# ---- nn_status_monitor ----
Fig. 1: nn_status_monitor, where the registers sit
Bar = 20 um.
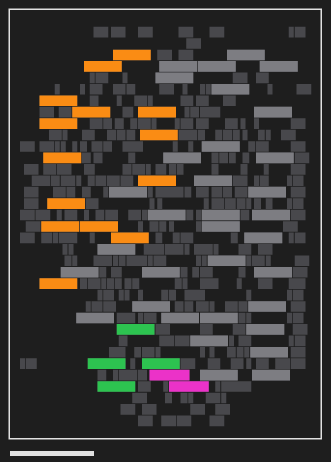

==> src/rtl/nn_status_monitor.sv <==
// Result tracker for Neural_Network outputs: yes/no/total counts, progress bar, sticky train flags, optional window.
// Latency: one cycle from an accepted result/flag pulse to every (registered) output.
// Backpressure: none; one result per cycle is accepted until total saturates, after which results are dropped.
//
// Ports: clk, reset (async, active-high), clear (sync, same values as reset),
//        start_train/end_system (flag pulses), result_valid/result_match (result strobe),
//        yes_cnt/no_cnt/total_cnt/saturated, progress, status_n[1:0] (active-low),
//        win_hits/win_full (sliding accuracy window).
// Build option: define NN_ACC_WINDOW_EN to implement the sliding window; otherwise
//        win_hits and win_full are tied to 0.
module nn_status_monitor #(
    parameter int CNT_BITS  = 14,
    parameter int NLED      = 4,
    parameter int STEP      = 10,
    parameter int WIN_DEPTH = 64,
    parameter int WIN_BITS  = 6
) (
    input  logic                clk,
    input  logic                reset,
    input  logic                clear,
    input  logic                start_train,
    input  logic                end_system,
    input  logic                result_valid,
    input  logic                result_match,
    output logic [CNT_BITS-1:0] yes_cnt,
    output logic [CNT_BITS-1:0] no_cnt,
    output logic [CNT_BITS-1:0] total_cnt,
    output logic                saturated,
    output logic [NLED-1:0]     progress,
    output logic [1:0]          status_n,
    output logic [WIN_BITS:0]   win_hits,
    output logic                win_full
);

    // STEP = 1 still needs a 1-bit step counter; it simply stays at 0.
    localparam int STEP_W = (STEP > 1) ? $clog2(STEP) : 1;
    localparam logic [STEP_W-1:0] STEP_LAST = STEP_W'(STEP - 1);

    logic                accept;
    logic [CNT_BITS-1:0] total_nxt;
    logic [STEP_W-1:0]   step_cnt;

    assign accept    = result_valid & ~clear & ~saturated;
    assign total_nxt = total_cnt + 1'b1;

    always_ff @(posedge clk or posedge reset) begin
        if (reset) begin
            yes_cnt   <= '0;
            no_cnt    <= '0;
            total_cnt <= '0;
            saturated <= 1'b0;
            progress  <= '0;
            step_cnt  <= '0;
            status_n  <= 2'b11;
        end else if (clear) begin
            yes_cnt   <= '0;
            no_cnt    <= '0;
            total_cnt <= '0;
            saturated <= 1'b0;
            progress  <= '0;
            step_cnt  <= '0;
            status_n  <= 2'b11;
        end else begin
            if (start_train) status_n[0] <= 1'b0;
            if (end_system)  status_n[1] <= 1'b0;
            if (accept) begin
                if (result_match) yes_cnt <= yes_cnt + 1'b1;
                else              no_cnt  <= no_cnt + 1'b1;
                total_cnt <= total_nxt;
                // yes/no can never exceed total, so only total needs a saturation guard.
                if (total_nxt == '1) saturated <= 1'b1;
                if (step_cnt == STEP_LAST) begin
                    step_cnt <= '0;
                    if (progress != '1) progress <= progress + 1'b1;
                end else begin
                    step_cnt <= step_cnt + 1'b1;
                end
            end
        end
    end

`ifdef NN_ACC_WINDOW_EN
    logic [WIN_DEPTH-1:0] win_buf;
    logic [WIN_BITS-1:0]  wp;
    logic [WIN_BITS:0]    fill_cnt;

    always_ff @(posedge clk or posedge reset) begin
        if (reset) begin
            win_buf  <= '0;
            wp       <= '0;
            fill_cnt <= '0;
            win_hits <= '0;
            win_full <= 1'b0;
        end else if (clear) begin
            win_buf  <= '0;
            wp       <= '0;
            fill_cnt <= '0;
            win_hits <= '0;
            win_full <= 1'b0;
        end else if (accept) begin
            win_buf[wp] <= result_match;
            wp          <= wp + 1'b1;
            if (!win_full) begin
                fill_cnt <= fill_cnt + 1'b1;
                if (fill_cnt == (WIN_BITS+1)'(WIN_DEPTH - 1)) win_full <= 1'b1;
                if (result_match) win_hits <= win_hits + 1'b1;
            end else if (result_match != win_buf[wp]) begin
                // Full window: net change is match - evicted, i.e. +1, -1 or 0.
                win_hits <= result_match ? win_hits + 1'b1 : win_hits - 1'b1;
            end
        end
    end
`else
    assign win_hits = '0;
    assign win_full = 1'b0;
`endif

endmodule
==> config.mk <==
export PLATFORM = sky130hd
export DESIGN_NAME = nn_status_monitor
export DESIGN_NICKNAME = d
export VERILOG_FILES = /design/src/rtl/nn_status_monitor.sv
export SDC_FILE = /design/constraint.sdc
export NUM_CORES = 1
export LEC_CHECK = 0
export CORE_ASPECT_RATIO = 1.4
export CORE_MARGIN = 2
export CORE_UTILIZATION = 40
export DETAILED_ROUTE_END_ITERATION = 8
export GPL_TIMING_DRIVEN = 0
export MAX_ROUTING_LAYER = met4
export PLACE_DENSITY = 0.71
export SLEW_MARGIN = 20
export SYNTH_ARGS = -nofsm -noshare
export SYNTH_HDL_FRONTEND = slang
export SYNTH_SLANG_ARGS = --single-unit
==> constraint.sdc <==
create_clock -name clk -period 2.35 [get_ports clk]
set_input_delay 0.3525 -clock clk [delete_from_list [all_inputs] [get_ports clk]]
set_output_delay 0.3525 -clock clk [all_outputs]
set_load 0.01 [all_outputs]
# ---- tt_um_alu_dec_rx ----
[src/rtl/tt_um_alu_dec_rx_if.sv]
// Stream interface between the tt_um pin shell and the ALU decrypt/receive core:
// ciphertext/key input side, plaintext output side and status.
interface tt_um_alu_dec_rx_if;
    logic [7:0] in_data;
    logic       in_valid;
    logic       key_load;
    logic       in_ready;
    logic [7:0] out_data;
    logic       out_valid;
    logic       out_ready;
    logic       ovf;
    logic [2:0] count;

    modport master (
        output in_data, in_valid, key_load, out_ready,
        input  in_ready, out_data, out_valid, ovf, count
    );

    modport slave (
        input  in_data, in_valid, key_load, out_ready,
        output in_ready, out_data, out_valid, ovf, count
    );
endinterface

[src/rtl/tt_um_alu_dec_rx.sv]
// ALU ENC receive side: XOR-decrypts ciphertext bytes with a loadable key and
// buffers the recovered {a,b} operand bytes in a 4-entry FIFO.
module tt_um_alu_dec_rx_core #(
    parameter logic [7:0] KEY = 8'hAB
) (
    input logic                  clk,
    input logic                  rst_n,
    tt_um_alu_dec_rx_if.slave    bus
);
    localparam int unsigned DEPTH = 4;

    logic [7:0] key_q, key_d;
    logic [7:0] mem_q [DEPTH];
    logic [7:0] mem_d [DEPTH];
    logic [1:0] rd_ptr_q, rd_ptr_d;
    logic [1:0] wr_ptr_q, wr_ptr_d;
    logic [2:0] count_q, count_d;
    logic       ovf_q, ovf_d;

    logic full, empty;
    logic push_req, push_ok, pop_ok, key_ld;

    assign full  = (count_q == 3'(DEPTH));
    assign empty = (count_q == 3'd0);

    assign bus.in_ready  = !full;
    assign bus.out_valid = !empty;
    assign bus.out_data  = empty ? 8'h00 : mem_q[rd_ptr_q];
    assign bus.ovf       = ovf_q;
    assign bus.count     = count_q;

    // Classify this edge's handshakes; a full FIFO drops the push even if a pop frees a slot
    always_comb begin
        key_ld   = bus.in_valid && bus.key_load;
        push_req = bus.in_valid && !bus.key_load;
        push_ok  = push_req && !full;
        pop_ok   = bus.out_ready && !empty;
    end

    // Next-state for key, storage, pointers, occupancy and sticky overflow
    always_comb begin
        key_d    = key_q;
        mem_d    = mem_q;
        rd_ptr_d = rd_ptr_q;
        wr_ptr_d = wr_ptr_q;
        count_d  = count_q;
        ovf_d    = ovf_q;

        if (key_ld) begin
            key_d = bus.in_data;
        end

        if (push_ok) begin
            mem_d[wr_ptr_q] = bus.in_data ^ key_q;
            wr_ptr_d        = wr_ptr_q + 2'd1;
        end else if (push_req) begin
            ovf_d = 1'b1;
        end

        if (pop_ok) begin
            rd_ptr_d = rd_ptr_q + 2'd1;
        end

        if (push_ok && !pop_ok) begin
            count_d = count_q + 3'd1;
        end else if (pop_ok && !push_ok) begin
            count_d = count_q - 3'd1;
        end
    end

    // State registers with asynchronous active-low reset
    always_ff @(posedge clk or negedge rst_n) begin
        if (!rst_n) begin
            key_q    <= KEY;
            rd_ptr_q <= '0;
            wr_ptr_q <= '0;
            count_q  <= '0;
            ovf_q    <= 1'b0;
            for (int unsigned i = 0; i < DEPTH; i++) begin
                mem_q[i] <= '0;
            end
        end else begin
            key_q    <= key_d;
            rd_ptr_q <= rd_ptr_d;
            wr_ptr_q <= wr_ptr_d;
            count_q  <= count_d;
            ovf_q    <= ovf_d;
            mem_q    <= mem_d;
        end
    end
endmodule

// TinyTapeout pin shell: maps the bidirectional pins onto the core stream interface.
module tt_um_alu_dec_rx (
    input  logic       clk,
    input  logic       rst_n,
    input  logic       ena,
    input  logic [7:0] ui_in,
    output logic [7:0] uo_out,
    input  logic [7:0] uio_in,
    output logic [7:0] uio_out,
    output logic [7:0] uio_oe
);
    tt_um_alu_dec_rx_if core_bus ();

    assign core_bus.in_data   = ui_in;
    assign core_bus.in_valid  = uio_in[0];
    assign core_bus.out_ready = uio_in[1];
    assign core_bus.key_load  = uio_in[2];

    tt_um_alu_dec_rx_core #(.KEY(8'hAB)) u_core (
        .clk   (clk),
        .rst_n (rst_n),
        .bus   (core_bus.slave)
    );

    // A full FIFO shows count bits 00; in_ready=0 distinguishes it from empty
    assign uo_out  = core_bus.out_data;
    assign uio_out = {core_bus.out_valid, core_bus.in_ready, core_bus.ovf,
                      core_bus.count[1:0], 3'b000};
    assign uio_oe  = 8'b11111000;

    logic unused_ok;
    assign unused_ok = &{1'b0, ena, uio_in[7:3], core_bus.count[2]};
endmodule

[config.mk]
export PLATFORM = sky130hd
export DESIGN_NAME = tt_um_alu_dec_rx
export DESIGN_NICKNAME = d
export VERILOG_FILES = /design/src/rtl/tt_um_alu_dec_rx_if.sv /design/src/rtl/tt_um_alu_dec_rx.sv
export SDC_FILE = /design/constraint.sdc
export NUM_CORES = 1
export LEC_CHECK = 0
export CAP_MARGIN = 0
export CORE_ASPECT_RATIO = 1.1
export CORE_UTILIZATION = 57
export CTS_CLUSTER_SIZE = 25
export DETAILED_ROUTE_END_ITERATION = 7
export GPL_ROUTABILITY_DRIVEN = 0
export GPL_TIMING_DRIVEN = 0
export PLACE_DENSITY = 0.85
export SYNTH_ARGS = -nofsm -noshare
export SYNTH_HDL_FRONTEND = slang
export SYNTH_SLANG_ARGS = --single-unit
[constraint.sdc]
create_clock -name clk -period 4.72 [get_ports clk]
set_input_delay 0.944 -clock clk [delete_from_list [all_inputs] [get_ports clk]]
set_output_delay 0.944 -clock clk [all_outputs]
set_load 0.02 [all_outputs]
# ---- mem_copy_master ----
==> src/rtl/mem_copy_pkg.sv <==
// rtl/mem_copy_pkg.sv - shared types and sizing helpers for the memory copy initiator
package mem_copy_pkg;

  typedef enum logic [2:0] {
    IDLE,
    RD_REQ,
    RD_WAIT,
    WR_REQ,
    DONE
  } state_e;

  localparam int TIMEOUT_DEFAULT = 15;

  function automatic int timer_width(input int timeout);
    return $clog2(timeout + 1);
  endfunction

endpackage

==> src/rtl/mem_copy_master_wait_timer.sv <==
// rtl/mem_copy_master_wait_timer.sv - loadable saturating down-counter bounding the read-data wait
module wait_timer #(
  parameter int WIDTH = 4
) (
  input  logic             clk,
  input  logic             clr,
  input  logic             load,
  input  logic [WIDTH-1:0] load_val,
  input  logic             en,
  output logic             expired
);

  logic [WIDTH-1:0] cnt_q;
  logic [WIDTH-1:0] cnt_d;

  always_comb begin
    cnt_d = cnt_q;
    if (load) begin
      cnt_d = load_val;
    end else if (en && (cnt_q != '0)) begin
      cnt_d = cnt_q - WIDTH'(1);
    end
  end

  always_ff @(posedge clk) begin
    if (clr) begin
      cnt_q <= '0;
    end else begin
      cnt_q <= cnt_d;
    end
  end

  assign expired = (cnt_q == '0);

endmodule

==> src/rtl/mem_copy_master.sv <==
// rtl/mem_copy_master.sv - word-by-word copy initiator driving one read and one write memory port
module mem_copy_master
  import mem_copy_pkg::*;
#(
  parameter int DATA_WIDTH = 32,
  parameter int ADDR_WIDTH = 4,
  parameter int LEN_WIDTH  = 5,
  parameter int TIMEOUT    = TIMEOUT_DEFAULT
) (
  input  logic                  clk,
  input  logic                  rst,
  input  logic                  start,
  input  logic [ADDR_WIDTH-1:0] src_addr,
  input  logic [ADDR_WIDTH-1:0] dst_addr,
  input  logic [LEN_WIDTH-1:0]  len,
  output logic                  busy,
  output logic                  done,
  output logic                  error,
  output logic [LEN_WIDTH-1:0]  words_done,
  output logic [ADDR_WIDTH-1:0] m_r_addr,
  output logic                  m_r_avalid,
  input  logic                  m_r_aready,
  input  logic                  m_r_dvalid,
  input  logic [DATA_WIDTH-1:0] m_r_data,
  output logic [ADDR_WIDTH-1:0] m_w_addr,
  output logic [DATA_WIDTH-1:0] m_w_data,
  output logic                  m_w_valid,
  input  logic                  m_w_ready
);

  localparam int TMR_W = timer_width(TIMEOUT);

  state_e                  state_q, state_d;
  logic [ADDR_WIDTH-1:0]   src_q, src_d, dst_q, dst_d;
  logic [LEN_WIDTH-1:0]    len_q, len_d, words_q, words_d, words_inc;
  logic                    busy_q, busy_d, done_q, done_d, error_q, error_d;
  logic [ADDR_WIDTH-1:0]   r_addr_q, r_addr_d, w_addr_q, w_addr_d;
  logic                    r_avalid_q, r_avalid_d, w_valid_q, w_valid_d;
  logic [DATA_WIDTH-1:0]   w_data_q, w_data_d;
  logic                    tmr_load, tmr_en, tmr_expired;

  // Loaded with TIMEOUT-1 so expiry lands on the TIMEOUT-th RD_WAIT cycle.
  wait_timer #(.WIDTH(TMR_W)) u_wait_timer (
    .clk      (clk),
    .clr      (rst),
    .load     (tmr_load),
    .load_val (TMR_W'(TIMEOUT - 1)),
    .en       (tmr_en),
    .expired  (tmr_expired)
  );

  assign tmr_load  = (state_q == RD_REQ) && m_r_aready;
  assign tmr_en    = (state_q == RD_WAIT);
  assign words_inc = words_q + LEN_WIDTH'(1);

  always_comb begin
    state_d    = state_q;
    src_d      = src_q;
    dst_d      = dst_q;
    len_d      = len_q;
    words_d    = words_q;
    busy_d     = busy_q;
    done_d     = 1'b0;
    error_d    = error_q;
    r_addr_d   = r_addr_q;
    r_avalid_d = r_avalid_q;
    w_addr_d   = w_addr_q;
    w_data_d   = w_data_q;
    w_valid_d  = w_valid_q;
    case (state_q)
      IDLE: begin
        if (start) begin
          src_d   = src_addr;
          dst_d   = dst_addr;
          len_d   = len;
          words_d = '0;
          error_d = 1'b0;
          busy_d  = 1'b1;
          if (len == '0) begin
            state_d = DONE;
          end else begin
            state_d    = RD_REQ;
            r_avalid_d = 1'b1;
            r_addr_d   = src_addr;
          end
        end
      end
      RD_REQ: begin
        if (m_r_aready) begin
          r_avalid_d = 1'b0;
          state_d    = RD_WAIT;
        end
      end
      RD_WAIT: begin
        if (m_r_dvalid) begin
          w_data_d  = m_r_data;
          w_addr_d  = dst_q;
          w_valid_d = 1'b1;
          state_d   = WR_REQ;
        end else if (tmr_expired) begin
          error_d = 1'b1;
          state_d = DONE;
        end
      end
      WR_REQ: begin
        if (m_w_ready) begin
          w_valid_d = 1'b0;
          words_d   = words_inc;
          src_d     = src_q + ADDR_WIDTH'(1);
          dst_d     = dst_q + ADDR_WIDTH'(1);
          if (words_inc == len_q) begin
            state_d = DONE;
          end else begin
            state_d    = RD_REQ;
            r_avalid_d = 1'b1;
            r_addr_d   = src_q + ADDR_WIDTH'(1);
          end
        end
      end
      DONE: begin
        done_d  = 1'b1;
        busy_d  = 1'b0;
        state_d = IDLE;
      end
      default: state_d = IDLE;
    endcase
  end

  always_ff @(posedge clk) begin
    if (rst) begin
      state_q    <= IDLE;
      src_q      <= '0;
      dst_q      <= '0;
      len_q      <= '0;
      words_q    <= '0;
      busy_q     <= 1'b0;
      done_q     <= 1'b0;
      error_q    <= 1'b0;
      r_addr_q   <= '0;
      r_avalid_q <= 1'b0;
      w_addr_q   <= '0;
      w_data_q   <= '0;
      w_valid_q  <= 1'b0;
    end else begin
      state_q    <= state_d;
      src_q      <= src_d;
      dst_q      <= dst_d;
      len_q      <= len_d;
      words_q    <= words_d;
      busy_q     <= busy_d;
      done_q     <= done_d;
      error_q    <= error_d;
      r_addr_q   <= r_addr_d;
      r_avalid_q <= r_avalid_d;
      w_addr_q   <= w_addr_d;
      w_data_q   <= w_data_d;
      w_valid_q  <= w_valid_d;
    end
  end

  assign busy       = busy_q;
  assign done       = done_q;
  assign error      = error_q;
  assign words_done = words_q;
  assign m_r_addr   = r_addr_q;
  assign m_r_avalid = r_avalid_q;
  assign m_w_addr   = w_addr_q;
  assign m_w_data   = w_data_q;
  assign m_w_valid  = w_valid_q;

endmodule

==> config.mk <==
export PLATFORM = sky130hd
export DESIGN_NAME = mem_copy_master
export DESIGN_NICKNAME = d
export VERILOG_FILES = /design/src/rtl/mem_copy_pkg.sv /design/src/rtl/mem_copy_master_wait_timer.sv /design/src/rtl/mem_copy_master.sv
export SDC_FILE = /design/constraint.sdc
export NUM_CORES = 1
export LEC_CHECK = 0
export CORE_UTILIZATION = 45
export CTS_CLUSTER_SIZE = 30
export DETAILED_ROUTE_END_ITERATION = 8
export GPL_TIMING_DRIVEN = 0
export PLACE_DENSITY = 0.91
export SLEW_MARGIN = 15
export SYNTH_ARGS = -nofsm -noshare
export SYNTH_HDL_FRONTEND = slang
export SYNTH_SLANG_ARGS = --single-unit
==> constraint.sdc <==
create_clock -name clk -period 2.3 [get_ports clk]
set_input_delay 0.46 -clock clk [delete_from_list [all_inputs] [get_ports clk]]
set_output_delay 0.46 -clock clk [all_outputs]
set_load 0.005 [all_outputs]
# ---- rom_fetch_arbiter ----
$ cat config.mk
export PLATFORM = sky130hd
export DESIGN_NAME = rom_fetch_arbiter
export DESIGN_NICKNAME = d
export VERILOG_FILES = /design/src/rtl/rom_fetch_arbiter.sv
export SDC_FILE = /design/constraint.sdc
export NUM_CORES = 1
export LEC_CHECK = 0
export ABC_AREA = 1
export ABC_CLOCK_PERIOD_IN_PS = 1500
export CELL_PAD_IN_SITES_DETAIL_PLACEMENT = 1
export CELL_PAD_IN_SITES_GLOBAL_PLACEMENT = 2
export CORE_ASPECT_RATIO = 0.75
export CORE_UTILIZATION = 20
export CTS_CLUSTER_SIZE = 20
export DETAILED_ROUTE_END_ITERATION = 8
export PLACE_DENSITY = 0.74
export REMOVE_ABC_BUFFERS = 1
export SYNTH_ARGS = -nofsm -noshare
export SYNTH_HDL_FRONTEND = slang
export SYNTH_SLANG_ARGS = --single-unit
$ cat constraint.sdc
create_clock -name clk -period 1.5 [get_ports clk]
set_input_delay 0.3 -clock clk [delete_from_list [all_inputs] [get_ports clk]]
set_output_delay 0.3 -clock clk [all_outputs]
set_load 0.005 [all_outputs]
$ cat src/rtl/rom_fetch_arbiter.sv
// -----------------------------------------------------------------------------
// rom_fetch_arbiter
//
// Shares the single read port of the two-bank instruction ROM between the
// 6502 core fetch unit (requester 0) and the debug/loader port (requester 1).
// An access in IDLE registers the winning address onto rom_addr, pulses the
// winner's gnt, then sits in WAIT for WAIT_STATES extra cycles before
// capturing rom_data and pulsing the winner's rvalid. Addresses whose top two
// bits are 01 or 10 fall in unpopulated banks: they run the same sequence but
// return rsp_data = 0 with rsp_err = 1.
//
// Configuration macro:
//   FETCH_ARB_FIXED_PRIO_EN  defined   -> requester 0 always wins ties
//                            undefined -> round-robin on ties (default)
//
// Ports:
//   clk, rst_n           clock, asynchronous active-low reset
//   req0/addr0/gnt0      requester 0 request, address, grant pulse
//   rvalid0              response-valid pulse for requester 0
//   req1/addr1/gnt1      requester 1 request, address, grant pulse
//   rvalid1              response-valid pulse for requester 1
//   rsp_data, rsp_err    registered response word / bank error (held)
//   rom_addr, rom_data   registered ROM address, combinational ROM data
//   busy                 high while the FSM is in WAIT
// -----------------------------------------------------------------------------
module rom_fetch_arbiter #(
  parameter int ADDR_W      = 16,
  parameter int DATA_W      = 16,
  parameter int WAIT_STATES = 0
) (
  input  logic              clk,
  input  logic              rst_n,
  input  logic              req0,
  input  logic [ADDR_W-1:0] addr0,
  output logic              gnt0,
  output logic              rvalid0,
  input  logic              req1,
  input  logic [ADDR_W-1:0] addr1,
  output logic              gnt1,
  output logic              rvalid1,
  output logic [DATA_W-1:0] rsp_data,
  output logic              rsp_err,
  output logic [ADDR_W-1:0] rom_addr,
  input  logic [DATA_W-1:0] rom_data,
  output logic              busy
);

  localparam logic [2:0] WAIT_CNT = 3'(WAIT_STATES);

  typedef enum logic [0:0] {
    ST_IDLE = 1'b0,
    ST_WAIT = 1'b1
  } state_e;

  state_e              state_q,      state_d;
  logic [2:0]          cnt_q,        cnt_d;
  logic                winner_q,     winner_d;     // 1: requester 1 owns the access
  logic                last_grant_q, last_grant_d;
  logic                err_pend_q,   err_pend_d;
  logic [ADDR_W-1:0]   rom_addr_q,   rom_addr_d;
  logic                gnt0_q,       gnt0_d;
  logic                gnt1_q,       gnt1_d;
  logic                rvalid0_q,    rvalid0_d;
  logic                rvalid1_q,    rvalid1_d;
  logic [DATA_W-1:0]   rsp_data_q,   rsp_data_d;
  logic                rsp_err_q,    rsp_err_d;
  logic                busy_q,       busy_d;

  logic                pick1_s;
  logic [ADDR_W-1:0]   addr_sel_s;

  // Banks 00 and 11 are populated; 01 and 10 are holes in the map.
  function automatic logic bank_unpopulated(input logic [1:0] bank);
    return (bank == 2'b01) || (bank == 2'b10);
  endfunction

  // Arbitration: who wins if a request is sampled in IDLE this cycle.
  always_comb begin
    pick1_s = 1'b0;
`ifdef FETCH_ARB_FIXED_PRIO_EN
    pick1_s = req1 & ~req0;
`else
    // A lone req1 wins; on a tie, req1 wins only if req0 had the last grant.
    pick1_s = req1 & (~req0 | ~last_grant_q);
`endif
    if (pick1_s) begin
      addr_sel_s = addr1;
    end else begin
      addr_sel_s = addr0;
    end
  end

  // FSM next-state and registered-output computation.
  always_comb begin
    state_d      = state_q;
    cnt_d        = cnt_q;
    winner_d     = winner_q;
    last_grant_d = last_grant_q;
    err_pend_d   = err_pend_q;
    rom_addr_d   = rom_addr_q;
    gnt0_d       = 1'b0;
    gnt1_d       = 1'b0;
    rvalid0_d    = 1'b0;
    rvalid1_d    = 1'b0;
    rsp_data_d   = rsp_data_q;
    rsp_err_d    = rsp_err_q;
    busy_d       = 1'b0;

    case (state_q)
      ST_IDLE: begin
        if (req0 || req1) begin
          winner_d   = pick1_s;
          rom_addr_d = addr_sel_s;
          gnt0_d     = ~pick1_s;
          gnt1_d     = pick1_s;
          err_pend_d = bank_unpopulated(addr_sel_s[ADDR_W-1:ADDR_W-2]);
          cnt_d      = WAIT_CNT;
          state_d    = ST_WAIT;
          busy_d     = 1'b1;
        end else begin
          state_d = ST_IDLE;
        end
      end
      ST_WAIT: begin
        if (cnt_q != 3'd0) begin
          cnt_d  = cnt_q - 3'd1;
          busy_d = 1'b1;
        end else begin
          // Error accesses still take the full wait so latency is address-independent.
          if (err_pend_q) begin
            rsp_data_d = {DATA_W{1'b0}};
          end else begin
            rsp_data_d = rom_data;
          end
          rsp_err_d    = err_pend_q;
          rvalid0_d    = ~winner_q;
          rvalid1_d    = winner_q;
          last_grant_d = winner_q;
          state_d      = ST_IDLE;
        end
      end
      default: begin
        state_d = ST_IDLE;
      end
    endcase
  end

  // State and output registers; reset drops any in-flight access.
  always_ff @(posedge clk or negedge rst_n) begin
    if (!rst_n) begin
      state_q      <= ST_IDLE;
      cnt_q        <= 3'd0;
      winner_q     <= 1'b0;
      last_grant_q <= 1'b1;
      err_pend_q   <= 1'b0;
      rom_addr_q   <= {ADDR_W{1'b0}};
      gnt0_q       <= 1'b0;
      gnt1_q       <= 1'b0;
      rvalid0_q    <= 1'b0;
      rvalid1_q    <= 1'b0;
      rsp_data_q   <= {DATA_W{1'b0}};
      rsp_err_q    <= 1'b0;
      busy_q       <= 1'b0;
    end else begin
      state_q      <= state_d;
      cnt_q        <= cnt_d;
      winner_q     <= winner_d;
      last_grant_q <= last_grant_d;
      err_pend_q   <= err_pend_d;
      rom_addr_q   <= rom_addr_d;
      gnt0_q       <= gnt0_d;
      gnt1_q       <= gnt1_d;
      rvalid0_q    <= rvalid0_d;
      rvalid1_q    <= rvalid1_d;
      rsp_data_q   <= rsp_data_d;
      rsp_err_q    <= rsp_err_d;
      busy_q       <= busy_d;
    end
  end

  assign gnt0     = gnt0_q;
  assign gnt1     = gnt1_q;
  assign rvalid0  = rvalid0_q;
  assign rvalid1  = rvalid1_q;
  assign rsp_data = rsp_data_q;
  assign rsp_err  = rsp_err_q;
  assign rom_addr = rom_addr_q;
  assign busy     = busy_q;

endmodule

# ---- rf_uart_rx ----
==> config.mk <==
export PLATFORM = sky130hd
export DESIGN_NAME = rf_uart_rx
export DESIGN_NICKNAME = d
export VERILOG_FILES = /design/src/rtl/rf_uart_rx.sv
export SDC_FILE = /design/constraint.sdc
export NUM_CORES = 1
export LEC_CHECK = 0
export CAP_MARGIN = 20
export CORE_MARGIN = 4
export CORE_UTILIZATION = 55
export CTS_CLUSTER_SIZE = 24
export DETAILED_ROUTE_END_ITERATION = 10
export PLACE_DENSITY_LB_ADDON = 0.12
export SYNTH_ARGS = -nofsm -noshare
export SYNTH_HDL_FRONTEND = slang
export SYNTH_SLANG_ARGS = --single-unit
==> constraint.sdc <==
create_clock -name clk -period 3.1 [get_ports clk]
set_clock_uncertainty 0.2 [all_clocks]
set_input_delay 0.465 -clock clk [delete_from_list [all_inputs] [get_ports clk]]
set_output_delay 0.465 -clock clk [all_outputs]
set_load 0.005 [all_outputs]
==> src/rtl/rf_uart_rx.sv <==
// 8N1 UART receiver for the RF receive path: recovers bytes from the RX line,
// writes good bytes to the RX FIFO and counts framing errors and overflows.
module rf_uart_rx #(
   parameter int unsigned BAUD_DIV = 868
) (
   input  logic        clk,
   input  logic        rst_n,
   input  logic        uart_rx,
   input  logic        i_fifo_full,
   output logic        fifo_wr_en,
   output logic [7:0]  fifo_wr_data,
   output logic        rx_busy,
   output logic [31:0] rx_err_state,
   output logic [3:0]  dbg_state_o
);

   typedef enum logic [3:0] {
      IDLE  = 4'b0001,
      START = 4'b0010,
      DATA  = 4'b0100,
      STOP  = 4'b1000
   } state_t;

   localparam logic [15:0] HALF_M1 = 16'(BAUD_DIV / 2 - 1);
   localparam logic [15:0] FULL_M1 = 16'(BAUD_DIV - 1);

   state_t      state_q;
   logic        sync1_q;
   logic        rx_s_q;
   logic        rx_s_d_q;
   logic [15:0] baud_cnt_q;
   logic [2:0]  bit_cnt_q;
   logic [7:0]  shreg_q;
   logic [15:0] frm_err_cnt_q;
   logic [15:0] ovf_cnt_q;

   logic        fall_d;
   logic        half_done_d;
   logic        bit_done_d;

   assign fall_d      = rx_s_d_q & ~rx_s_q;
   assign half_done_d = (baud_cnt_q == HALF_M1);
   assign bit_done_d  = (baud_cnt_q == FULL_M1);

   always_ff @(posedge clk or negedge rst_n) begin
      if (!rst_n) begin
         sync1_q       <= 1'b1;
         rx_s_q        <= 1'b1;
         rx_s_d_q      <= 1'b1;
         state_q       <= IDLE;
         baud_cnt_q    <= '0;
         bit_cnt_q     <= '0;
         shreg_q       <= '0;
         frm_err_cnt_q <= '0;
         ovf_cnt_q     <= '0;
         fifo_wr_en    <= 1'b0;
         fifo_wr_data  <= '0;
      end else begin
         sync1_q    <= uart_rx;
         rx_s_q     <= sync1_q;
         rx_s_d_q   <= rx_s_q;
         fifo_wr_en <= 1'b0;
         case (state_q)
            IDLE: begin
               baud_cnt_q <= '0;
               bit_cnt_q  <= '0;
               // Only a high-to-low transition arms a frame; a stuck-low line never does.
               if (fall_d) state_q <= START;
            end
            START: begin
               if (half_done_d) begin
                  baud_cnt_q <= '0;
                  state_q    <= rx_s_q ? IDLE : DATA;
               end else begin
                  baud_cnt_q <= baud_cnt_q + 16'd1;
               end
            end
            DATA: begin
               if (bit_done_d) begin
                  baud_cnt_q <= '0;
                  shreg_q    <= {rx_s_q, shreg_q[7:1]};
                  bit_cnt_q  <= bit_cnt_q + 3'd1;
                  if (bit_cnt_q == 3'd7) state_q <= STOP;
               end else begin
                  baud_cnt_q <= baud_cnt_q + 16'd1;
               end
            end
            STOP: begin
               // Returning to IDLE at mid-stop-bit leaves half a bit to catch the next start edge.
               if (bit_done_d) begin
                  baud_cnt_q <= '0;
                  state_q    <= IDLE;
                  if (!rx_s_q) begin
                     frm_err_cnt_q <= frm_err_cnt_q + 16'd1;
                  end else if (i_fifo_full) begin
                     ovf_cnt_q <= ovf_cnt_q + 16'd1;
                  end else begin
                     fifo_wr_en   <= 1'b1;
                     fifo_wr_data <= shreg_q;
                  end
               end else begin
                  baud_cnt_q <= baud_cnt_q + 16'd1;
               end
            end
            default: state_q <= IDLE;
         endcase
      end
   end

   assign rx_busy      = (state_q != IDLE);
   assign rx_err_state = {ovf_cnt_q, frm_err_cnt_q};
   assign dbg_state_o  = state_q;

endmodule

Fig. 2: nn_status_monitor, routing congestion
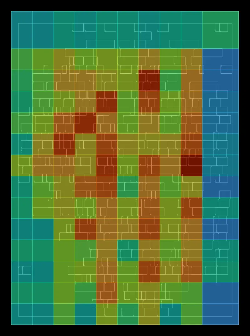
GRT met1 Usage: 0.218
GR peak layer: met2
routed len/inst: 13.8 um

## Picture notes: Fig. 1
Key: `status_n` = magenta [sequential cells 2]; `progress` = green [sequential cells 4]; `total_cnt` = orange [sequential cells 14]
Another 33 sequential cells are not coloured.

==> results_slide.txt, nn_status_monitor <==
Flow Results at a Glance

Clocking
  • CTS buffer count: 5
  • CTS tree: done
  • CTS clock-pin slew for the worst setup and hold paths: 0.10 ns
  • Clock Latency Late Sink: 0.31 ns
  • Root Buffer: clkbuf_8

Logic synthesis
  • Area leader, netlist: dfrtp_1
  • # Cells Yosys: 281
  • Top cells by count: dfrtp_1 (51), nor2_1 (44), xor2_1 (27)
  • Post-synthesis cell type count: 43
  • Synth area leaders: dfrtp_1 (47%), xor2_1 (8.6%), nor2_1 (6.0%), xnor2_1 (4.5%), ha_1 (3.2%)
  • Post-synth EDFFs: 0
  • Yosys aoi share: 0.0682
  • Post-synth top area share: 0.467

Global route
  • Largest net degree at the start of global routing: 33
  • Global Route met2 Usage: 0.289
  • Met3 GRT Util: 0.0286
  • Initial antenna violation count: 0

Power and ir drop
  • P_seq: 0.941 mW
  • PD cells: 459 nW/um2
  • Switching Fraction: 0.259

Finish
  • Fillers: 600
  • Most common logic cells in the final layout: clkdlybuf4s50_1 (53), dfrtp_1 (51), nor2_1 (44)
  • Area grow syn2layout: 28.5%
  • Cell area after layout: 3510 um2

Place
  • Placed instance area: 3430 um2
  • # port buffers: 53

Critical path
  • Reg2Reg Setup Slack: 0.52 ns
  • Top delay family on crit path: buffers and inverters

Timing
  • Worst-case hold slack: 0.354 ns

Worst hold path
  • Hold path cells: 3
  • Hold Path Origin: clear

Die
  • Die X: 73.9 um
  • I/O pin count: 64
  • Num rows: 35

Detailed routing
  • Met2 WL: 3.09 mm
  • Post-DRT Antenna Nets: 0
  • 1st-pass router iterations: 4

Outcome
  • Status: finished clean
nn_status_monitor: worst min-delay path: stages:
cell	delay [ns]
buf_6	0.11
inv_2	0.09
o21ai_0	0.08
nn_status_monitor: final cells by class:
type                    instances  area, um2  area share
plain buffers                  17        104      0.0296
clock buffers                   6       72.6      0.0207
clock inverters                 2       15.0     0.00427
inverters                       7       26.3     0.00748
multi-input cells             211       1300       0.370
flip-flops and latches         53       1330       0.378
well taps                      92        115      0.0328
repair buffers                 54        551       0.157
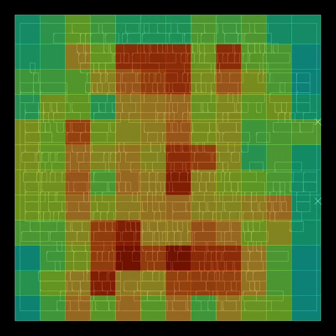
Fig. 3. Routing congestion (mem_copy_master).
met3 GRT Util: 0.0524
GR peak layer: met2
GRT Resource Usage Total: 0.235
GRT met1 Usage: 0.289

==> results_slide.txt, mem_copy_master <==
Flow Results at a Glance

Finish
  • N_diodes: 0
  • Fillers: 523

Detailed routing
  • Drt initial violations: 196
  • Drc violations: 4
  • Vias: 2960

Place
  • GPL Wtd Cong: 0.863

Run
  • Log Warnings: 27

Logic synthesis
  • Post-synthesis cell type count: 48
  • Top-count cell post-synth: nand2_1
  • Top_reg_cell synth: dfxtp_1
  • Post-synth net total: 425

Critical path
  • Critical path depth: 6
  • CP max stage delay: 0.40 ns
  • Arrival time at the worst endpoint: 2.25 ns

Outcome
  • Failing checks: design-rule violations
  • Status: complete, but fails checks

Global route
  • Global Route met2 Usage: 0.385

Clocking
  • Post-CTS Resized: 0

Power and ir drop
  • Switching Fraction: 0.269
mem_copy_master: cell families after synthesis:
kind of cell	synth area share
flops	0.464
compound gates	0.167
mux	0.0232
fa+ha+maj	0.0207
buf+inv	0.0535
simple gates	0.242
xor+xnor	0.0290
mem_copy_master: flip-flops by register name, indices dropped and copies added, names as in the netlist, 3 cells and up:
register            cells
m_w_data               32
len_q                   5
words_done              5
dst_q                   4
m_r_addr                4
m_w_addr                4
src_q                   4
u_wait_timer.cnt_q      4
state_q                 3
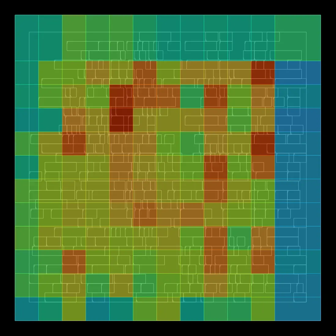
Fig. 4. Routing congestion (rf_uart_rx).
GRT Resource Usage Total: 0.192
routed len/inst: 15.1 um
Global Route met2 Usage: 0.304
GRT met1 Usage: 0.264

==> results_slide.txt, rf_uart_rx <==
Flow Results at a Glance

Timing
  • Final min period: 2.89 ns
  • Worst-case hold slack: 0.163 ns
  • Final TNS setup: 0 ns

Critical path
  • Reg2reg end: baud_cnt_q[2]$_DFFE_PN0P_
  • Critical path class: reg -> out
  • Worst-path cell chain: nor3b_1 > nor2b_1 > inv_1 > clkdlybuf4s50_1
  • Reg2reg start: baud_cnt_q[0]$_DFFE_PN0P_
  • Reg2Reg Setup Slack: 0.57 ns
  • Critical path depth: 4

Detailed routing
  • Highest metal used: met4
  • Drt initial violations: 130
  • Drc violations: 0
  • Met3 WL post-DR: 335 um
  • Vias: 2607

Power and ir drop
  • PD cells: 494 nW/um2
  • Logic power comb: 0.351 mW
  • Pleak: 1.98 nW

Global route
  • Number of global-route vias before repair: 2601
  • GR peak layer: met2
  • Largest net degree at the start of global routing: 44
  • Initial antenna violation count: 0

Logic synthesis
  • Post-synth top area share: 0.489
  • Dominant kind of combinational cell: simple AND/OR/NAND/NOR gates
  • Register area share after synthesis: 0.518
  • Synth flops: 75

Outcome
  • Status: finished clean

Run
  • Log Warnings: 27

Clocking
  • Clock Latency Late Sink: 0.34 ns
  • CTS clock-pin slew for the worst setup and hold paths: 0.08 ns

Finish
  • Most common logic cells in the final layout: dfrtp_1 (71), clkdlybuf4s50_1 (48), nand2_1 (30)
  • Fin cells: 454

Die
  • Die height: 89.3 um
  • Num rows: 29
-- rf_uart_rx: cell type report --
type,count,area [um2],share of cell area
clock inverters,6,65.1,0.0149
well taps,77,96.3,0.0220
multi-input cells,225,1640,0.375
inverters,7,26.3,0.00600
clock buffers,10,128,0.0291
repair buffers,54,538,0.123
flip-flops and latches,75,1880,0.430
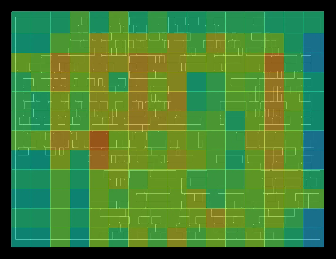
Fig. 5. Routing congestion (rom_fetch_arbiter).
routed len/inst: 13.7 um
Global Route met2 Usage: 0.171
GR peak layer: met1
fin util: 0.369
GRT Resource Usage Total: 0.121

==> results_slide.txt, rom_fetch_arbiter <==
Flow Results at a Glance

Outcome
  • Status: finished clean

Critical path
  • Reg2reg end: rsp_data[7]$_DFFE_PN0P_
  • Critical path class: reg -> out
  • Critical path depth: 1
  • Top delay family on crit path: buffers and inverters
  • CP Buf/Inv Count: 1
  • R2R depth: 7
  • Reg2Reg Setup Slack: 0.09 ns
  • CP Capture Type: primary output
  • Worst setup SP type: flop
  • Worst setup startpoint: rom_addr[9]$_DFFE_PN0P_

Logic synthesis
  • Top cells by count: nand2_1 (47), dfrtp_1 (43), a22o_1 (16)
  • Synth Cell Area: 1780 um2
  • Fa+ha+maj area frac: 0.0141
  • Post-synth EDFFs: 0

Power and ir drop
  • Comb power frac: 0.290
  • Top power group: registers
  • Logic power comb: 1.14 mW
  • Clock share of power: 0.310

Timing
  • Setup Viol. Count Final: 0
  • Final min period: 1.46 ns

Clocking
  • Clock Latency Late Sink: 0.28 ns
  • CTS clock-pin slew for the worst setup and hold paths: 0.06 ns
  • Clock buffer depth: 2
  • Cts hold-fix bufs: 1
  • H-tree lvl count: 2

Die
  • Core Area: 8530 um2
  • Num rows: 29
  • Die area: 9270 um2

Worst hold path
  • Worst Hold End: rvalid0$_DFF_PN0_

Finish
  • Inverters: 11
  • Logic area: 589 um2
  • Fillers: 984
  • Final #Nets: 339
[rom_fetch_arbiter: stage by stage]
step / TNS, ns / utilization / instances / hold slack [ns]
floorplan: -1.51 / - / 166 / 0.00441
global placement: -1.74 / 0.344 / 382 / 0.280
detailed placement: -1.85 / 0.344 / 382 / 0.283
CTS: 0 / 0.365 / 392 / 0.470
global route: 0 / 0.369 / 394 / 0.486
finish: 0 / 0.369 / 394 / 0.470
Fig. 6: tt_um_alu_dec_rx, logic cells by family
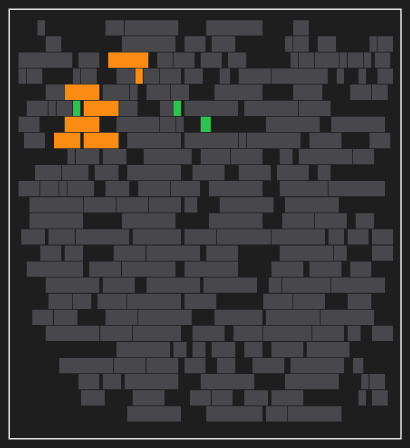
Key: NOR gates = orange [cells 7, where north-west]; NAND gates = green [cells 3]

==> results_slide.txt, tt_um_alu_dec_rx <==
Flow Results at a Glance

Outcome
  • Status: finished clean

Detailed routing
  • Drt initial violations: 67
  • 1st-pass router iterations: 4
  • Highest metal used: met4
  • Routed len/inst: 16.9 um
  • Met2 WL: 2.33 mm

Global route
  • Met3 GRT Util: 0.0472
  • Global-route wire length before repair: 7.58 mm

Critical path
  • Worst path required time: 3.78 ns
  • Critical path class: reg -> out

Finish
  • Flop area: 1210 um2
  • Combinational share of cell area: 0.395
  • Non-clock buffers: 49
  • Largest cell class by area: flip-flops and latches
  • Non-clk buf share: 0.146

Logic synthesis
  • Mux area share: 0.301
  • Area leader, netlist: dfrtp_1
  • Xor/xnor share: 0.0478
  • Syn_area_per_cell: 15.3 um2
  • Post-synthesis cell type count: 24
  • Register area share after synthesis: 0.470
  • Async SR Flop Fraction: 1.00
  • Ys Warns: 0

Clocking
  • Clock buffer depth: 2
  • Post-CTS Resized: 0

Power and ir drop
  • P_seq: 0.726 mW
  • Top power group: combinational cells
  • PD cells: 667 nW/um2

Worst hold path
  • Hold path cells: 1

Place
  • Post-placement cell count: 257

Timing
  • Final TNS setup: 0 ns

Run
  • Log Warnings: 35
-- tt_um_alu_dec_rx: critical path: stages, from the launching register on --
cell             delay (ns)
dfrtp_1                0.33
buf_2                  0.31
mux4_2                 0.54
and2_1                 0.19
clkdlybuf4s50_1        0.54
-- tt_um_alu_dec_rx: state kept, by name, indices dropped and copies added (netlist names) --
name	cells
u_core.mem_q	32
u_core.bus.ovf	1
u_core.wr_ptr_q	2
u_core.key_q	8
u_core.rd_ptr_q	2
u_core.bus.count	3

# ---- pir_alarm_sequencer ----
Fig. 7: pir_alarm_sequencer, placed cells, one colour a class
Bar = 20 um.
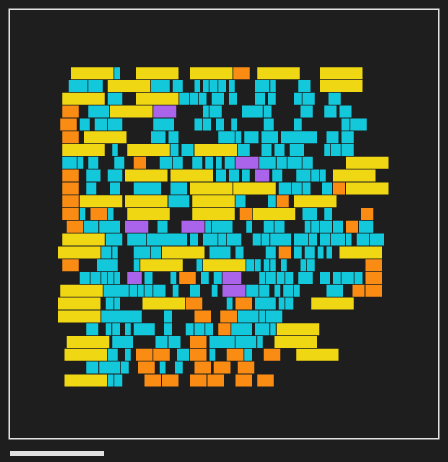

===== config.mk =====
export PLATFORM = sky130hd
export DESIGN_NAME = pir_alarm_sequencer
export DESIGN_NICKNAME = d
export VERILOG_FILES = /design/src/rtl/pir_alarm_sequencer.sv
export SDC_FILE = /design/constraint.sdc
export NUM_CORES = 1
export LEC_CHECK = 0
export CAP_MARGIN = 20
export CORE_MARGIN = 10
export CORE_UTILIZATION = 54
export DETAILED_ROUTE_END_ITERATION = 8
export PLACE_DENSITY_LB_ADDON = 0.2
export SLEW_MARGIN = 10
export SYNTH_ARGS = -nofsm -noshare
export SYNTH_HDL_FRONTEND = slang
export SYNTH_SLANG_ARGS = --single-unit

===== constraint.sdc =====
create_clock -name clk -period 3.05 [get_ports clk]
set_clock_uncertainty 0.1 [all_clocks]
set_input_delay 0.61 -clock clk [delete_from_list [all_inputs] [get_ports clk]]
set_output_delay 0.61 -clock clk [all_outputs]
set_load 0.01 [all_outputs]

===== src/rtl/pir_alarm_sequencer.sv =====
// pir_alarm_sequencer: control core of the PIR motion-detection system.
// Scans three 7-bit PIR channels round-robin, debounces each one against a
// threshold and steps the system through OFF, ARMING, ARMED, ALARM and COOLDOWN.
//
// Ports:
//   clk          system clock
//   rst          asynchronous active-high reset
//   turn         system enable; low forces OFF on the next edge
//   stop_alarm   operator acknowledge, level-sampled, only acted on in ALARM
//   pir_sensor_1 PIR channel 0 value
//   pir_sensor_2 PIR channel 1 value
//   pir_sensor_3 PIR channel 2 value
//   alarm        registered alarm drive, high only in ALARM
//   zone         OR of the channels that triggered (bit k = channel k)
//   state        encoded FSM state: OFF=0 ARMING=1 ARMED=2 ALARM=3 COOLDOWN=4
//   scan_sel     channel sampled this cycle
//   event_count  ALARM entries since reset, saturating at 255
module pir_alarm_sequencer #(
   parameter int unsigned THRESHOLD       = 20,
   parameter int unsigned HOLD_SAMPLES    = 3,
   parameter int unsigned ARM_DELAY       = 16,
   parameter int unsigned ALARM_TIMEOUT   = 1000,
   parameter int unsigned COOLDOWN_CYCLES = 32,
   parameter int unsigned CNT_W           = 16
) (
   input  logic       clk,
   input  logic       rst,
   input  logic       turn,
   input  logic       stop_alarm,
   input  logic [6:0] pir_sensor_1,
   input  logic [6:0] pir_sensor_2,
   input  logic [6:0] pir_sensor_3,
   output logic       alarm,
   output logic [2:0] zone,
   output logic [2:0] state,
   output logic [1:0] scan_sel,
   output logic [7:0] event_count
);

   localparam logic [2:0] StOff      = 3'd0;
   localparam logic [2:0] StArming   = 3'd1;
   localparam logic [2:0] StArmed    = 3'd2;
   localparam logic [2:0] StAlarm    = 3'd3;
   localparam logic [2:0] StCooldown = 3'd4;

   localparam logic [6:0]       Thr        = 7'(THRESHOLD);
   localparam logic [3:0]       Hold       = 4'(HOLD_SAMPLES);
   localparam logic [CNT_W-1:0] ArmLast    = CNT_W'(ARM_DELAY - 1);
   localparam logic [CNT_W-1:0] AlarmLast  = CNT_W'(ALARM_TIMEOUT - 1);
   localparam logic [CNT_W-1:0] CoolLast   = CNT_W'(COOLDOWN_CYCLES - 1);

   logic [2:0]       state_q, state_d;
   logic [CNT_W-1:0] timer_q, timer_d;
   logic             alarm_q, alarm_d;
   logic [2:0]       zone_q, zone_d;
   logic [1:0]       sel_q, sel_d, sel_nxt;
   logic [7:0]       evt_q, evt_d;
   logic [2:0][3:0]  hit_q, hit_d, hit_upd;
   logic [2:0]       trig;
   logic [6:0]       sample;
   logic             qualify;

   // Scanner: only the selected channel's hit counter moves each cycle.
   always_comb begin
      case (sel_q)
         2'd1:    sample = pir_sensor_2;
         2'd2:    sample = pir_sensor_3;
         default: sample = pir_sensor_1;
      endcase
      qualify = (sample >= Thr);
      sel_nxt = (sel_q == 2'd2) ? 2'd0 : sel_q + 2'd1;
      hit_upd = hit_q;
      trig    = '0;
      for (int k = 0; k < 3; k++) begin
         if (sel_q == 2'(k)) begin
            if (!qualify) begin
               hit_upd[k] = '0;
            end else if (hit_q[k] < Hold) begin
               hit_upd[k] = hit_q[k] + 4'd1;
               // Trigger only on the transition into HOLD, not while saturated.
               trig[k]    = ((hit_q[k] + 4'd1) == Hold);
            end
         end
      end
   end

   always_comb begin
      state_d = state_q;
      timer_d = timer_q;
      alarm_d = alarm_q;
      zone_d  = zone_q;
      sel_d   = sel_q;
      hit_d   = hit_q;
      evt_d   = evt_q;
      if (!turn) begin
         state_d = StOff;
         timer_d = '0;
         alarm_d = 1'b0;
         zone_d  = '0;
         sel_d   = '0;
         hit_d   = '0;
      end else begin
         case (state_q)
            StOff: begin
               state_d = StArming;
               timer_d = '0;
            end
            StArming: begin
               if (timer_q == ArmLast) begin
                  state_d = StArmed;
                  timer_d = '0;
                  sel_d   = '0;
                  hit_d   = '0;
               end else begin
                  timer_d = timer_q + 1'b1;
               end
            end
            StArmed: begin
               sel_d = sel_nxt;
               hit_d = hit_upd;
               if (|trig) begin
                  state_d = StAlarm;
                  alarm_d = 1'b1;
                  zone_d  = zone_q | trig;
                  timer_d = '0;
                  if (evt_q != 8'hFF) evt_d = evt_q + 8'd1;
               end
            end
            StAlarm: begin
               // Acknowledge and timeout share one exit path.
               if (stop_alarm || (timer_q == AlarmLast)) begin
                  state_d = StCooldown;
                  alarm_d = 1'b0;
                  hit_d   = '0;
                  timer_d = '0;
               end else begin
                  timer_d = timer_q + 1'b1;
                  sel_d   = sel_nxt;
                  hit_d   = hit_upd;
                  zone_d  = zone_q | trig;
               end
            end
            StCooldown: begin
               if (timer_q == CoolLast) begin
                  state_d = StArmed;
                  zone_d  = '0;
                  sel_d   = '0;
                  hit_d   = '0;
                  timer_d = '0;
               end else begin
                  timer_d = timer_q + 1'b1;
               end
            end
            default: begin
               state_d = StOff;
               timer_d = '0;
               alarm_d = 1'b0;
               zone_d  = '0;
               sel_d   = '0;
               hit_d   = '0;
            end
         endcase
      end
   end

   always_ff @(posedge clk or posedge rst) begin
      if (rst) begin
         state_q <= StOff;
         timer_q <= '0;
         alarm_q <= 1'b0;
         zone_q  <= '0;
         sel_q   <= '0;
         hit_q   <= '0;
         evt_q   <= '0;
      end else begin
         state_q <= state_d;
         timer_q <= timer_d;
         alarm_q <= alarm_d;
         zone_q  <= zone_d;
         sel_q   <= sel_d;
         hit_q   <= hit_d;
         evt_q   <= evt_d;
      end
   end

   assign alarm       = alarm_q;
   assign zone        = zone_q;
   assign state       = state_q;
   assign scan_sel    = sel_q;
   assign event_count = evt_q;

endmodule

# ---- mem_stage_lsu ----
## config.mk

```make
export PLATFORM = sky130hd
export DESIGN_NAME = mem_stage_lsu
export DESIGN_NICKNAME = d
export VERILOG_FILES = /design/src/rtl/pipe_pkg.sv /design/src/rtl/lsu_align.sv /design/src/rtl/mem_stage_lsu.sv
export SDC_FILE = /design/constraint.sdc
export NUM_CORES = 1
export LEC_CHECK = 0
export CAP_MARGIN = 5
export CORE_MARGIN = 4
export CORE_UTILIZATION = 42
export DETAILED_ROUTE_END_ITERATION = 8
export HOLD_SLACK_MARGIN = 0.12
export MAX_ROUTING_LAYER = met4
export PLACE_DENSITY_LB_ADDON = 0.05
export RECOVER_POWER = 100
export SYNTH_ARGS = -nofsm -noshare
export SYNTH_HDL_FRONTEND = slang
export SYNTH_HIERARCHICAL = 1
export SYNTH_SLANG_ARGS = --single-unit
```

## constraint.sdc

```tcl
create_clock -name clk -period 5.45 [get_ports clk]
set_clock_uncertainty 0.05 [all_clocks]
set_input_delay 1.09 -clock clk [delete_from_list [all_inputs] [get_ports clk]]
set_output_delay 1.09 -clock clk [all_outputs]
set_load 0.02 [all_outputs]
```

## src/rtl/pipe_pkg.sv

```systemverilog
// Shared pipeline definitions: writeback-source encodings, funct3 access codes, LSU FSM states.
package pipe_pkg;

    localparam logic [1:0] RES_ALU = 2'b00;
    localparam logic [1:0] RES_MEM = 2'b01;
    localparam logic [1:0] RES_PC4 = 2'b10;

    localparam logic [2:0] F3_B  = 3'b000;
    localparam logic [2:0] F3_H  = 3'b001;
    localparam logic [2:0] F3_W  = 3'b010;
    localparam logic [2:0] F3_BU = 3'b100;
    localparam logic [2:0] F3_HU = 3'b101;

    typedef enum logic [1:0] {IDLE, REQ, WAIT} lsu_state_t;

    typedef enum logic [1:0] {SzByte, SzHalf, SzWord} access_size_t;

    typedef struct packed {
        logic        reg_write;
        logic [1:0]  result_src;
        logic [31:0] alu_result;
        logic [31:0] read_data;
        logic [4:0]  rd;
        logic [31:0] pc_plus4;
    } wb_regs_t;

    // Size lives in funct3[1:0]; unknown size codes fall back to a full word.
    function automatic access_size_t access_size(input logic [1:0] f3_lo);
        if (f3_lo == F3_B[1:0]) begin
            return SzByte;
        end else if (f3_lo == F3_H[1:0]) begin
            return SzHalf;
        end
        return SzWord;
    endfunction

endpackage

```

## src/rtl/lsu_align.sv

```systemverilog
// Byte-lane steering for the LSU: store strobes/replication, alignment check and load extension.
module lsu_align
    import pipe_pkg::*;
#(
    parameter int unsigned XLEN = 32
) (
    input  logic [2:0]      funct3_i,
    input  logic [1:0]      offset_i,
    input  logic [XLEN-1:0] wdata_i,
    input  logic [XLEN-1:0] rdata_i,
    output logic            aligned_o,
    output logic [3:0]      wstrb_o,
    output logic [XLEN-1:0] wdata_o,
    output logic [XLEN-1:0] rdata_o
);

    access_size_t size;
    logic [7:0]   lane_byte;
    logic [15:0]  lane_half;
    logic         sext;

    always_comb begin
        size      = access_size(funct3_i[1:0]);
        lane_byte = rdata_i[{offset_i, 3'b000} +: 8];
        lane_half = rdata_i[{offset_i[1], 4'b0000} +: 16];
        // funct3[2] set selects the unsigned load variants.
        sext      = ~funct3_i[2];
        aligned_o = 1'b1;
        wstrb_o   = 4'b1111;
        wdata_o   = wdata_i;
        rdata_o   = rdata_i;
        case (size)
            SzByte: begin
                wstrb_o = 4'b0001 << offset_i;
                wdata_o = {4{wdata_i[7:0]}};
                rdata_o = {{(XLEN-8){sext & lane_byte[7]}}, lane_byte};
            end
            SzHalf: begin
                aligned_o = ~offset_i[0];
                wstrb_o   = 4'b0011 << offset_i;
                wdata_o   = {2{wdata_i[15:0]}};
                rdata_o   = {{(XLEN-16){sext & lane_half[15]}}, lane_half};
            end
            default: begin
                aligned_o = (offset_i == 2'b00);
            end
        endcase
    end

endmodule

```

## src/rtl/mem_stage_lsu.sv

```systemverilog
// Memory-stage load/store unit: valid/ready data bus master, pipeline stall and MEM/WB register.
module mem_stage_lsu
    import pipe_pkg::*;
#(
    parameter int unsigned XLEN = 32
) (
    input  logic            clk,
    input  logic            reset,
    input  logic            reg_write_m,
    input  logic [1:0]      result_src_m,
    input  logic            mem_write_m,
    input  logic [XLEN-1:0] alu_result_m,
    input  logic [XLEN-1:0] wdata_m,
    input  logic [4:0]      rdm,
    input  logic [XLEN-1:0] pc_plus4_m,
    input  logic [2:0]      funct3_m,
    output logic            req_valid,
    input  logic            req_ready,
    output logic [XLEN-1:0] req_addr,
    output logic            req_we,
    output logic [XLEN-1:0] req_wdata,
    output logic [3:0]      req_wstrb,
    input  logic            rsp_valid,
    input  logic [XLEN-1:0] rsp_rdata,
    output logic            stall_m,
    output logic            misaligned_m,
    output logic            reg_write_w,
    output logic [1:0]      result_src_w,
    output logic [XLEN-1:0] alu_result_w,
    output logic [XLEN-1:0] read_data_w,
    output logic [4:0]      rdw,
    output logic [XLEN-1:0] pc_plus4_w
);

    lsu_state_t      state_q, state_d;
    wb_regs_t        wb_q, wb_d;
    logic            is_load, is_store, access, aligned, complete;
    logic [3:0]      wstrb;
    logic [XLEN-1:0] load_data;

    // A store flag wins if a malformed op also claims a memory result.
    assign is_store     = mem_write_m;
    assign is_load      = (result_src_m == RES_MEM) && !mem_write_m;
    assign access       = is_load || is_store;
    assign misaligned_m = access && !aligned;

    lsu_align #(
        .XLEN(XLEN)
    ) u_align (
        .funct3_i  (funct3_m),
        .offset_i  (alu_result_m[1:0]),
        .wdata_i   (wdata_m),
        .rdata_i   (rsp_rdata),
        .aligned_o (aligned),
        .wstrb_o   (wstrb),
        .wdata_o   (req_wdata),
        .rdata_o   (load_data)
    );

    assign req_addr  = {alu_result_m[XLEN-1:2], 2'b00};
    assign req_we    = is_store;
    assign req_wstrb = is_store ? wstrb : 4'b0000;

    always_comb begin
        state_d   = state_q;
        req_valid = 1'b0;
        complete  = 1'b0;
        unique case (state_q)
            IDLE: begin
                if (access && aligned) begin
                    req_valid = 1'b1;
                    if (!req_ready) begin
                        state_d = REQ;
                    end else if (is_store) begin
                        complete = 1'b1;
                    end else begin
                        state_d = WAIT;
                    end
                end
            end
            REQ: begin
                req_valid = 1'b1;
                if (req_ready) begin
                    if (is_store) begin
                        complete = 1'b1;
                        state_d  = IDLE;
                    end else begin
                        state_d = WAIT;
                    end
                end
            end
            WAIT: begin
                if (rsp_valid) begin
                    complete = 1'b1;
                    state_d  = IDLE;
                end
            end
            default: state_d = IDLE;
        endcase
    end

    assign stall_m = access && aligned && !complete;

    always_comb begin
        wb_d           = wb_q;
        wb_d.reg_write = 1'b0;
        if (!stall_m) begin
            wb_d.reg_write  = reg_write_m && !misaligned_m;
            wb_d.result_src = result_src_m;
            wb_d.alu_result = alu_result_m;
            wb_d.read_data  = (is_load && aligned) ? load_data : '0;
            wb_d.rd         = rdm;
            wb_d.pc_plus4   = pc_plus4_m;
        end
    end

    always_ff @(posedge clk) begin
        if (!reset) begin
            state_q <= IDLE;
            wb_q    <= '0;
        end else begin
            state_q <= state_d;
            wb_q    <= wb_d;
        end
    end

    assign reg_write_w  = wb_q.reg_write;
    assign result_src_w = wb_q.result_src;
    assign alu_result_w = wb_q.alu_result;
    assign read_data_w  = wb_q.read_data;
    assign rdw          = wb_q.rd;
    assign pc_plus4_w   = wb_q.pc_plus4;

endmodule

```

# ---- tc1_sensor_emulator ----
File: src/rtl/tc1_sensor_emulator.sv
// MAX31855 thermocouple converter model for the Pmod TC1 SPI pins, oversampled in s_axi_aclk.
// Optional build macro TC1_EMU_FAULT_INJECT_EN adds a fault_inject input ORed into each frame.
`timescale 1ns/1ps
module tc1_sensor_emulator #(
   parameter int                 SYNC_STAGES = 2,
   parameter int                 FRAME_CNT_W = 16,
   parameter logic [13:0]        INIT_JUNC_T = 14'h0190,
   parameter logic [11:0]        INIT_INT_T  = 12'h190
) (
   input  logic                   s_axi_aclk,
   input  logic                   s_axi_aresetn,
   input  logic                   SCLK,
   input  logic                   CSn,
   output logic                   MISO,
   input  logic [13:0]            junc_t_in,
   input  logic [11:0]            internal_t_in,
   input  logic [2:0]             faults_in,
`ifdef TC1_EMU_FAULT_INJECT_EN
   input  logic [2:0]             fault_inject,
`endif
   input  logic                   load_valid,
   output logic                   load_ready,
   output logic                   busy,
   output logic                   frame_done,
   output logic                   partial_done,
   output logic [FRAME_CNT_W-1:0] frame_count
);

   typedef enum logic [1:0] {IDLE, SHIFT, DONE} state_t;

   state_t                 state, state_next;
   logic [SYNC_STAGES-1:0] sclk_sync, cs_sync;
   logic                   sclk_d, cs_d;
   logic                   sclk_s, cs_s;
   logic                   sclk_rise, sclk_fall, cs_rise, cs_fall;
   logic [13:0]            val_junc;
   logic [11:0]            val_int;
   logic [2:0]             val_faults;
   logic [2:0]             frame_faults;
   logic [31:0]            frame_word;
   logic [31:0]            shift_q;
   logic [4:0]             bit_cnt;
   logic [5:0]             rise_cnt;
   logic                   load_shift, do_shift, count_rise, end_frame, full_frame;

   // Pin synchronizers reset to the idle bus levels so reset release never looks like an edge.
   always_ff @(posedge s_axi_aclk or negedge s_axi_aresetn) begin
      if (!s_axi_aresetn) begin
         sclk_sync <= '0;
         cs_sync   <= '1;
         sclk_d    <= 1'b0;
         cs_d      <= 1'b1;
      end else begin
         // NOTE: non-blocking assignments let every flop sample the pre-edge value, forming a real chain.
         sclk_sync <= {sclk_sync[SYNC_STAGES-2:0], SCLK};
         cs_sync   <= {cs_sync[SYNC_STAGES-2:0], CSn};
         sclk_d    <= sclk_s;
         cs_d      <= cs_s;
      end
   end

   assign sclk_s    = sclk_sync[SYNC_STAGES-1];
   assign cs_s      = cs_sync[SYNC_STAGES-1];
   assign sclk_rise = sclk_s & ~sclk_d;
   assign sclk_fall = ~sclk_s & sclk_d;
   assign cs_rise   = cs_s & ~cs_d;
   assign cs_fall   = ~cs_s & cs_d;

`ifdef TC1_EMU_FAULT_INJECT_EN
   assign frame_faults = val_faults | fault_inject;
`else
   assign frame_faults = val_faults;
`endif
   assign frame_word = {val_junc, 1'b0, |frame_faults, val_int, 1'b0, frame_faults};

   always_ff @(posedge s_axi_aclk or negedge s_axi_aresetn) begin
      if (!s_axi_aresetn) state <= IDLE;
      else                state <= state_next;
   end

   always_comb begin
      // NOTE: every output gets a default first so no path leaves a value unassigned (no latches).
      state_next = state;
      load_shift = 1'b0;
      do_shift   = 1'b0;
      count_rise = 1'b0;
      end_frame  = 1'b0;
      case (state)
         IDLE: begin
            if (cs_fall) begin
               load_shift = 1'b1;
               state_next = SHIFT;
            end
         end
         SHIFT: begin
            // Chip-select release takes priority over a coincident SCLK fall.
            if (cs_rise) begin
               end_frame  = 1'b1;
               state_next = IDLE;
            end else begin
               count_rise = sclk_rise && (rise_cnt < 6'd32);
               if (sclk_fall) begin
                  if (bit_cnt == 5'd31) state_next = DONE;
                  else                  do_shift   = 1'b1;
               end
            end
         end
         DONE: begin
            if (cs_rise) begin
               end_frame  = 1'b1;
               state_next = IDLE;
            end
         end
         default: state_next = IDLE;
      endcase
   end

   assign full_frame = rise_cnt >= 6'd32;

   always_ff @(posedge s_axi_aclk or negedge s_axi_aresetn) begin
      if (!s_axi_aresetn) begin
         // NOTE: the value register resets to the INIT frame so a read right after reset is defined.
         val_junc     <= INIT_JUNC_T;
         val_int      <= INIT_INT_T;
         val_faults   <= 3'b000;
         shift_q      <= '0;
         bit_cnt      <= '0;
         rise_cnt     <= '0;
         frame_done   <= 1'b0;
         partial_done <= 1'b0;
         frame_count  <= '0;
      end else begin
         frame_done   <= end_frame & full_frame;
         partial_done <= end_frame & ~full_frame;
         if (end_frame && full_frame) frame_count <= frame_count + FRAME_CNT_W'(1);

         // A load coincident with cs_fall lands here while the shift register takes the old frame.
         if (load_valid && load_ready) begin
            val_junc   <= junc_t_in;
            val_int    <= internal_t_in;
            val_faults <= faults_in;
         end

         if (load_shift) begin
            shift_q  <= frame_word;
            bit_cnt  <= '0;
            rise_cnt <= '0;
         end else begin
            if (do_shift) begin
               shift_q <= {shift_q[30:0], 1'b0};
               bit_cnt <= bit_cnt + 5'd1;
            end
            if (count_rise) rise_cnt <= rise_cnt + 6'd1;
         end
      end
   end

   assign MISO       = (state == SHIFT) ? shift_q[31] : 1'b0;
   assign load_ready = (state == IDLE);
   assign busy       = ~cs_s;

endmodule

File: config.mk
export PLATFORM = sky130hd
export DESIGN_NAME = tc1_sensor_emulator
export DESIGN_NICKNAME = d
export VERILOG_FILES = /design/src/rtl/tc1_sensor_emulator.sv
export SDC_FILE = /design/constraint.sdc
export NUM_CORES = 1
export LEC_CHECK = 0
export ABC_AREA = 1
export CORE_ASPECT_RATIO = 1.75
export CORE_MARGIN = 5
export CORE_UTILIZATION = 56
export DETAILED_ROUTE_END_ITERATION = 12
export GPL_TIMING_DRIVEN = 0
export PLACE_DENSITY = 0.86
export SYNTH_ARGS = -nofsm -noshare
export SYNTH_HDL_FRONTEND = slang
export SYNTH_SLANG_ARGS = --single-unit
File: constraint.sdc
create_clock -name s_axi_aclk -period 2.1 [get_ports s_axi_aclk]
set_input_delay 0.42 -clock s_axi_aclk [delete_from_list [all_inputs] [get_ports s_axi_aclk]]
set_output_delay 0.42 -clock s_axi_aclk [all_outputs]
set_load 0.02 [all_outputs]
# ---- ahb_slave_port_arbiter ----
<file path="config.mk">
export PLATFORM = sky130hd
export DESIGN_NAME = ahb_slave_port_arbiter
export DESIGN_NICKNAME = d
export VERILOG_FILES = /design/src/rtl/ahb_slave_port_arbiter.sv
export SDC_FILE = /design/constraint.sdc
export NUM_CORES = 1
export LEC_CHECK = 0
export ABC_AREA = 1
export CAP_MARGIN = 0
export CORE_UTILIZATION = 40
export CTS_BUF_LIST = sky130_fd_sc_hd__clkbuf_4 sky130_fd_sc_hd__clkbuf_8 sky130_fd_sc_hd__clkbuf_16
export DETAILED_ROUTE_END_ITERATION = 12
export PLACE_DENSITY = 0.68
export SLEW_MARGIN = 20
export SYNTH_ARGS = -nofsm -noshare
export SYNTH_HDL_FRONTEND = slang
export SYNTH_SLANG_ARGS = --single-unit
</file>
<file path="constraint.sdc">
create_clock -name hclk -period 2.8 [get_ports hclk]
set_clock_uncertainty 0.2 [all_clocks]
set_input_delay 0.42 -clock hclk [delete_from_list [all_inputs] [get_ports hclk]]
set_output_delay 0.42 -clock hclk [all_outputs]
set_load 0.005 [all_outputs]
</file>
<file path="src/rtl/ahb_slave_port_arbiter.sv">
// Per-slave-port AHB arbiter: round-robin address-phase grant with burst/lock hold and data-phase owner tracking.
// Optional lock watchdog enabled by defining AHB_ARB_LOCK_TIMEOUT_EN.
module ahb_slave_port_arbiter #(
  parameter int NO_OF_MASTERS   = 4,
  parameter int MASTER_ID_WIDTH = $clog2(NO_OF_MASTERS),
  parameter int LOCK_TIMEOUT    = 16
) (
  input  logic                         hclk,
  input  logic                         hresetn,
  input  logic [NO_OF_MASTERS-1:0]     req,
  input  logic [2*NO_OF_MASTERS-1:0]   htrans_flat,
  input  logic [NO_OF_MASTERS-1:0]     hmastlock,
  input  logic                         hready,
  output logic [NO_OF_MASTERS-1:0]     grant,
  output logic [MASTER_ID_WIDTH-1:0]   addr_owner,
  output logic                         addr_owner_valid,
  output logic [MASTER_ID_WIDTH-1:0]   data_owner,
  output logic                         data_owner_valid,
  output logic                         locked,
  output logic                         lock_timeout
);
  localparam int N  = NO_OF_MASTERS;
  localparam int MW = MASTER_ID_WIDTH;

  localparam logic [1:0] HTRANS_IDLE   = 2'b00;
  localparam logic [1:0] HTRANS_BUSY   = 2'b01;
  localparam logic [1:0] HTRANS_NONSEQ = 2'b10;
  localparam logic [1:0] HTRANS_SEQ    = 2'b11;

  typedef enum logic [1:0] {ST_IDLE, ST_OWNED, ST_LOCKED} state_e;

  state_e          state_q, state_d;
  logic [N-1:0]    grant_q, grant_d;
  logic [MW-1:0]   addr_owner_q, addr_owner_d;
  logic            addr_valid_q, addr_valid_d;
  logic [MW-1:0]   data_owner_q, data_owner_d;
  logic            data_valid_q, data_valid_d;
  logic [MW-1:0]   rr_ptr_q, rr_ptr_d;
  logic            lock_timeout_q, lock_timeout_d;

  logic [1:0]      trans [N];
  logic [N-1:0]    req_eff;
  logic [1:0]      owner_trans;
  logic            hold_owned, hold_locked, hold, timeout_hit;
  logic [N-1:0]    excl_mask;
  logic [MW:0]     pick_lock, pick_any, pick;
  logic [MW-1:0]   win;

  // A request is only real while the master drives a non-IDLE transfer.
  for (genvar gi = 0; gi < N; gi++) begin : g_unpack
    assign trans[gi]   = htrans_flat[2*gi+1:2*gi];
    assign req_eff[gi] = req[gi] && (trans[gi] != HTRANS_IDLE);
  end

  // Returns {found, index} of the first set bit of mask at or after ptr, wrapping.
  function automatic logic [MW:0] rr_pick(input logic [N-1:0] mask, input logic [MW-1:0] ptr);
    logic [MW:0] res;
    int          idx;
    res = '0;
    for (int k = N - 1; k >= 0; k--) begin
      idx = int'(ptr) + k;
      if (idx >= N) idx = idx - N;
      if (mask[idx[MW-1:0]]) res = {1'b1, idx[MW-1:0]};
    end
    return res;
  endfunction

  assign owner_trans = trans[addr_owner_q];
  assign hold_owned  = (state_q == ST_OWNED) &&
                       ((owner_trans == HTRANS_SEQ) || (owner_trans == HTRANS_BUSY));
  assign hold_locked = (state_q == ST_LOCKED) && hmastlock[addr_owner_q];

`ifdef AHB_ARB_LOCK_TIMEOUT_EN
  localparam int CW = $clog2(LOCK_TIMEOUT + 1);
  logic [CW-1:0] lock_cnt_q, lock_cnt_d;

  assign timeout_hit = hold_locked && (lock_cnt_q == CW'(LOCK_TIMEOUT - 1));

  // Counts held edges in LOCKED; any re-arbitration restarts it.
  always_comb begin
    lock_cnt_d = lock_cnt_q;
    if (hready) lock_cnt_d = (hold_locked && !timeout_hit) ? lock_cnt_q + 1'b1 : '0;
  end

  always_ff @(posedge hclk or negedge hresetn) begin
    if (!hresetn) lock_cnt_q <= '0;
    else          lock_cnt_q <= lock_cnt_d;
  end
`else
  // Never true: without the watchdog a lock is held for as long as the master asserts it.
  assign timeout_hit = (LOCK_TIMEOUT < 0);
`endif

  assign hold      = (hold_owned || hold_locked) && !timeout_hit;
  assign excl_mask = timeout_hit ? (N'(1) << addr_owner_q) : '0;
  assign pick_lock = rr_pick(req_eff & hmastlock & ~excl_mask, rr_ptr_q);
  assign pick_any  = rr_pick(req_eff & ~excl_mask, rr_ptr_q);
  assign pick      = pick_lock[MW] ? pick_lock : pick_any;
  assign win       = pick[MW-1:0];

  always_ff @(posedge hclk or negedge hresetn) begin
    if (!hresetn) begin
      state_q        <= ST_IDLE;
      grant_q        <= '0;
      addr_owner_q   <= '0;
      addr_valid_q   <= 1'b0;
      data_owner_q   <= '0;
      data_valid_q   <= 1'b0;
      rr_ptr_q       <= '0;
      lock_timeout_q <= 1'b0;
    end else begin
      state_q        <= state_d;
      grant_q        <= grant_d;
      addr_owner_q   <= addr_owner_d;
      addr_valid_q   <= addr_valid_d;
      data_owner_q   <= data_owner_d;
      data_valid_q   <= data_valid_d;
      rr_ptr_q       <= rr_ptr_d;
      lock_timeout_q <= lock_timeout_d;
    end
  end

  always_comb begin
    state_d        = state_q;
    grant_d        = grant_q;
    addr_owner_d   = addr_owner_q;
    addr_valid_d   = addr_valid_q;
    data_owner_d   = data_owner_q;
    data_valid_d   = data_valid_q;
    rr_ptr_d       = rr_ptr_q;
    lock_timeout_d = 1'b0;
    if (hready) begin
      data_owner_d   = addr_owner_q;
      data_valid_d   = addr_valid_q &&
                       ((owner_trans == HTRANS_NONSEQ) || (owner_trans == HTRANS_SEQ));
      lock_timeout_d = timeout_hit;
      if (!hold) begin
        if (pick[MW]) begin
          grant_d      = N'(1) << win;
          addr_owner_d = win;
          addr_valid_d = 1'b1;
          rr_ptr_d     = (win == MW'(N - 1)) ? '0 : win + 1'b1;
          state_d      = hmastlock[win] ? ST_LOCKED : ST_OWNED;
        end else begin
          // Nobody requests: drop the grant but park addr_owner on the last master.
          grant_d      = '0;
          addr_valid_d = 1'b0;
          state_d      = ST_IDLE;
        end
      end
    end
  end

  always_comb begin
    grant            = grant_q;
    addr_owner       = addr_owner_q;
    addr_owner_valid = addr_valid_q;
    data_owner       = data_owner_q;
    data_owner_valid = data_valid_q;
    locked           = (state_q == ST_LOCKED);
    lock_timeout     = lock_timeout_q;
  end
endmodule

</file>
Fig. 8: mem_stage_lsu, where the registers sit
Bar = 20 um.
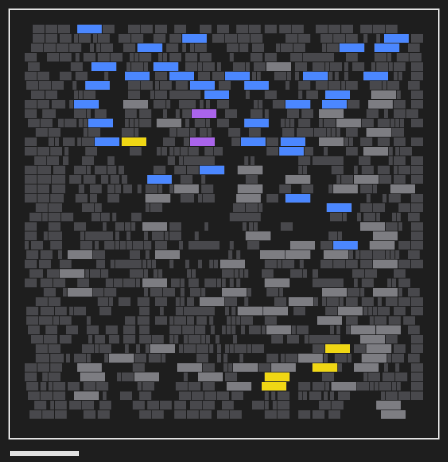
Key: `alu_result_w` = blue [sequential cells 32]; `rdw` = yellow [sequential cells 5]; `state_q` = purple [sequential cells 2]

Fig. 9: mem_stage_lsu, routed metal, one colour a layer
Bar = 20 um. Only two layers are drawn.
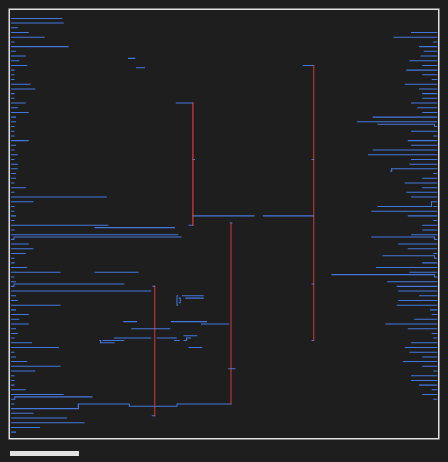
Key: metal 4 = red [wire length 205 um]; metal 3 = blue [wire length 1440 um]

==> results_slide.txt, mem_stage_lsu <==
Flow Results at a Glance

Detailed routing
  • Drt initial violations: 297
  • Highest metal used: met4
  • Met3 WL post-DR: 1.44 mm
  • 1st-pass router iterations: 5

Finish
  • Flops: 106
  • Logic area: 2930 um2
  • Most common logic cells in the final layout: nand2_1 (249), dlygate4sd3_1 (172), clkdlybuf4s50_1 (143)
  • Area grow syn2layout: 55.8%

Timing
  • Slew headroom: 0.115
  • Max Slew Vio Count: 0
  • Worst slew pin tran: 1.33 ns
  • Final min period: 4.81 ns

Power and ir drop
  • P_clk: 0.628 mW
  • Switching Fraction: 0.294
  • PD cells: 233 nW/um2
  • Final Power: 2.04 mW

Critical path
  • Reg2Reg Setup Slack: 2.62 ns
  • Critical path class: in -> out
  • CP most frequent cell: dlygate4sd3_1

Clocking
  • Post-CTS Resized: 0
  • Clock Latency Late Sink: 0.34 ns

Worst hold path
  • Hold path cells: 2
  • Hold crit path type: reg -> reg

Global route
  • Met3 GRT Util: 0.0554
  • GRT met1 Usage: 0.259

Logic synthesis
  • Synth Cell Area: 5630 um2
  • Async SR Flop Fraction: 0
  • Ys Warns: 6
  • Register area share after synthesis: 0.377

Die
  • Well-Tap Cells: 176

Place
  • Post-placement cell count: 1080

Outcome
  • Status: finished clean
-- mem_stage_lsu: synth_stat cells (2+ instances only) --
cell type,number
nor2_1,15
mux2i_1,118
o21bai_1,4
and2_1,4
a22o_1,7
buf_6,8
a21oi_1,3
o21ai_0,10
nand2_1,249
mux2_2,17
and3_1,4
nor2b_1,5
dfxtp_1,106
buf_2,10
buf_4,43
a211o_1,3
nor3_1,2
o21ai_1,2
clkbuf_1,31
a221o_1,12
a21o_1,2
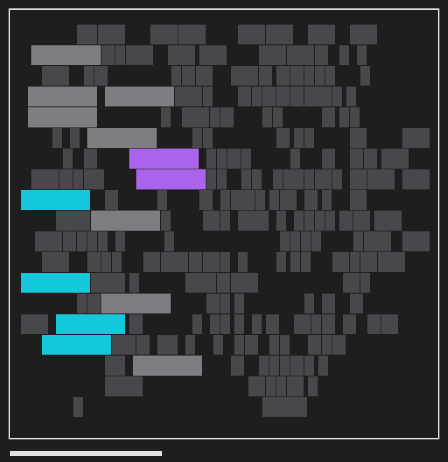
Fig. 10. Where the registers sit (ahb_slave_port_arbiter).
Bar = 20 um.
Key: `grant` = cyan [sequential cells 4]; `state_q` = purple [sequential cells 2]

==> results_slide.txt, ahb_slave_port_arbiter <==
Flow Results at a Glance

Logic synthesis
  • Top-count cell post-synth: nand2_1
  • Yosys aoi share: 0.108
  • Ys Warns: 0
  • Post-synthesis cell type count: 24

Die
  • Initial core utilization: 0.423

Finish
  • Fin cells: 244
  • ClkCell Share: 0.0240
  • Most common logic cells in the final layout: nand2_1 (60), clkdlybuf4s50_1 (29), nand3_1 (20)

Place
  • Post-DP HPWL: 2.42 mm

Timing
  • RSZ-0062 raised after global routing: no
  • Max Clk Rate: 407 MHz

Power and ir drop
  • Internal Power: 0.803 mW
  • Sw Pwr: 0.800 mW

Critical path
  • R2R depth: 12
  • Top delay family on crit path: simple AND/OR/NAND/NOR gates

Clocking
  • CTS buffer count: 3

Global route
  • Global-route wire length before repair: 5.18 mm
  • Number of global-route vias before repair: 1198

Detailed routing
  • 1st-pass router iterations: 4
  • Via-to-Cell Ratio: 5.25
  • Post-DRT Antenna Nets: 0

Worst hold path
  • Hold crit path type: in -> async

Outcome
  • Status: finished clean
==> ahb_slave_port_arbiter: per-stage QoR <==
| stage | cell area [um2] | util | setup slack (ns) | hold WS, ns |
|---|---|---|---|---|
| CTS | 1510 | 0.543 | 0.361 | 0.307 |
| detailed placement | 1470 | 0.530 | 0.159 | 0.282 |
| global placement | 1470 | 0.530 | 0.190 | 0.279 |
| finish | 1510 | 0.543 | 0.343 | 0.303 |
| global route | 1510 | 0.543 | 0.122 | 0.345 |
| floorplan | 1180 | - | 0.754 | -0.0756 |
Fig. 11: tc1_sensor_emulator, routed metal, one colour a layer
Bar = 20 um. Only two layers are drawn.
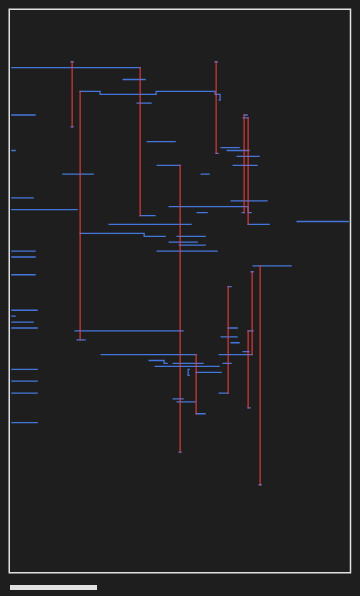
Key: metal 3 = blue [wire length 444 um]; metal 4 = red [wire length 365 um]

==> results_slide.txt, tc1_sensor_emulator <==
Flow Results at a Glance

Outcome
  • Status: finished clean

Logic synthesis
  • Async SR Flop Fraction: 1.00
  • Xor/xnor share: 0.0173
  • Top cells by count: nand2_1 (138), dfrtp_1 (89), nand3_1 (75)
  • Ys Warns: 0
  • Simple share: 0.279
  • Synth flops: 98
  • Top-count cell post-synth: nand2_1
  • Post-synth EDFFs: 0
  • Mux area share: 0.0542

Finish
  • Most common logic cells in the final layout: nand2_1 (138), dfrtp_1 (89), nand3_1 (75)
  • Area grow syn2layout: 20.9%
  • Max FFs per register: 32
  • Flop area: 2460 um2
  • Logic area: 1830 um2
  • Layout cells sized above 1: 0.148
  • Fin cells: 643
  • N_diodes: 0

Clocking
  • CTS tree: done
  • Clock Sink Count: 98
  • CTS clock-pin slew for the worst setup and hold paths: 0.06 ns

Critical path
  • Worst setup SP type: flop
  • CP max stage delay: 0.41 ns
  • Worst path required time: 2.31 ns

Place
  • Setup WS pre-CTS: 0.179 ns
  • Placed instance area: 5230 um2

Die
  • Die height: 129 um
  • I/O pin count: 55

Timing
  • Max Clk Rate: 502 MHz
  • Final worst slack: 0.108 ns
  • Worst-case hold slack: 0.0975 ns
  • Slew headroom: 0.587
  • Final min period: 1.99 ns

Global route
  • Met3 GRT Util: 0.0424
  • GRT Resource Usage Total: 0.201
  • Number of global-route vias before repair: 3701

Power and ir drop
  • Power share of the sequential group: 0.479
  • Sw Pwr: 1.95 mW
  • Internal Power: 4.12 mW

Detailed routing
  • Routed len/inst: 15.2 um
## tc1_sensor_emulator: cell type report
class                   count  area share
plain buffers              16      0.0196
clock buffers              11      0.0442
clock inverters             5     0.00546
inverters                  38      0.0273
multi-input cells         330       0.332
flip-flops and latches     98       0.448
well taps                  90      0.0205
repair buffers             55       0.102
## tc1_sensor_emulator: worst max-delay path: cells and delay by family, from the launching register on
| family | cells | cell delay (ns) |
|---|---|---|
| adders and majority gates | 2 | 0.47 |
| buffers and inverters | 1 | 0.19 |
| DFF | 1 | 0.41 |
| and+or+nand+nor | 5 | 0.78 |
Fig. 12: pir_alarm_sequencer, routed metal, one colour a layer
Bar = 20 um. Only two layers are drawn.
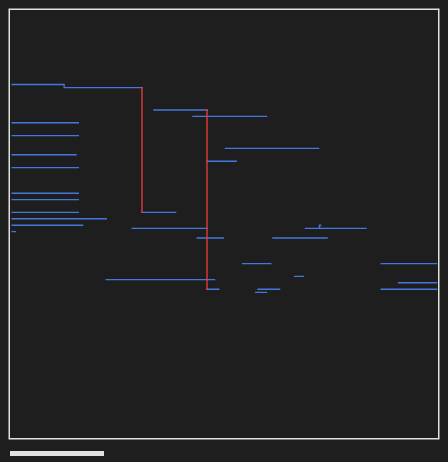
Key: metal 3 = blue [wire length 340 um]; metal 4 = red [wire length 64.6 um]

Fig. 13: pir_alarm_sequencer, where the registers sit
Bar = 20 um.
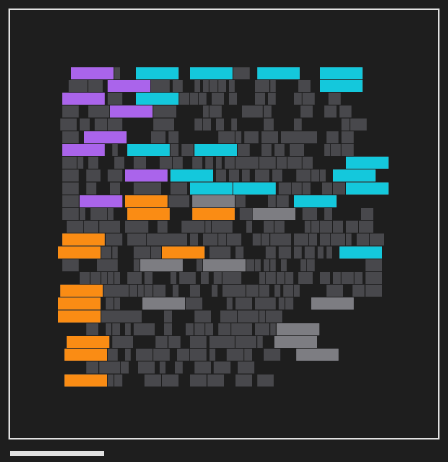
Key: `timer_q` = cyan [sequential cells 16]; `event_count` = purple [sequential cells 8, where north-west]; `hit_q` = orange [sequential cells 12]
Another 9 sequential cells are not coloured.

Notes on Fig. 7 above:
Key: combinational and other logic = cyan [cells 225, share of their area 48%]; other buffers and delay cells = orange [cells 44, share of their area 13%]; flops = yellow [cells 45, share of their area 35%]; clock drivers and dummy loads = purple [cells 8, share of their area 3.1%]

==> results_slide.txt, pir_alarm_sequencer <==
Flow Results at a Glance

Worst hold path
  • Hold crit path type: reg -> reg
  • Worst Hold End: zone[2]$_DFFE_PP0P_
  • Hold path cells: 2

Logic synthesis
  • Simple share: 0.231
  • Top cells by count: dfrtp_1 (45), nand2_1 (21), a21oi_1 (20)
  • Yosys aoi share: 0.210
  • Register area share after synthesis: 0.414
  • Post-synth net total: 317
  • Xor/xnor share: 0.0290
  • Ys Warns: 0
  • Mux area share: 0.0156
  • Synth Cell Area: 2720 um2
  • Post-synth top area share: 0.414

Critical path
  • Reg2Reg Setup Slack: 0.39 ns
  • Critical path depth: 7
  • CP Capture Type: flop
  • Top delay family on crit path: simple AND/OR/NAND/NOR gates
  • CP max stage delay: 0.42 ns
  • Arrival time at the worst endpoint: 2.77 ns
  • Setup crit end: event_count[1]$_DFFE_PP0P_
  • Worst setup startpoint: scan_sel[1]$_DFFE_PP0P_

Clocking
  • Clock buffer depth: 2
  • Post-CTS Resized: 0
  • Number of setup buffers added after CTS: 0
  • Cts hold-fix bufs: 0
  • Root Buffer: clkbuf_8

Global route
  • Global Route met2 Usage: 0.240
  • Grt ovf: 0
  • Number of global-route vias before repair: 2196

Die
  • Num rows: 25
  • Initial core utilization: 0.568
  • Core Area: 4790 um2

Power and ir drop
  • Final Power: 1.10 mW
  • Logic power comb: 0.0894 mW
  • Top power group: registers
  • Max VDD drop: 326 uV
  • P_seq: 0.601 mW

Finish
  • Final #Nets: 358
  • Layout cells sized above 1: 0.109

Detailed routing
  • Vias: 2268
  • Via-to-Cell Ratio: 5.83

Place
  • Post-DP HPWL: 4.69 mm

Outcome
  • Status: finished clean

Timing
  • Fin. Hold Viols: 0
  • RSZ-0062 raised after global routing: no
pir_alarm_sequencer: cell type report:
type	count	area (um2)
multi-input cells	209	1470
fillers	394	1530
flip-flops and latches	45	1130
clock inverters	3	28.8
inverters	16	60.1
well taps	67	83.8
clock buffers	5	68.8
repair buffers	44	418
pir_alarm_sequencer: state kept, by name, summed over array words and instances (netlist names):
register	cells
scan_sel	2
state	3
alarm	1
timer_q	16
hit_q	12
zone	3
event_count	8
pir_alarm_sequencer: routing by layer:
layer / share of wire / vias up
met2: 0.48 / 43
met3: 0.056 / 6
met4: 0.010 / 0
li1: - / 1120
met5: 0 / -
met1: 0.45 / 1099

==> gallery <==
Logic cells by family.
picture 1
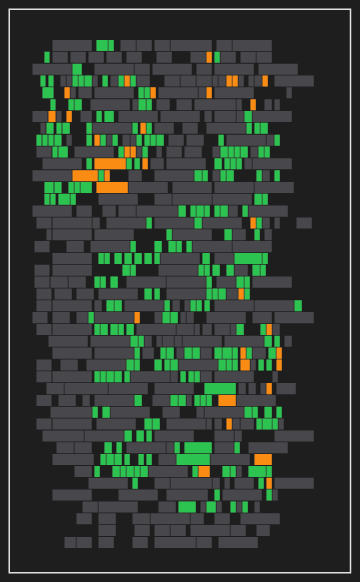
picture 2
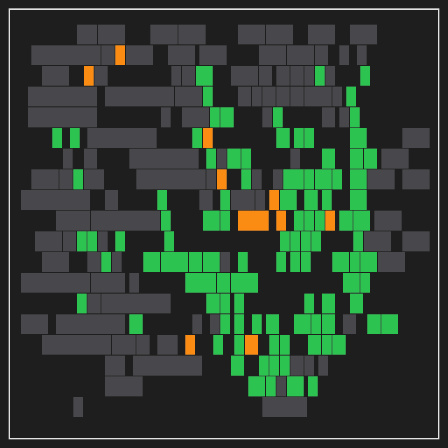
picture 3
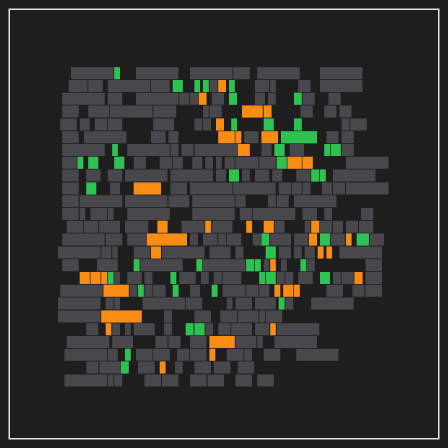
picture 4
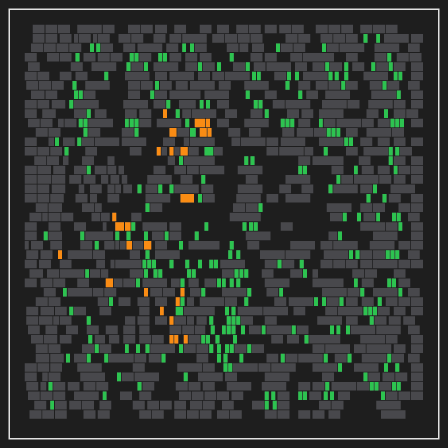
The one with the fewest cells is picture 2.
The one with the most cells is picture 4.
picture 2 -> ahb_slave_port_arbiter
picture 4 -> mem_stage_lsu
picture 3 -> pir_alarm_sequencer
picture 1 -> tc1_sensor_emulator

Key to picture 4:
Key: NAND gates = green [cells 252, where spread over the die]; NOR gates = orange [cells 25]


# ---- barrel_cmd_sequencer ----
Fig. 14: barrel_cmd_sequencer, logic cells by family
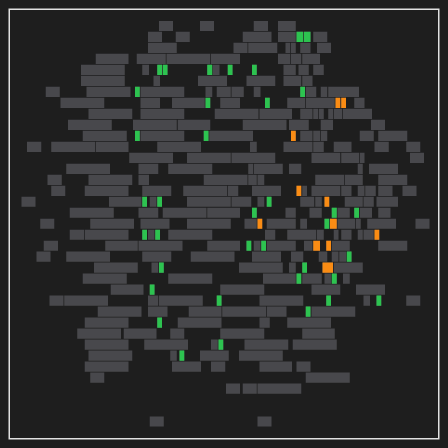

**src/rtl/barrel_cmd_sequencer.sv**
```systemverilog
// Command FIFO plus LOAD/SHIFT/DONE sequencer driving the barrel rotator's Load, Select and Data_in.
// Optional Abort input is compiled in when SEQ_ABORT_EN is defined.

module barrel_cmd_sequencer #(
    parameter int DATA_SIZE  = 8,
    parameter int SEL_W      = 3,
    parameter int CNT_W      = 4,
    parameter int FIFO_DEPTH = 4
) (
    input  logic                          Clock,
    input  logic                          Reset,
    input  logic                          Cmd_valid,
    output logic                          Cmd_ready,
    input  logic [DATA_SIZE-1:0]          Cmd_data,
    input  logic [SEL_W-1:0]              Cmd_select,
    input  logic [CNT_W-1:0]              Cmd_steps,
`ifdef SEQ_ABORT_EN
    input  logic                          Abort,
`endif
    output logic                          Load,
    output logic [SEL_W-1:0]              Select,
    output logic [DATA_SIZE-1:0]          Data_out,
    output logic                          Busy,
    output logic                          Done,
    output logic [$clog2(FIFO_DEPTH):0]   Fifo_count
);

    localparam int PTR_W = $clog2(FIFO_DEPTH);
    localparam logic [PTR_W:0] FULL_CNT = (PTR_W + 1)'(FIFO_DEPTH);

    typedef struct packed {
        logic [DATA_SIZE-1:0] data;
        logic [SEL_W-1:0]     sel;
        logic [CNT_W-1:0]     steps;
    } cmd_t;

    typedef enum logic [1:0] {S_IDLE, S_LOAD, S_SHIFT, S_DONE} state_t;

    cmd_t             mem [FIFO_DEPTH];
    logic [PTR_W-1:0] wr_ptr;
    logic [PTR_W-1:0] rd_ptr;
    logic [PTR_W:0]   count_q;
    state_t           state_q;
    state_t           state_d;
    cmd_t             cmd_q;
    logic [CNT_W-1:0] step_q;
    logic             push;
    logic             pop;
    logic             abort_req;

`ifdef SEQ_ABORT_EN
    assign abort_req = Abort;
`else
    assign abort_req = 1'b0;
`endif

    assign Cmd_ready  = (count_q != FULL_CNT);
    assign push       = Cmd_valid && Cmd_ready;
    assign Fifo_count = count_q;
    // The command register doubles as the held Select/Data_out drive, so both persist through IDLE.
    assign Data_out   = cmd_q.data;
    assign Select     = cmd_q.sel;

    always_comb begin
        // NOTE: defaults first so every path assigns state_d and pop; no latch can be inferred.
        state_d = state_q;
        pop     = 1'b0;
        case (state_q)
            S_IDLE: begin
                if (count_q != '0) begin
                    pop     = 1'b1;
                    state_d = S_LOAD;
                end
            end
            S_LOAD: begin
                state_d = (cmd_q.steps == '0) ? S_DONE : S_SHIFT;
                if (abort_req) state_d = S_DONE;
            end
            S_SHIFT: begin
                if (step_q == CNT_W'(1) || abort_req) state_d = S_DONE;
            end
            default: state_d = S_IDLE;
        endcase
    end

    // NOTE: FIFO storage has no reset; the pointers and count define which entries are valid.
    always_ff @(posedge Clock) begin
        if (push) mem[wr_ptr] <= {Cmd_data, Cmd_select, Cmd_steps};
    end

    // NOTE: all sequential state uses non-blocking assignments so every flop samples pre-edge values.
    always_ff @(posedge Clock) begin
        if (Reset) begin
            wr_ptr  <= '0;
            rd_ptr  <= '0;
            count_q <= '0;
            state_q <= S_IDLE;
            cmd_q   <= '0;
            step_q  <= '0;
            Load    <= 1'b0;
            Busy    <= 1'b0;
            Done    <= 1'b0;
        end else begin
            if (push) wr_ptr <= wr_ptr + PTR_W'(1);
            if (pop)  rd_ptr <= rd_ptr + PTR_W'(1);
            case ({push, pop})
                2'b10:   count_q <= count_q + (PTR_W + 1)'(1);
                2'b01:   count_q <= count_q - (PTR_W + 1)'(1);
                default: ;
            endcase

            state_q <= state_d;
            if (pop) cmd_q <= mem[rd_ptr];

            if (state_q == S_LOAD)       step_q <= cmd_q.steps;
            else if (state_q == S_SHIFT) step_q <= step_q - CNT_W'(1);

            // Outputs are registered from the next state so they line up with the state they describe.
            Load <= (state_d == S_LOAD);
            Busy <= (state_d != S_IDLE);
            Done <= (state_d == S_DONE);
        end
    end

endmodule

```
**config.mk**
```make
export PLATFORM = sky130hd
export DESIGN_NAME = barrel_cmd_sequencer
export DESIGN_NICKNAME = d
export VERILOG_FILES = /design/src/rtl/barrel_cmd_sequencer.sv
export SDC_FILE = /design/constraint.sdc
export NUM_CORES = 1
export LEC_CHECK = 0
export CORE_MARGIN = 1.5
export CORE_UTILIZATION = 35
export CTS_CLUSTER_SIZE = 16
export DETAILED_ROUTE_END_ITERATION = 12
export MAX_ROUTING_LAYER = met4
export PLACE_DENSITY = 0.64
export SLEW_MARGIN = 5
export SYNTH_ARGS = -nofsm -noshare
export SYNTH_HDL_FRONTEND = slang
export SYNTH_SLANG_ARGS = --single-unit
```
**constraint.sdc**
```tcl
create_clock -name Clock -period 2.8 [get_ports Clock]
set_input_delay 0.42 -clock Clock [delete_from_list [all_inputs] [get_ports Clock]]
set_output_delay 0.42 -clock Clock [all_outputs]
set_load 0.03 [all_outputs]
```
# ---- icn_tx ----
<file path="src/rtl/icn_pkg.sv">
// Shared definitions for the MVU interconnect transmit engine.
package icn_pkg;

   localparam int N_DEF     = 8;
   localparam int W_DEF     = 64;
   localparam int BADDR_DEF = 15;
   localparam int RDLAT_DEF = 2;
   localparam int RDLAT_MIN = 1;
   localparam int RDLAT_MAX = 4;

   typedef enum logic [1:0] {
      IDLE,
      RUN,
      FIN
   } tx_state_e;

   // Two slots beyond the read latency let the FIFO sustain one word per cycle.
   function automatic int fifo_depth(input int rdlat);
      int lat;
      lat = (rdlat < RDLAT_MIN) ? RDLAT_MIN : ((rdlat > RDLAT_MAX) ? RDLAT_MAX : rdlat);
      return lat + 2;
   endfunction

   localparam int FIFO_DEPTH = fifo_depth(RDLAT_DEF);

endpackage

</file>
<file path="src/rtl/icn_tx_fifo.sv">
// Small synchronous FIFO holding words returned from local memory until granted.
module icn_tx_fifo #(
   parameter int W     = 64,
   parameter int DEPTH = 4,
   parameter int CW    = $clog2(DEPTH + 1)
) (
   input  logic          clk,
   input  logic          clr,
   input  logic          push_i,
   input  logic [W-1:0]  wdata_i,
   input  logic          pop_i,
   output logic [W-1:0]  head_o,
   output logic [CW-1:0] count_o
);

   localparam int AW = (DEPTH > 1) ? $clog2(DEPTH) : 1;
   localparam logic [AW-1:0] LAST = AW'(DEPTH - 1);

   logic [W-1:0]  mem_q [DEPTH];
   logic [AW-1:0] wr_q;
   logic [AW-1:0] rd_q;
   logic [CW-1:0] count_q;
   logic          do_push;
   logic          do_pop;

   assign do_pop  = pop_i && (count_q != '0);
   assign do_push = push_i && ((count_q != CW'(DEPTH)) || do_pop);

   always_ff @(posedge clk) begin
      if (do_push) begin
         mem_q[wr_q] <= wdata_i;
      end
   end

   always_ff @(posedge clk or posedge clr) begin
      if (clr) begin
         wr_q    <= '0;
         rd_q    <= '0;
         count_q <= '0;
      end else begin
         if (do_push) begin
            wr_q <= (wr_q == LAST) ? '0 : wr_q + AW'(1);
         end
         if (do_pop) begin
            rd_q <= (rd_q == LAST) ? '0 : rd_q + AW'(1);
         end
         case ({do_push, do_pop})
            2'b10:   count_q <= count_q + CW'(1);
            2'b01:   count_q <= count_q - CW'(1);
            default: count_q <= count_q;
         endcase
      end
   end

   assign head_o  = mem_q[rd_q];
   assign count_o = count_q;

endmodule

</file>
<file path="src/rtl/icn_tx.sv">
// Per-MVU transmit engine: reads a block from local memory and streams it to
// the crossbar under per-cycle arbiter grant, with credit-limited read issue.
module icn_tx
   import icn_pkg::*;
#(
   parameter int N     = N_DEF,
   parameter int W     = W_DEF,
   parameter int BADDR = BADDR_DEF,
   parameter int RDLAT = RDLAT_DEF
) (
   input  logic             clk,
   input  logic             clr,
   input  logic             cmd_valid,
   output logic             cmd_ready,
   input  logic [N-1:0]     cmd_dest,
   input  logic [BADDR-1:0] cmd_src_addr,
   input  logic [BADDR-1:0] cmd_dst_addr,
   input  logic [BADDR-1:0] cmd_len,
   output logic             mem_rd_en,
   output logic [BADDR-1:0] mem_rd_addr,
   input  logic [W-1:0]     mem_rd_word,
   input  logic             tx_grant,
   output logic [N-1:0]     send_to,
   output logic             send_en,
   output logic [BADDR-1:0] send_addr,
   output logic [W-1:0]     send_word,
   output logic             busy,
   output logic             done
);

   localparam int DEPTH = fifo_depth(RDLAT);
   localparam int CW    = $clog2(DEPTH + 1);
   localparam int OW    = $clog2(DEPTH + RDLAT + 1);

   tx_state_e        state_q;
   logic [N-1:0]     dest_q;
   logic [BADDR-1:0] src_q;
   logic [BADDR-1:0] dst_q;
   logic [BADDR-1:0] reads_left_q;
   logic [BADDR-1:0] issued_q;
   logic [BADDR-1:0] sent_q;
   logic [BADDR-1:0] pops_left_q;
   logic [RDLAT-1:0] vld_q;
   logic [N-1:0]     send_to_q;
   logic             send_en_q;
   logic [BADDR-1:0] send_addr_q;
   logic [W-1:0]     send_word_q;
   logic             done_q;

   logic [CW-1:0]    fifo_count;
   logic [W-1:0]     fifo_head;
   logic [OW-1:0]    outstanding;
   logic             rd_en;
   logic             push;
   logic             pop;

   // Credits: words already buffered plus reads still travelling back.
   always_comb begin
      outstanding = OW'(fifo_count);
      for (int i = 0; i < RDLAT; i++) begin
         outstanding = outstanding + OW'(vld_q[i]);
      end
   end

   assign rd_en = (state_q == RUN) && (reads_left_q != '0) && (outstanding < OW'(DEPTH));
   assign push  = vld_q[RDLAT-1];
   assign pop   = (state_q == RUN) && (fifo_count != '0) && tx_grant;

   generate
      if (RDLAT == 1) begin : g_vld_one
         always_ff @(posedge clk or posedge clr) begin
            if (clr) vld_q <= '0;
            else     vld_q <= rd_en;
         end
      end else begin : g_vld_multi
         always_ff @(posedge clk or posedge clr) begin
            if (clr) vld_q <= '0;
            else     vld_q <= {vld_q[RDLAT-2:0], rd_en};
         end
      end
   endgenerate

   icn_tx_fifo #(
      .W     (W),
      .DEPTH (DEPTH),
      .CW    (CW)
   ) u_fifo (
      .clk     (clk),
      .clr     (clr),
      .push_i  (push),
      .wdata_i (mem_rd_word),
      .pop_i   (pop),
      .head_o  (fifo_head),
      .count_o (fifo_count)
   );

   always_ff @(posedge clk or posedge clr) begin
      if (clr) begin
         state_q      <= IDLE;
         dest_q       <= '0;
         src_q        <= '0;
         dst_q        <= '0;
         reads_left_q <= '0;
         issued_q     <= '0;
         sent_q       <= '0;
         pops_left_q  <= '0;
         send_to_q    <= '0;
         send_en_q    <= 1'b0;
         send_addr_q  <= '0;
         send_word_q  <= '0;
         done_q       <= 1'b0;
      end else begin
         done_q      <= 1'b0;
         send_en_q   <= pop;
         send_to_q   <= pop ? dest_q : '0;
         send_addr_q <= pop ? dst_q + sent_q : '0;
         send_word_q <= pop ? fifo_head : '0;
         if (rd_en) begin
            reads_left_q <= reads_left_q - BADDR'(1);
            issued_q     <= issued_q + BADDR'(1);
         end
         if (pop) begin
            sent_q      <= sent_q + BADDR'(1);
            pops_left_q <= pops_left_q - BADDR'(1);
         end
         case (state_q)
            IDLE: begin
               if (cmd_valid) begin
                  dest_q       <= cmd_dest;
                  src_q        <= cmd_src_addr;
                  dst_q        <= cmd_dst_addr;
                  reads_left_q <= cmd_len;
                  pops_left_q  <= cmd_len;
                  issued_q     <= '0;
                  sent_q       <= '0;
                  if (cmd_len == '0) begin
                     state_q <= FIN;
                     done_q  <= 1'b1;
                  end else begin
                     state_q <= RUN;
                  end
               end
            end
            RUN: begin
               // done lines up with the final send_en, one cycle after the last pop
               if (pop && (pops_left_q == BADDR'(1))) begin
                  state_q <= FIN;
                  done_q  <= 1'b1;
               end
            end
            FIN:     state_q <= IDLE;
            default: state_q <= IDLE;
         endcase
      end
   end

   assign cmd_ready   = (state_q == IDLE);
   assign busy        = (state_q != IDLE);
   assign mem_rd_en   = rd_en;
   assign mem_rd_addr = src_q + issued_q;
   assign send_to     = send_to_q;
   assign send_en     = send_en_q;
   assign send_addr   = send_addr_q;
   assign send_word   = send_word_q;
   assign done        = done_q;

endmodule

</file>
<file path="config.mk">
export PLATFORM = sky130hd
export DESIGN_NAME = icn_tx
export DESIGN_NICKNAME = d
export VERILOG_FILES = /design/src/rtl/icn_pkg.sv /design/src/rtl/icn_tx_fifo.sv /design/src/rtl/icn_tx.sv
export SDC_FILE = /design/constraint.sdc
export NUM_CORES = 1
export LEC_CHECK = 0
export CORE_MARGIN = 4
export CORE_UTILIZATION = 50
export DETAILED_ROUTE_END_ITERATION = 6
export GPL_TIMING_DRIVEN = 1
export HOLD_SLACK_MARGIN = 0.1
export PLACE_DENSITY = 0.76
export SLEW_MARGIN = 5
export SYNTH_ARGS = -nofsm -noshare
export SYNTH_HDL_FRONTEND = slang
export SYNTH_HIERARCHICAL = 1
export SYNTH_SLANG_ARGS = --single-unit
</file>
<file path="constraint.sdc">
create_clock -name clk -period 6.8 [get_ports clk]
set_input_delay 1.36 -clock clk [delete_from_list [all_inputs] [get_ports clk]]
set_output_delay 1.36 -clock clk [all_outputs]
set_load 0.005 [all_outputs]
</file>
# ---- ddr3_user_request_queue ----
File: config.mk
export PLATFORM = sky130hd
export DESIGN_NAME = ddr3_user_request_queue
export DESIGN_NICKNAME = d
export VERILOG_FILES = /design/src/rtl/ddr3_ctrl_pkg.sv /design/src/rtl/ddr3_req_fifo.sv /design/src/rtl/ddr3_user_request_queue.sv
export SDC_FILE = /design/constraint.sdc
export NUM_CORES = 1
export LEC_CHECK = 0
export ABC_AREA = 1
export CAP_MARGIN = 0
export CORE_MARGIN = 5
export CORE_UTILIZATION = 60
export DETAILED_ROUTE_END_ITERATION = 6
export PLACE_DENSITY_LB_ADDON = 0.15
export SETUP_SLACK_MARGIN = 0.5
export SLEW_MARGIN = 20
export SYNTH_ARGS = -nofsm -noshare
export SYNTH_HDL_FRONTEND = slang
export SYNTH_SLANG_ARGS = --single-unit
File: constraint.sdc
create_clock -name clk -period 4.5 [get_ports clk]
set_input_delay 0.9 -clock clk [delete_from_list [all_inputs] [get_ports clk]]
set_output_delay 0.9 -clock clk [all_outputs]
set_load 0.05 [all_outputs]
File: src/rtl/ddr3_ctrl_pkg.sv
// Shared definitions between the DDR3 controller and its user-side request queue.
// Holds the controller data-state encodings and the layout of a queued request.
package ddr3_ctrl_pkg;

  localparam int ADDR_WIDTH     = 17;
  localparam int DQ_BITWIDTH    = 16;
  localparam int STATE_BITWIDTH = 5;

  localparam logic [STATE_BITWIDTH-1:0] STATE_WRITE_DATA = 5'd8;
  localparam logic [STATE_BITWIDTH-1:0] STATE_READ_DATA  = 5'd11;

  // One queued user request: {write, {bank, address}, write data}
  typedef struct packed {
    logic                   write;
    logic [ADDR_WIDTH-1:0]  addr;
    logic [DQ_BITWIDTH-1:0] wdata;
  } user_req_t;

  localparam int USER_REQ_WIDTH = $bits(user_req_t);

endpackage

File: src/rtl/ddr3_req_fifo.sv
// Synchronous request FIFO with first-word-fall-through head.
// The head entry is visible on head_o whenever the FIFO is non-empty.
module ddr3_req_fifo
  import ddr3_ctrl_pkg::*;
#(
  parameter int WIDTH = USER_REQ_WIDTH,
  parameter int DEPTH = 8,
  localparam int AW   = $clog2(DEPTH)
) (
  input  logic             clk,
  input  logic             reset,
  input  logic             push_i,
  input  logic             pop_i,
  input  logic [WIDTH-1:0] wdata_i,
  output logic [WIDTH-1:0] head_o,
  output logic [AW:0]      level_o,
  output logic             full_o,
  output logic             empty_o
);

  logic [WIDTH-1:0] mem_q [DEPTH];
  logic [AW-1:0]    wr_ptr_q;
  logic [AW-1:0]    rd_ptr_q;
  logic [AW:0]      count_q;
  logic             push_ok_s;
  logic             pop_ok_s;

  assign full_o    = (count_q == (AW+1)'(DEPTH));
  assign empty_o   = (count_q == (AW+1)'(0));
  assign push_ok_s = push_i & ~full_o;
  assign pop_ok_s  = pop_i & ~empty_o;
  assign head_o    = mem_q[rd_ptr_q];
  assign level_o   = count_q;

  // Storage write; contents are don't-care until pushed, so no reset here
  always_ff @(posedge clk) begin
    if (push_ok_s) begin
      mem_q[wr_ptr_q] <= wdata_i;
    end
  end

  // Pointers wrap naturally at the power-of-two depth; count tracks occupancy
  always_ff @(posedge clk) begin
    if (reset) begin
      wr_ptr_q <= '0;
      rd_ptr_q <= '0;
      count_q  <= '0;
    end else begin
      if (push_ok_s) begin
        wr_ptr_q <= wr_ptr_q + AW'(1);
      end
      if (pop_ok_s) begin
        rd_ptr_q <= rd_ptr_q + AW'(1);
      end
      case ({push_ok_s, pop_ok_s})
        2'b10:   count_q <= count_q + (AW+1)'(1);
        2'b01:   count_q <= count_q - (AW+1)'(1);
        default: count_q <= count_q;
      endcase
    end
  end

endmodule

File: src/rtl/ddr3_user_request_queue.sv
// User request queue in front of ddr3_memory_controller.
// Presents the oldest request to the controller, pops it exactly once when the
// controller enters the matching data state, and returns read data after a
// fixed latency as a one-cycle response pulse. Only one read is in flight.
module ddr3_user_request_queue #(
  parameter int ADDR_WIDTH     = ddr3_ctrl_pkg::ADDR_WIDTH,
  parameter int DQ_BITWIDTH    = ddr3_ctrl_pkg::DQ_BITWIDTH,
  parameter int FIFO_DEPTH     = 8,
  parameter int STATE_BITWIDTH = ddr3_ctrl_pkg::STATE_BITWIDTH,
  parameter logic [STATE_BITWIDTH-1:0] STATE_WRITE_DATA = ddr3_ctrl_pkg::STATE_WRITE_DATA,
  parameter logic [STATE_BITWIDTH-1:0] STATE_READ_DATA  = ddr3_ctrl_pkg::STATE_READ_DATA,
  parameter int READ_LATENCY   = 32,
  localparam int LW            = $clog2(FIFO_DEPTH)
) (
  input  logic                      clk,
  input  logic                      reset,
  input  logic                      req_valid,
  output logic                      req_ready,
  input  logic                      req_write,
  input  logic [ADDR_WIDTH-1:0]     req_address,
  input  logic [DQ_BITWIDTH-1:0]    req_wdata,
  output logic                      rsp_valid,
  output logic [DQ_BITWIDTH-1:0]    rsp_rdata,
  output logic [ADDR_WIDTH-1:0]     rsp_address,
  input  logic [STATE_BITWIDTH-1:0] main_state,
  input  logic [DQ_BITWIDTH-1:0]    data_from_ram,
  output logic                      write_enable,
  output logic                      read_enable,
  output logic [ADDR_WIDTH-1:0]     i_user_data_address,
  output logic [DQ_BITWIDTH-1:0]    data_to_ram,
  output logic [LW:0]               fifo_level,
  output logic                      sequence_error
);

  localparam int REQ_W = 1 + ADDR_WIDTH + DQ_BITWIDTH;
  localparam int CNT_W = (READ_LATENCY > 1) ? $clog2(READ_LATENCY) : 1;
  localparam logic [CNT_W-1:0] CNT_LOAD = CNT_W'(READ_LATENCY - 1);

  typedef enum logic [1:0] {
    S_IDLE    = 2'd0,
    S_ISSUE   = 2'd1,
    S_WAIT_RD = 2'd2
  } state_e;

  state_e                    state_q, state_d;
  logic [STATE_BITWIDTH-1:0] prev_state_q;
  logic [CNT_W-1:0]          cnt_q, cnt_d;
  logic [ADDR_WIDTH-1:0]     rd_addr_q, rd_addr_d;
  logic                      err_q, err_d;
  logic                      rsp_valid_q, rsp_valid_d;
  logic [DQ_BITWIDTH-1:0]    rsp_rdata_q, rsp_rdata_d;
  logic [ADDR_WIDTH-1:0]     rsp_addr_q, rsp_addr_d;
  logic [ADDR_WIDTH-1:0]     last_addr_q;
  logic [DQ_BITWIDTH-1:0]    last_data_q;

  logic                      push_s;
  logic                      pop_s;
  logic [REQ_W-1:0]          head_s;
  logic                      head_write_s;
  logic [ADDR_WIDTH-1:0]     head_addr_s;
  logic [DQ_BITWIDTH-1:0]    head_data_s;
  logic                      fifo_full_s;
  logic                      fifo_empty_s;
  logic                      wr_entry_s;
  logic                      rd_entry_s;
  logic                      more_after_pop_s;
  logic                      nonempty_next_s;

  assign req_ready = ~fifo_full_s;
  assign push_s    = req_valid & req_ready;

  ddr3_req_fifo #(
    .WIDTH (REQ_W),
    .DEPTH (FIFO_DEPTH)
  ) u_fifo (
    .clk     (clk),
    .reset   (reset),
    .push_i  (push_s),
    .pop_i   (pop_s),
    .wdata_i ({req_write, req_address, req_wdata}),
    .head_o  (head_s),
    .level_o (fifo_level),
    .full_o  (fifo_full_s),
    .empty_o (fifo_empty_s)
  );

  assign head_write_s = head_s[REQ_W-1];
  assign head_addr_s  = head_s[DQ_BITWIDTH +: ADDR_WIDTH];
  assign head_data_s  = head_s[DQ_BITWIDTH-1:0];

  // A data state counts once, on the first cycle the controller is in it
  assign wr_entry_s = (main_state == STATE_WRITE_DATA) && (prev_state_q != STATE_WRITE_DATA);
  assign rd_entry_s = (main_state == STATE_READ_DATA)  && (prev_state_q != STATE_READ_DATA);

  // Occupancy after this cycle, used to choose between issuing again and idling
  assign more_after_pop_s = (fifo_level > (LW+1)'(1)) || push_s;
  assign nonempty_next_s  = !fifo_empty_s || push_s;

  // Controller-facing outputs: live head while issuing, last head otherwise
  assign write_enable        = (state_q == S_ISSUE) &&  head_write_s;
  assign read_enable         = (state_q == S_ISSUE) && !head_write_s;
  assign i_user_data_address = (state_q == S_ISSUE) ? head_addr_s : last_addr_q;
  assign data_to_ram         = (state_q == S_ISSUE) ? head_data_s : last_data_q;

  assign rsp_valid      = rsp_valid_q;
  assign rsp_rdata      = rsp_rdata_q;
  assign rsp_address    = rsp_addr_q;
  assign sequence_error = err_q;

  // Next-state, pop decision, read latency counter and response capture
  always_comb begin
    state_d     = state_q;
    pop_s       = 1'b0;
    cnt_d       = cnt_q;
    rd_addr_d   = rd_addr_q;
    err_d       = err_q;
    rsp_valid_d = 1'b0;
    rsp_rdata_d = rsp_rdata_q;
    rsp_addr_d  = rsp_addr_q;
    case (state_q)
      S_IDLE: begin
        if (!fifo_empty_s) begin
          state_d = S_ISSUE;
        end else begin
          state_d = S_IDLE;
        end
      end
      S_ISSUE: begin
        if (wr_entry_s) begin
          if (head_write_s) begin
            pop_s   = 1'b1;
            state_d = more_after_pop_s ? S_ISSUE : S_IDLE;
          end else begin
            err_d = 1'b1;
          end
        end else if (rd_entry_s) begin
          if (!head_write_s) begin
            pop_s     = 1'b1;
            rd_addr_d = head_addr_s;
            cnt_d     = CNT_LOAD;
            state_d   = S_WAIT_RD;
          end else begin
            err_d = 1'b1;
          end
        end else begin
          state_d = S_ISSUE;
        end
      end
      S_WAIT_RD: begin
        if (cnt_q == CNT_W'(0)) begin
          rsp_valid_d = 1'b1;
          rsp_rdata_d = data_from_ram;
          rsp_addr_d  = rd_addr_q;
          state_d     = nonempty_next_s ? S_ISSUE : S_IDLE;
        end else begin
          cnt_d = cnt_q - CNT_W'(1);
        end
      end
      default: begin
        state_d = S_IDLE;
      end
    endcase
  end

  // State, counter, sticky error and response registers
  always_ff @(posedge clk) begin
    if (reset) begin
      state_q      <= S_IDLE;
      prev_state_q <= '0;
      cnt_q        <= '0;
      rd_addr_q    <= '0;
      err_q        <= 1'b0;
      rsp_valid_q  <= 1'b0;
      rsp_rdata_q  <= '0;
      rsp_addr_q   <= '0;
    end else begin
      state_q      <= state_d;
      prev_state_q <= main_state;
      cnt_q        <= cnt_d;
      rd_addr_q    <= rd_addr_d;
      err_q        <= err_d;
      rsp_valid_q  <= rsp_valid_d;
      rsp_rdata_q  <= rsp_rdata_d;
      rsp_addr_q   <= rsp_addr_d;
    end
  end

  // Remember the last presented head so the controller sees stable values when idle
  always_ff @(posedge clk) begin
    if (reset) begin
      last_addr_q <= '0;
      last_data_q <= '0;
    end else if (state_q == S_ISSUE) begin
      last_addr_q <= head_addr_s;
      last_data_q <= head_data_s;
    end else begin
      last_addr_q <= last_addr_q;
      last_data_q <= last_data_q;
    end
  end

endmodule
Fig. 15: barrel_cmd_sequencer, routed metal, one colour a layer
Bar = 20 um. Only two layers are drawn.
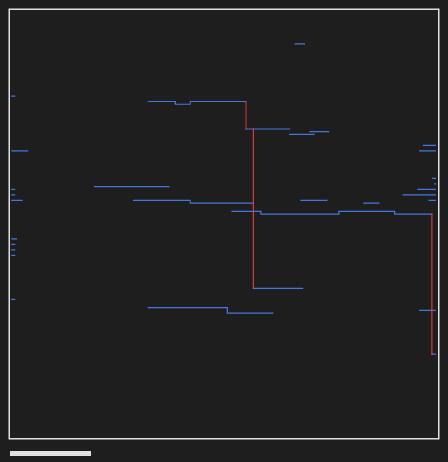
Key: metal 3 = blue [wire length 243 um]; metal 4 = red [wire length 80.9 um]

## Picture notes: Fig. 14
Key: NAND gates = green [cells 37]; NOR gates = orange [cells 11, where east]

==> results_slide.txt, barrel_cmd_sequencer <==
Flow Results at a Glance

Power and ir drop
  • Clock share of power: 0.203
  • P_seq: 1.84 mW
  • Sw Pwr: 1.54 mW
  • Pleak: 1.43 nW

Critical path
  • Worst setup startpoint: Fifo_count[2]$_SDFFE_PP0P_
  • Setup crit end: Fifo_count[2]$_SDFFE_PP0P_
  • CP Capture Type: flop
  • Reg2reg end: Fifo_count[2]$_SDFFE_PP0P_
  • Reg2reg start: Fifo_count[2]$_SDFFE_PP0P_

Logic synthesis
  • Fa+ha+maj area frac: 0.0425
  • Synthesized instance count: 258
  • Synth area leaders: edfxtp_1 (49%), dfxtp_1 (17%), mux4_2 (9.1%), ha_1 (3.7%), nand2_1 (3.5%)
  • Simple share: 0.0705
  • Chip Area, Yosys: 3710 um2
  • Post-synthesis cell type count: 39
  • Yosys aoi share: 0.0779
  • Post-synth EDFFs: 60
  • Ys Warns: 0
  • Mux area share: 0.0911

Global route
  • GRT met1 Usage: 0.153
  • Initial antenna violation count: 0
  • Global-route wire length before repair: 10.7 mm

Timing
  • Worst Skew: 0.00458 ns
  • Worst-case hold slack: 0.457 ns
  • Max Clk Rate: 412 MHz
  • Post-route clock period utilization: 0.867

Outcome
  • Status: finished clean

Clocking
  • Clock buffer depth: 2
  • Root Buffer: clkbuf_8
  • Post-CTS Resized: 0
  • H-tree lvl count: 3

Worst hold path
  • Hold crit path type: reg -> reg

Finish
  • Fin cells: 426
  • Layout cells sized above 1: 0.159
  • Cell area after layout: 4300 um2

Place
  • # port buffers: 35
  • Placed instance area: 4100 um2
  • Setup WS pre-CTS: 0.366 ns

Detailed routing
  • Drc violations: 0
barrel_cmd_sequencer: worst max-delay path, cell delays in order (launching register included):
cell and delay (ns):
dfxtp_1 0.43, or3b_1 0.51, nand2_1 0.12, ha_1 0.18, inv_1 0.06, fa_1 0.37, xor2_1 0.16, or3_2 0.40
a21oi_1 0.15
barrel_cmd_sequencer: area by class of cell:
class	count	share of cell area
multi-input combinational	131	0.249
clock inverter	7	0.0183
tap	136	0.0396
inverter	13	0.0119
clock buffer	9	0.0288
timing repair buffer	39	0.0885
sequential	91	0.563
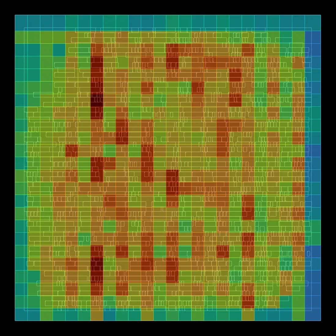
Fig. 16. Routing congestion (ddr3_user_request_queue).
Global Route met2 Usage: 0.386
GR peak layer: met2
GRT Resource Usage Total: 0.239

Fig. 17: ddr3_user_request_queue, placed cells, one colour a class
Bar = 50 um.
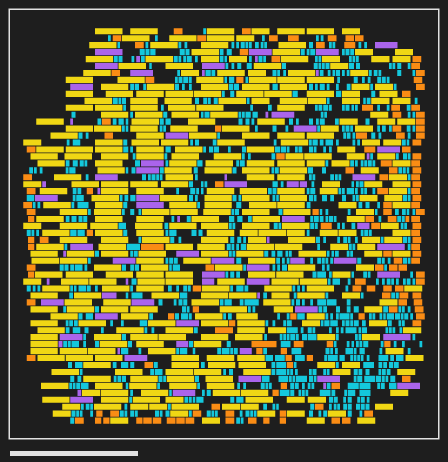
Key: clock drivers and dummy loads = purple [cells 72, share of their area 7.6%]; other buffers and delay cells = orange [cells 153, share of their area 8.8%]; combinational and other logic = cyan [cells 856, share of their area 24%]; flops = yellow [cells 382, share of their area 60%]

==> results_slide.txt, ddr3_user_request_queue <==
Flow Results at a Glance

Outcome
  • Status: finished clean

Logic synthesis
  • Async SR Flop Fraction: 0
  • Dominant kind of combinational cell: simple AND/OR/NAND/NOR gates
  • Ys Warns: 0

Finish
  • Non-clock buffers: 153
  • Final #Nets: 1499
  • Logic Gate Count: 810
  • Inverters: 46

Detailed routing
  • Drt initial violations: 1045

Global route
  • Initial antenna violation count: 2

Die
  • I/O pin count: 133

Power and ir drop
  • Pleak: 6.44 nW

Place
  • Post-placement cell count: 1714
  • Post-DP HPWL: 18.9 mm

Clocking
  • Root Buffer: clkbuf_16
  • Clock buffer depth: 3

Critical path
  • Critical path depth: 8
  • Reg2Reg Setup Slack: 1.79 ns

Timing
  • Final worst slack: 0.639 ns
## ddr3_user_request_queue: what timing repair did
action / 4_1_cts / 5_1_grt
hold buffers: 0 / 0
endpoints found under the hold margin: 0 / 0
pin swaps: 0 / 0
resized: 2 / 11
endpoints found under the setup margin: 9 / 14
buffers inserted: 0 / 0
cloned: 0 / 1
## ddr3_user_request_queue: per-layer routing
layer / vias to the layer above / GRT usage / part of all wire
li1: 4876 / - / -
met1: 4969 / 0.334 / 0.42
met2: 491 / 0.386 / 0.47
met3: 62 / 0.0460 / 0.091
met4: 2 / 0.0734 / 0.019
met5: - / 0 / 0.00049
Fig. 18: icn_tx, placed cells, one colour a class
Bar = 50 um.
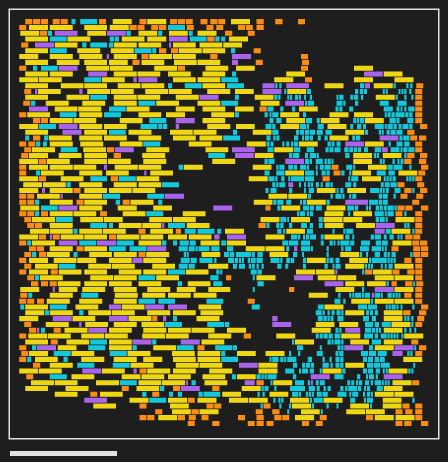
Key: other buffers and delay cells = orange [cells 233, share of their area 10%]; clock drivers and dummy loads = purple [cells 87, share of their area 7.1%]; combinational and other logic = cyan [cells 745, share of their area 25%]; flops = yellow [cells 454, share of their area 57%]

==> results_slide.txt, icn_tx <==
Flow Results at a Glance

Die
  • Num rows: 70
  • Die X: 200 um
  • Die height: 200 um

Finish
  • Fillers: 2637
  • Final #Nets: 1645
  • N_diodes: 1
  • Largest cell class by area: flip-flops and latches
  • Flops: 454
  • Fin util: 0.623
  • Combinational share of cell area: 0.241
  • Most common logic cell in the routed design: edfxtp_1
  • Logic Gate Count: 720

Global route
  • GRT met1 Usage: 0.272
  • Initial antenna violation count: 3

Clocking
  • Cts hold-fix bufs: 0
  • H-tree lvl count: 2

Logic synthesis
  • Post-synthesis cell type count: 59
  • Chip Area, Yosys: 18400 um2
  • Top-count cell post-synth: edfxtp_1
  • Synth flops: 454
  • Simple share: 0.110
  • Area leader, netlist: edfxtp_1
  • Async SR Flop Fraction: 0.436
  • Synth area leaders: edfxtp_1 (42%), dfrtp_1 (27%), mux4_2 (7.8%), nand2_1 (3.0%), ha_1 (2.7%)
  • # Cells Yosys: 1245
  • Top_reg_cell synth: edfxtp_1
  • Post-synth top area share: 0.417

Timing
  • Slew headroom: 0.291
  • Worst slew pin tran: 1.06 ns
  • Max Slew Vio Count: 0
  • RSZ-0062 raised after global routing: no
  • Final min period: 5.19 ns

Worst hold path
  • Worst Hold End: vld_q[1]$_DFF_PP0_

Critical path
  • Setup crit end: mem_rd_addr[12]
  • Worst path required time: 5.44 ns
  • Worst-path cell chain: ha_1 > fa_1 > a21oi_1 > o211ai_1 > o41ai_1 > o21ai_0 > a21oi_1 > xnor2_1 > clkdlybuf4s50_1

Place
  • # port buffers: 227
  • Setup WS pre-CTS: 2.00 ns
  • GPL Wtd Cong: 0.884

Detailed routing
  • 1st-pass router iterations: 5
  • Met3 WL post-DR: 2.83 mm

Power and ir drop
  • P_clk: 2.59 mW
  • Sw Pwr: 2.78 mW

Outcome
  • Status: finished clean
## icn_tx: state kept, by name, summed over array words and instances (netlist names), 3 cells and up
name	count
send_word	64
src_q	15
reads_left_q	15
send_addr	15
pops_left_q	15
issued_q	15
dest_q	8
dst_q	15
u_fifo/count_o	3
u_fifo/mem_q	256
send_to	8
sent_q	15

## Gallery

Where the registers sit.
(a)
Bar = 50 um.
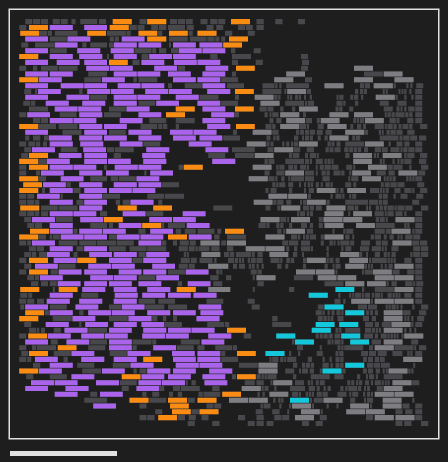
(b)
Bar = 20 um.
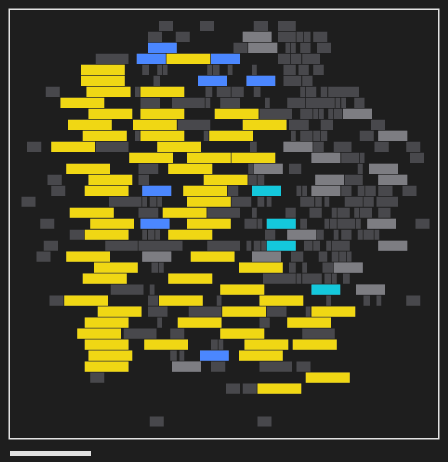
(c)
Bar = 50 um.
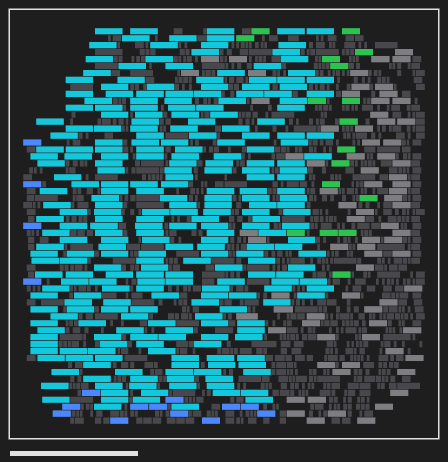
| from | picture |
|---|---|
| ddr3_user_request_queue | (c) |
| icn_tx | (a) |
| barrel_cmd_sequencer | (b) |
- smallest die: (b)

Key to (a):
Key: `sent_q` = cyan [sequential cells 15, where south-east]; `u_fifo/mem_q` = purple [sequential cells 256]; `send_word` = orange [sequential cells 64]
Another 119 sequential cells are not coloured.



## Gallery

Where the registers sit.
Bar = 20 um.
image #1
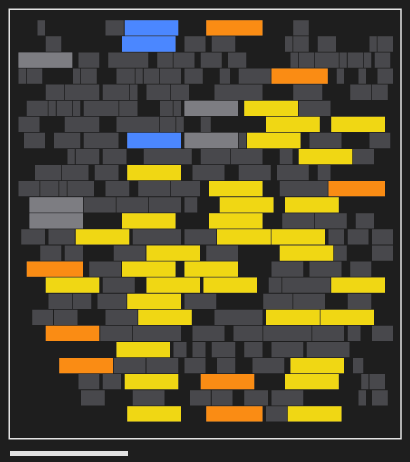
image #2
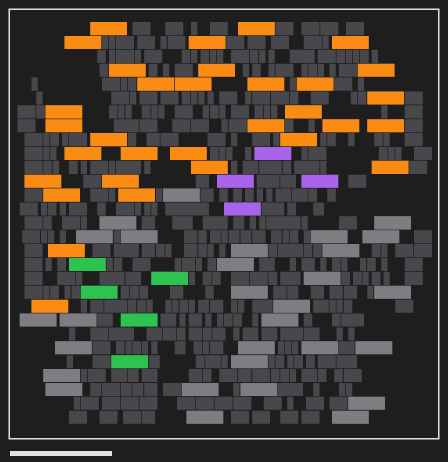
image #3
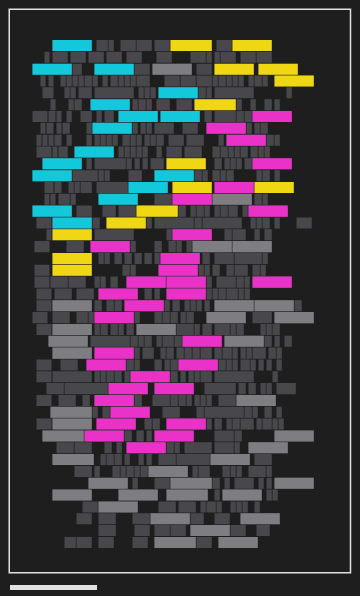
image #4
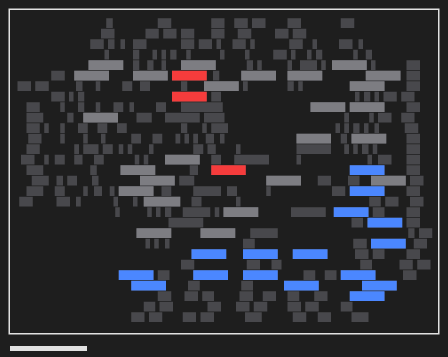
image #5
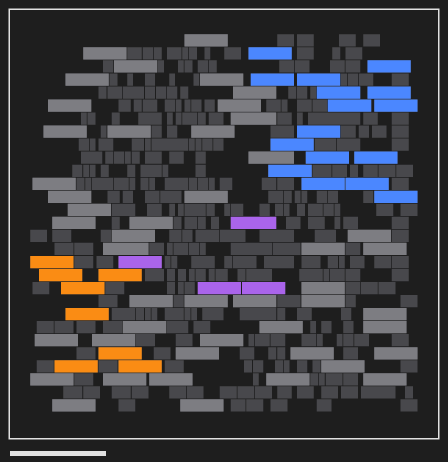
The one with the smallest die is image #1.
Image #4 comes from rom_fetch_arbiter.
Image #1 comes from tt_um_alu_dec_rx.
Image #3 comes from tc1_sensor_emulator.
Image #2 comes from mem_copy_master.
Image #5 comes from rf_uart_rx.


==> gallery <==
Placed cells, one colour a class.
Bar = 20 um.
panel A
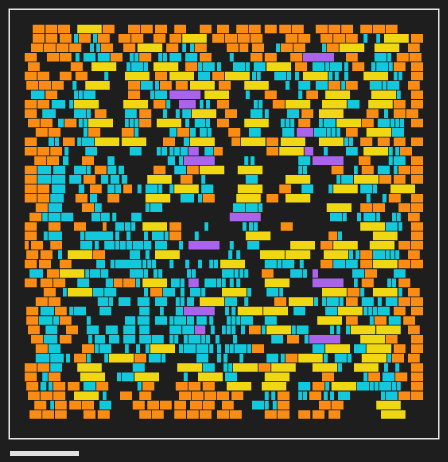
panel B
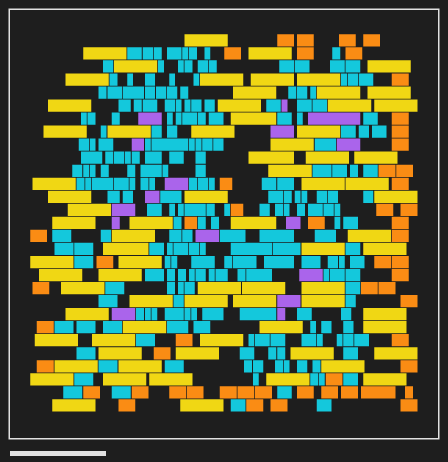
panel C
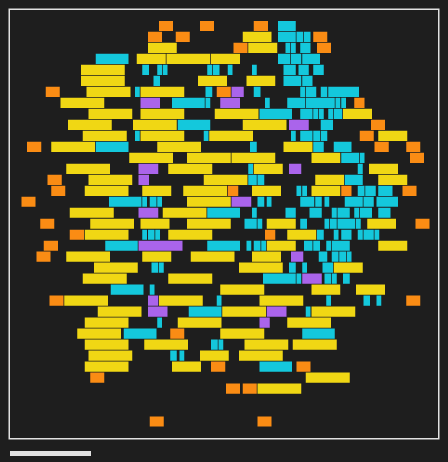
panel D
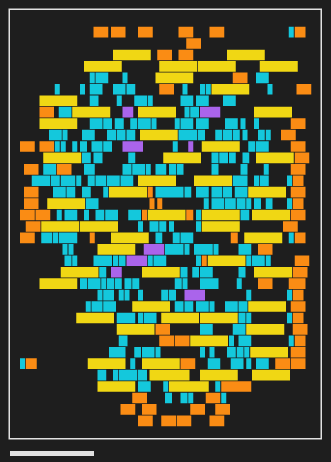
panel E
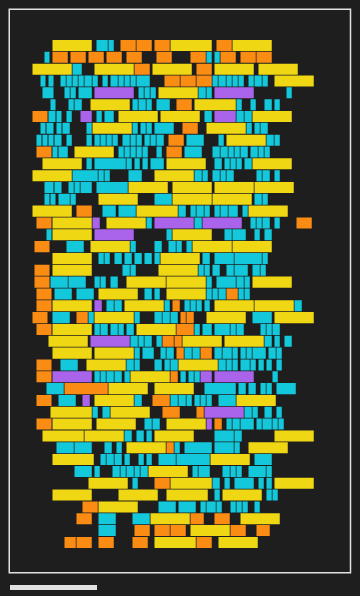
panel F
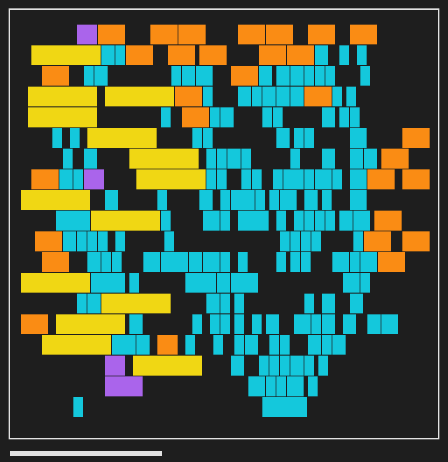
The one with the fewest cells is panel F.
- nn_status_monitor = panel D
- barrel_cmd_sequencer = panel C
- tc1_sensor_emulator = panel E
- rf_uart_rx = panel B
- mem_stage_lsu = panel A
- ahb_slave_port_arbiter = panel F

Key to panel A:
Key: other buffers and delay cells = orange [cells 323, share of their area 37%]; combinational and other logic = cyan [cells 475, share of their area 34%]; flops = yellow [cells 106, share of their area 25%]; clock drivers and dummy loads = purple [cells 16, share of their area 3.4%]

Power figures rest on the tool's default switching activity, not on a simulated workload.
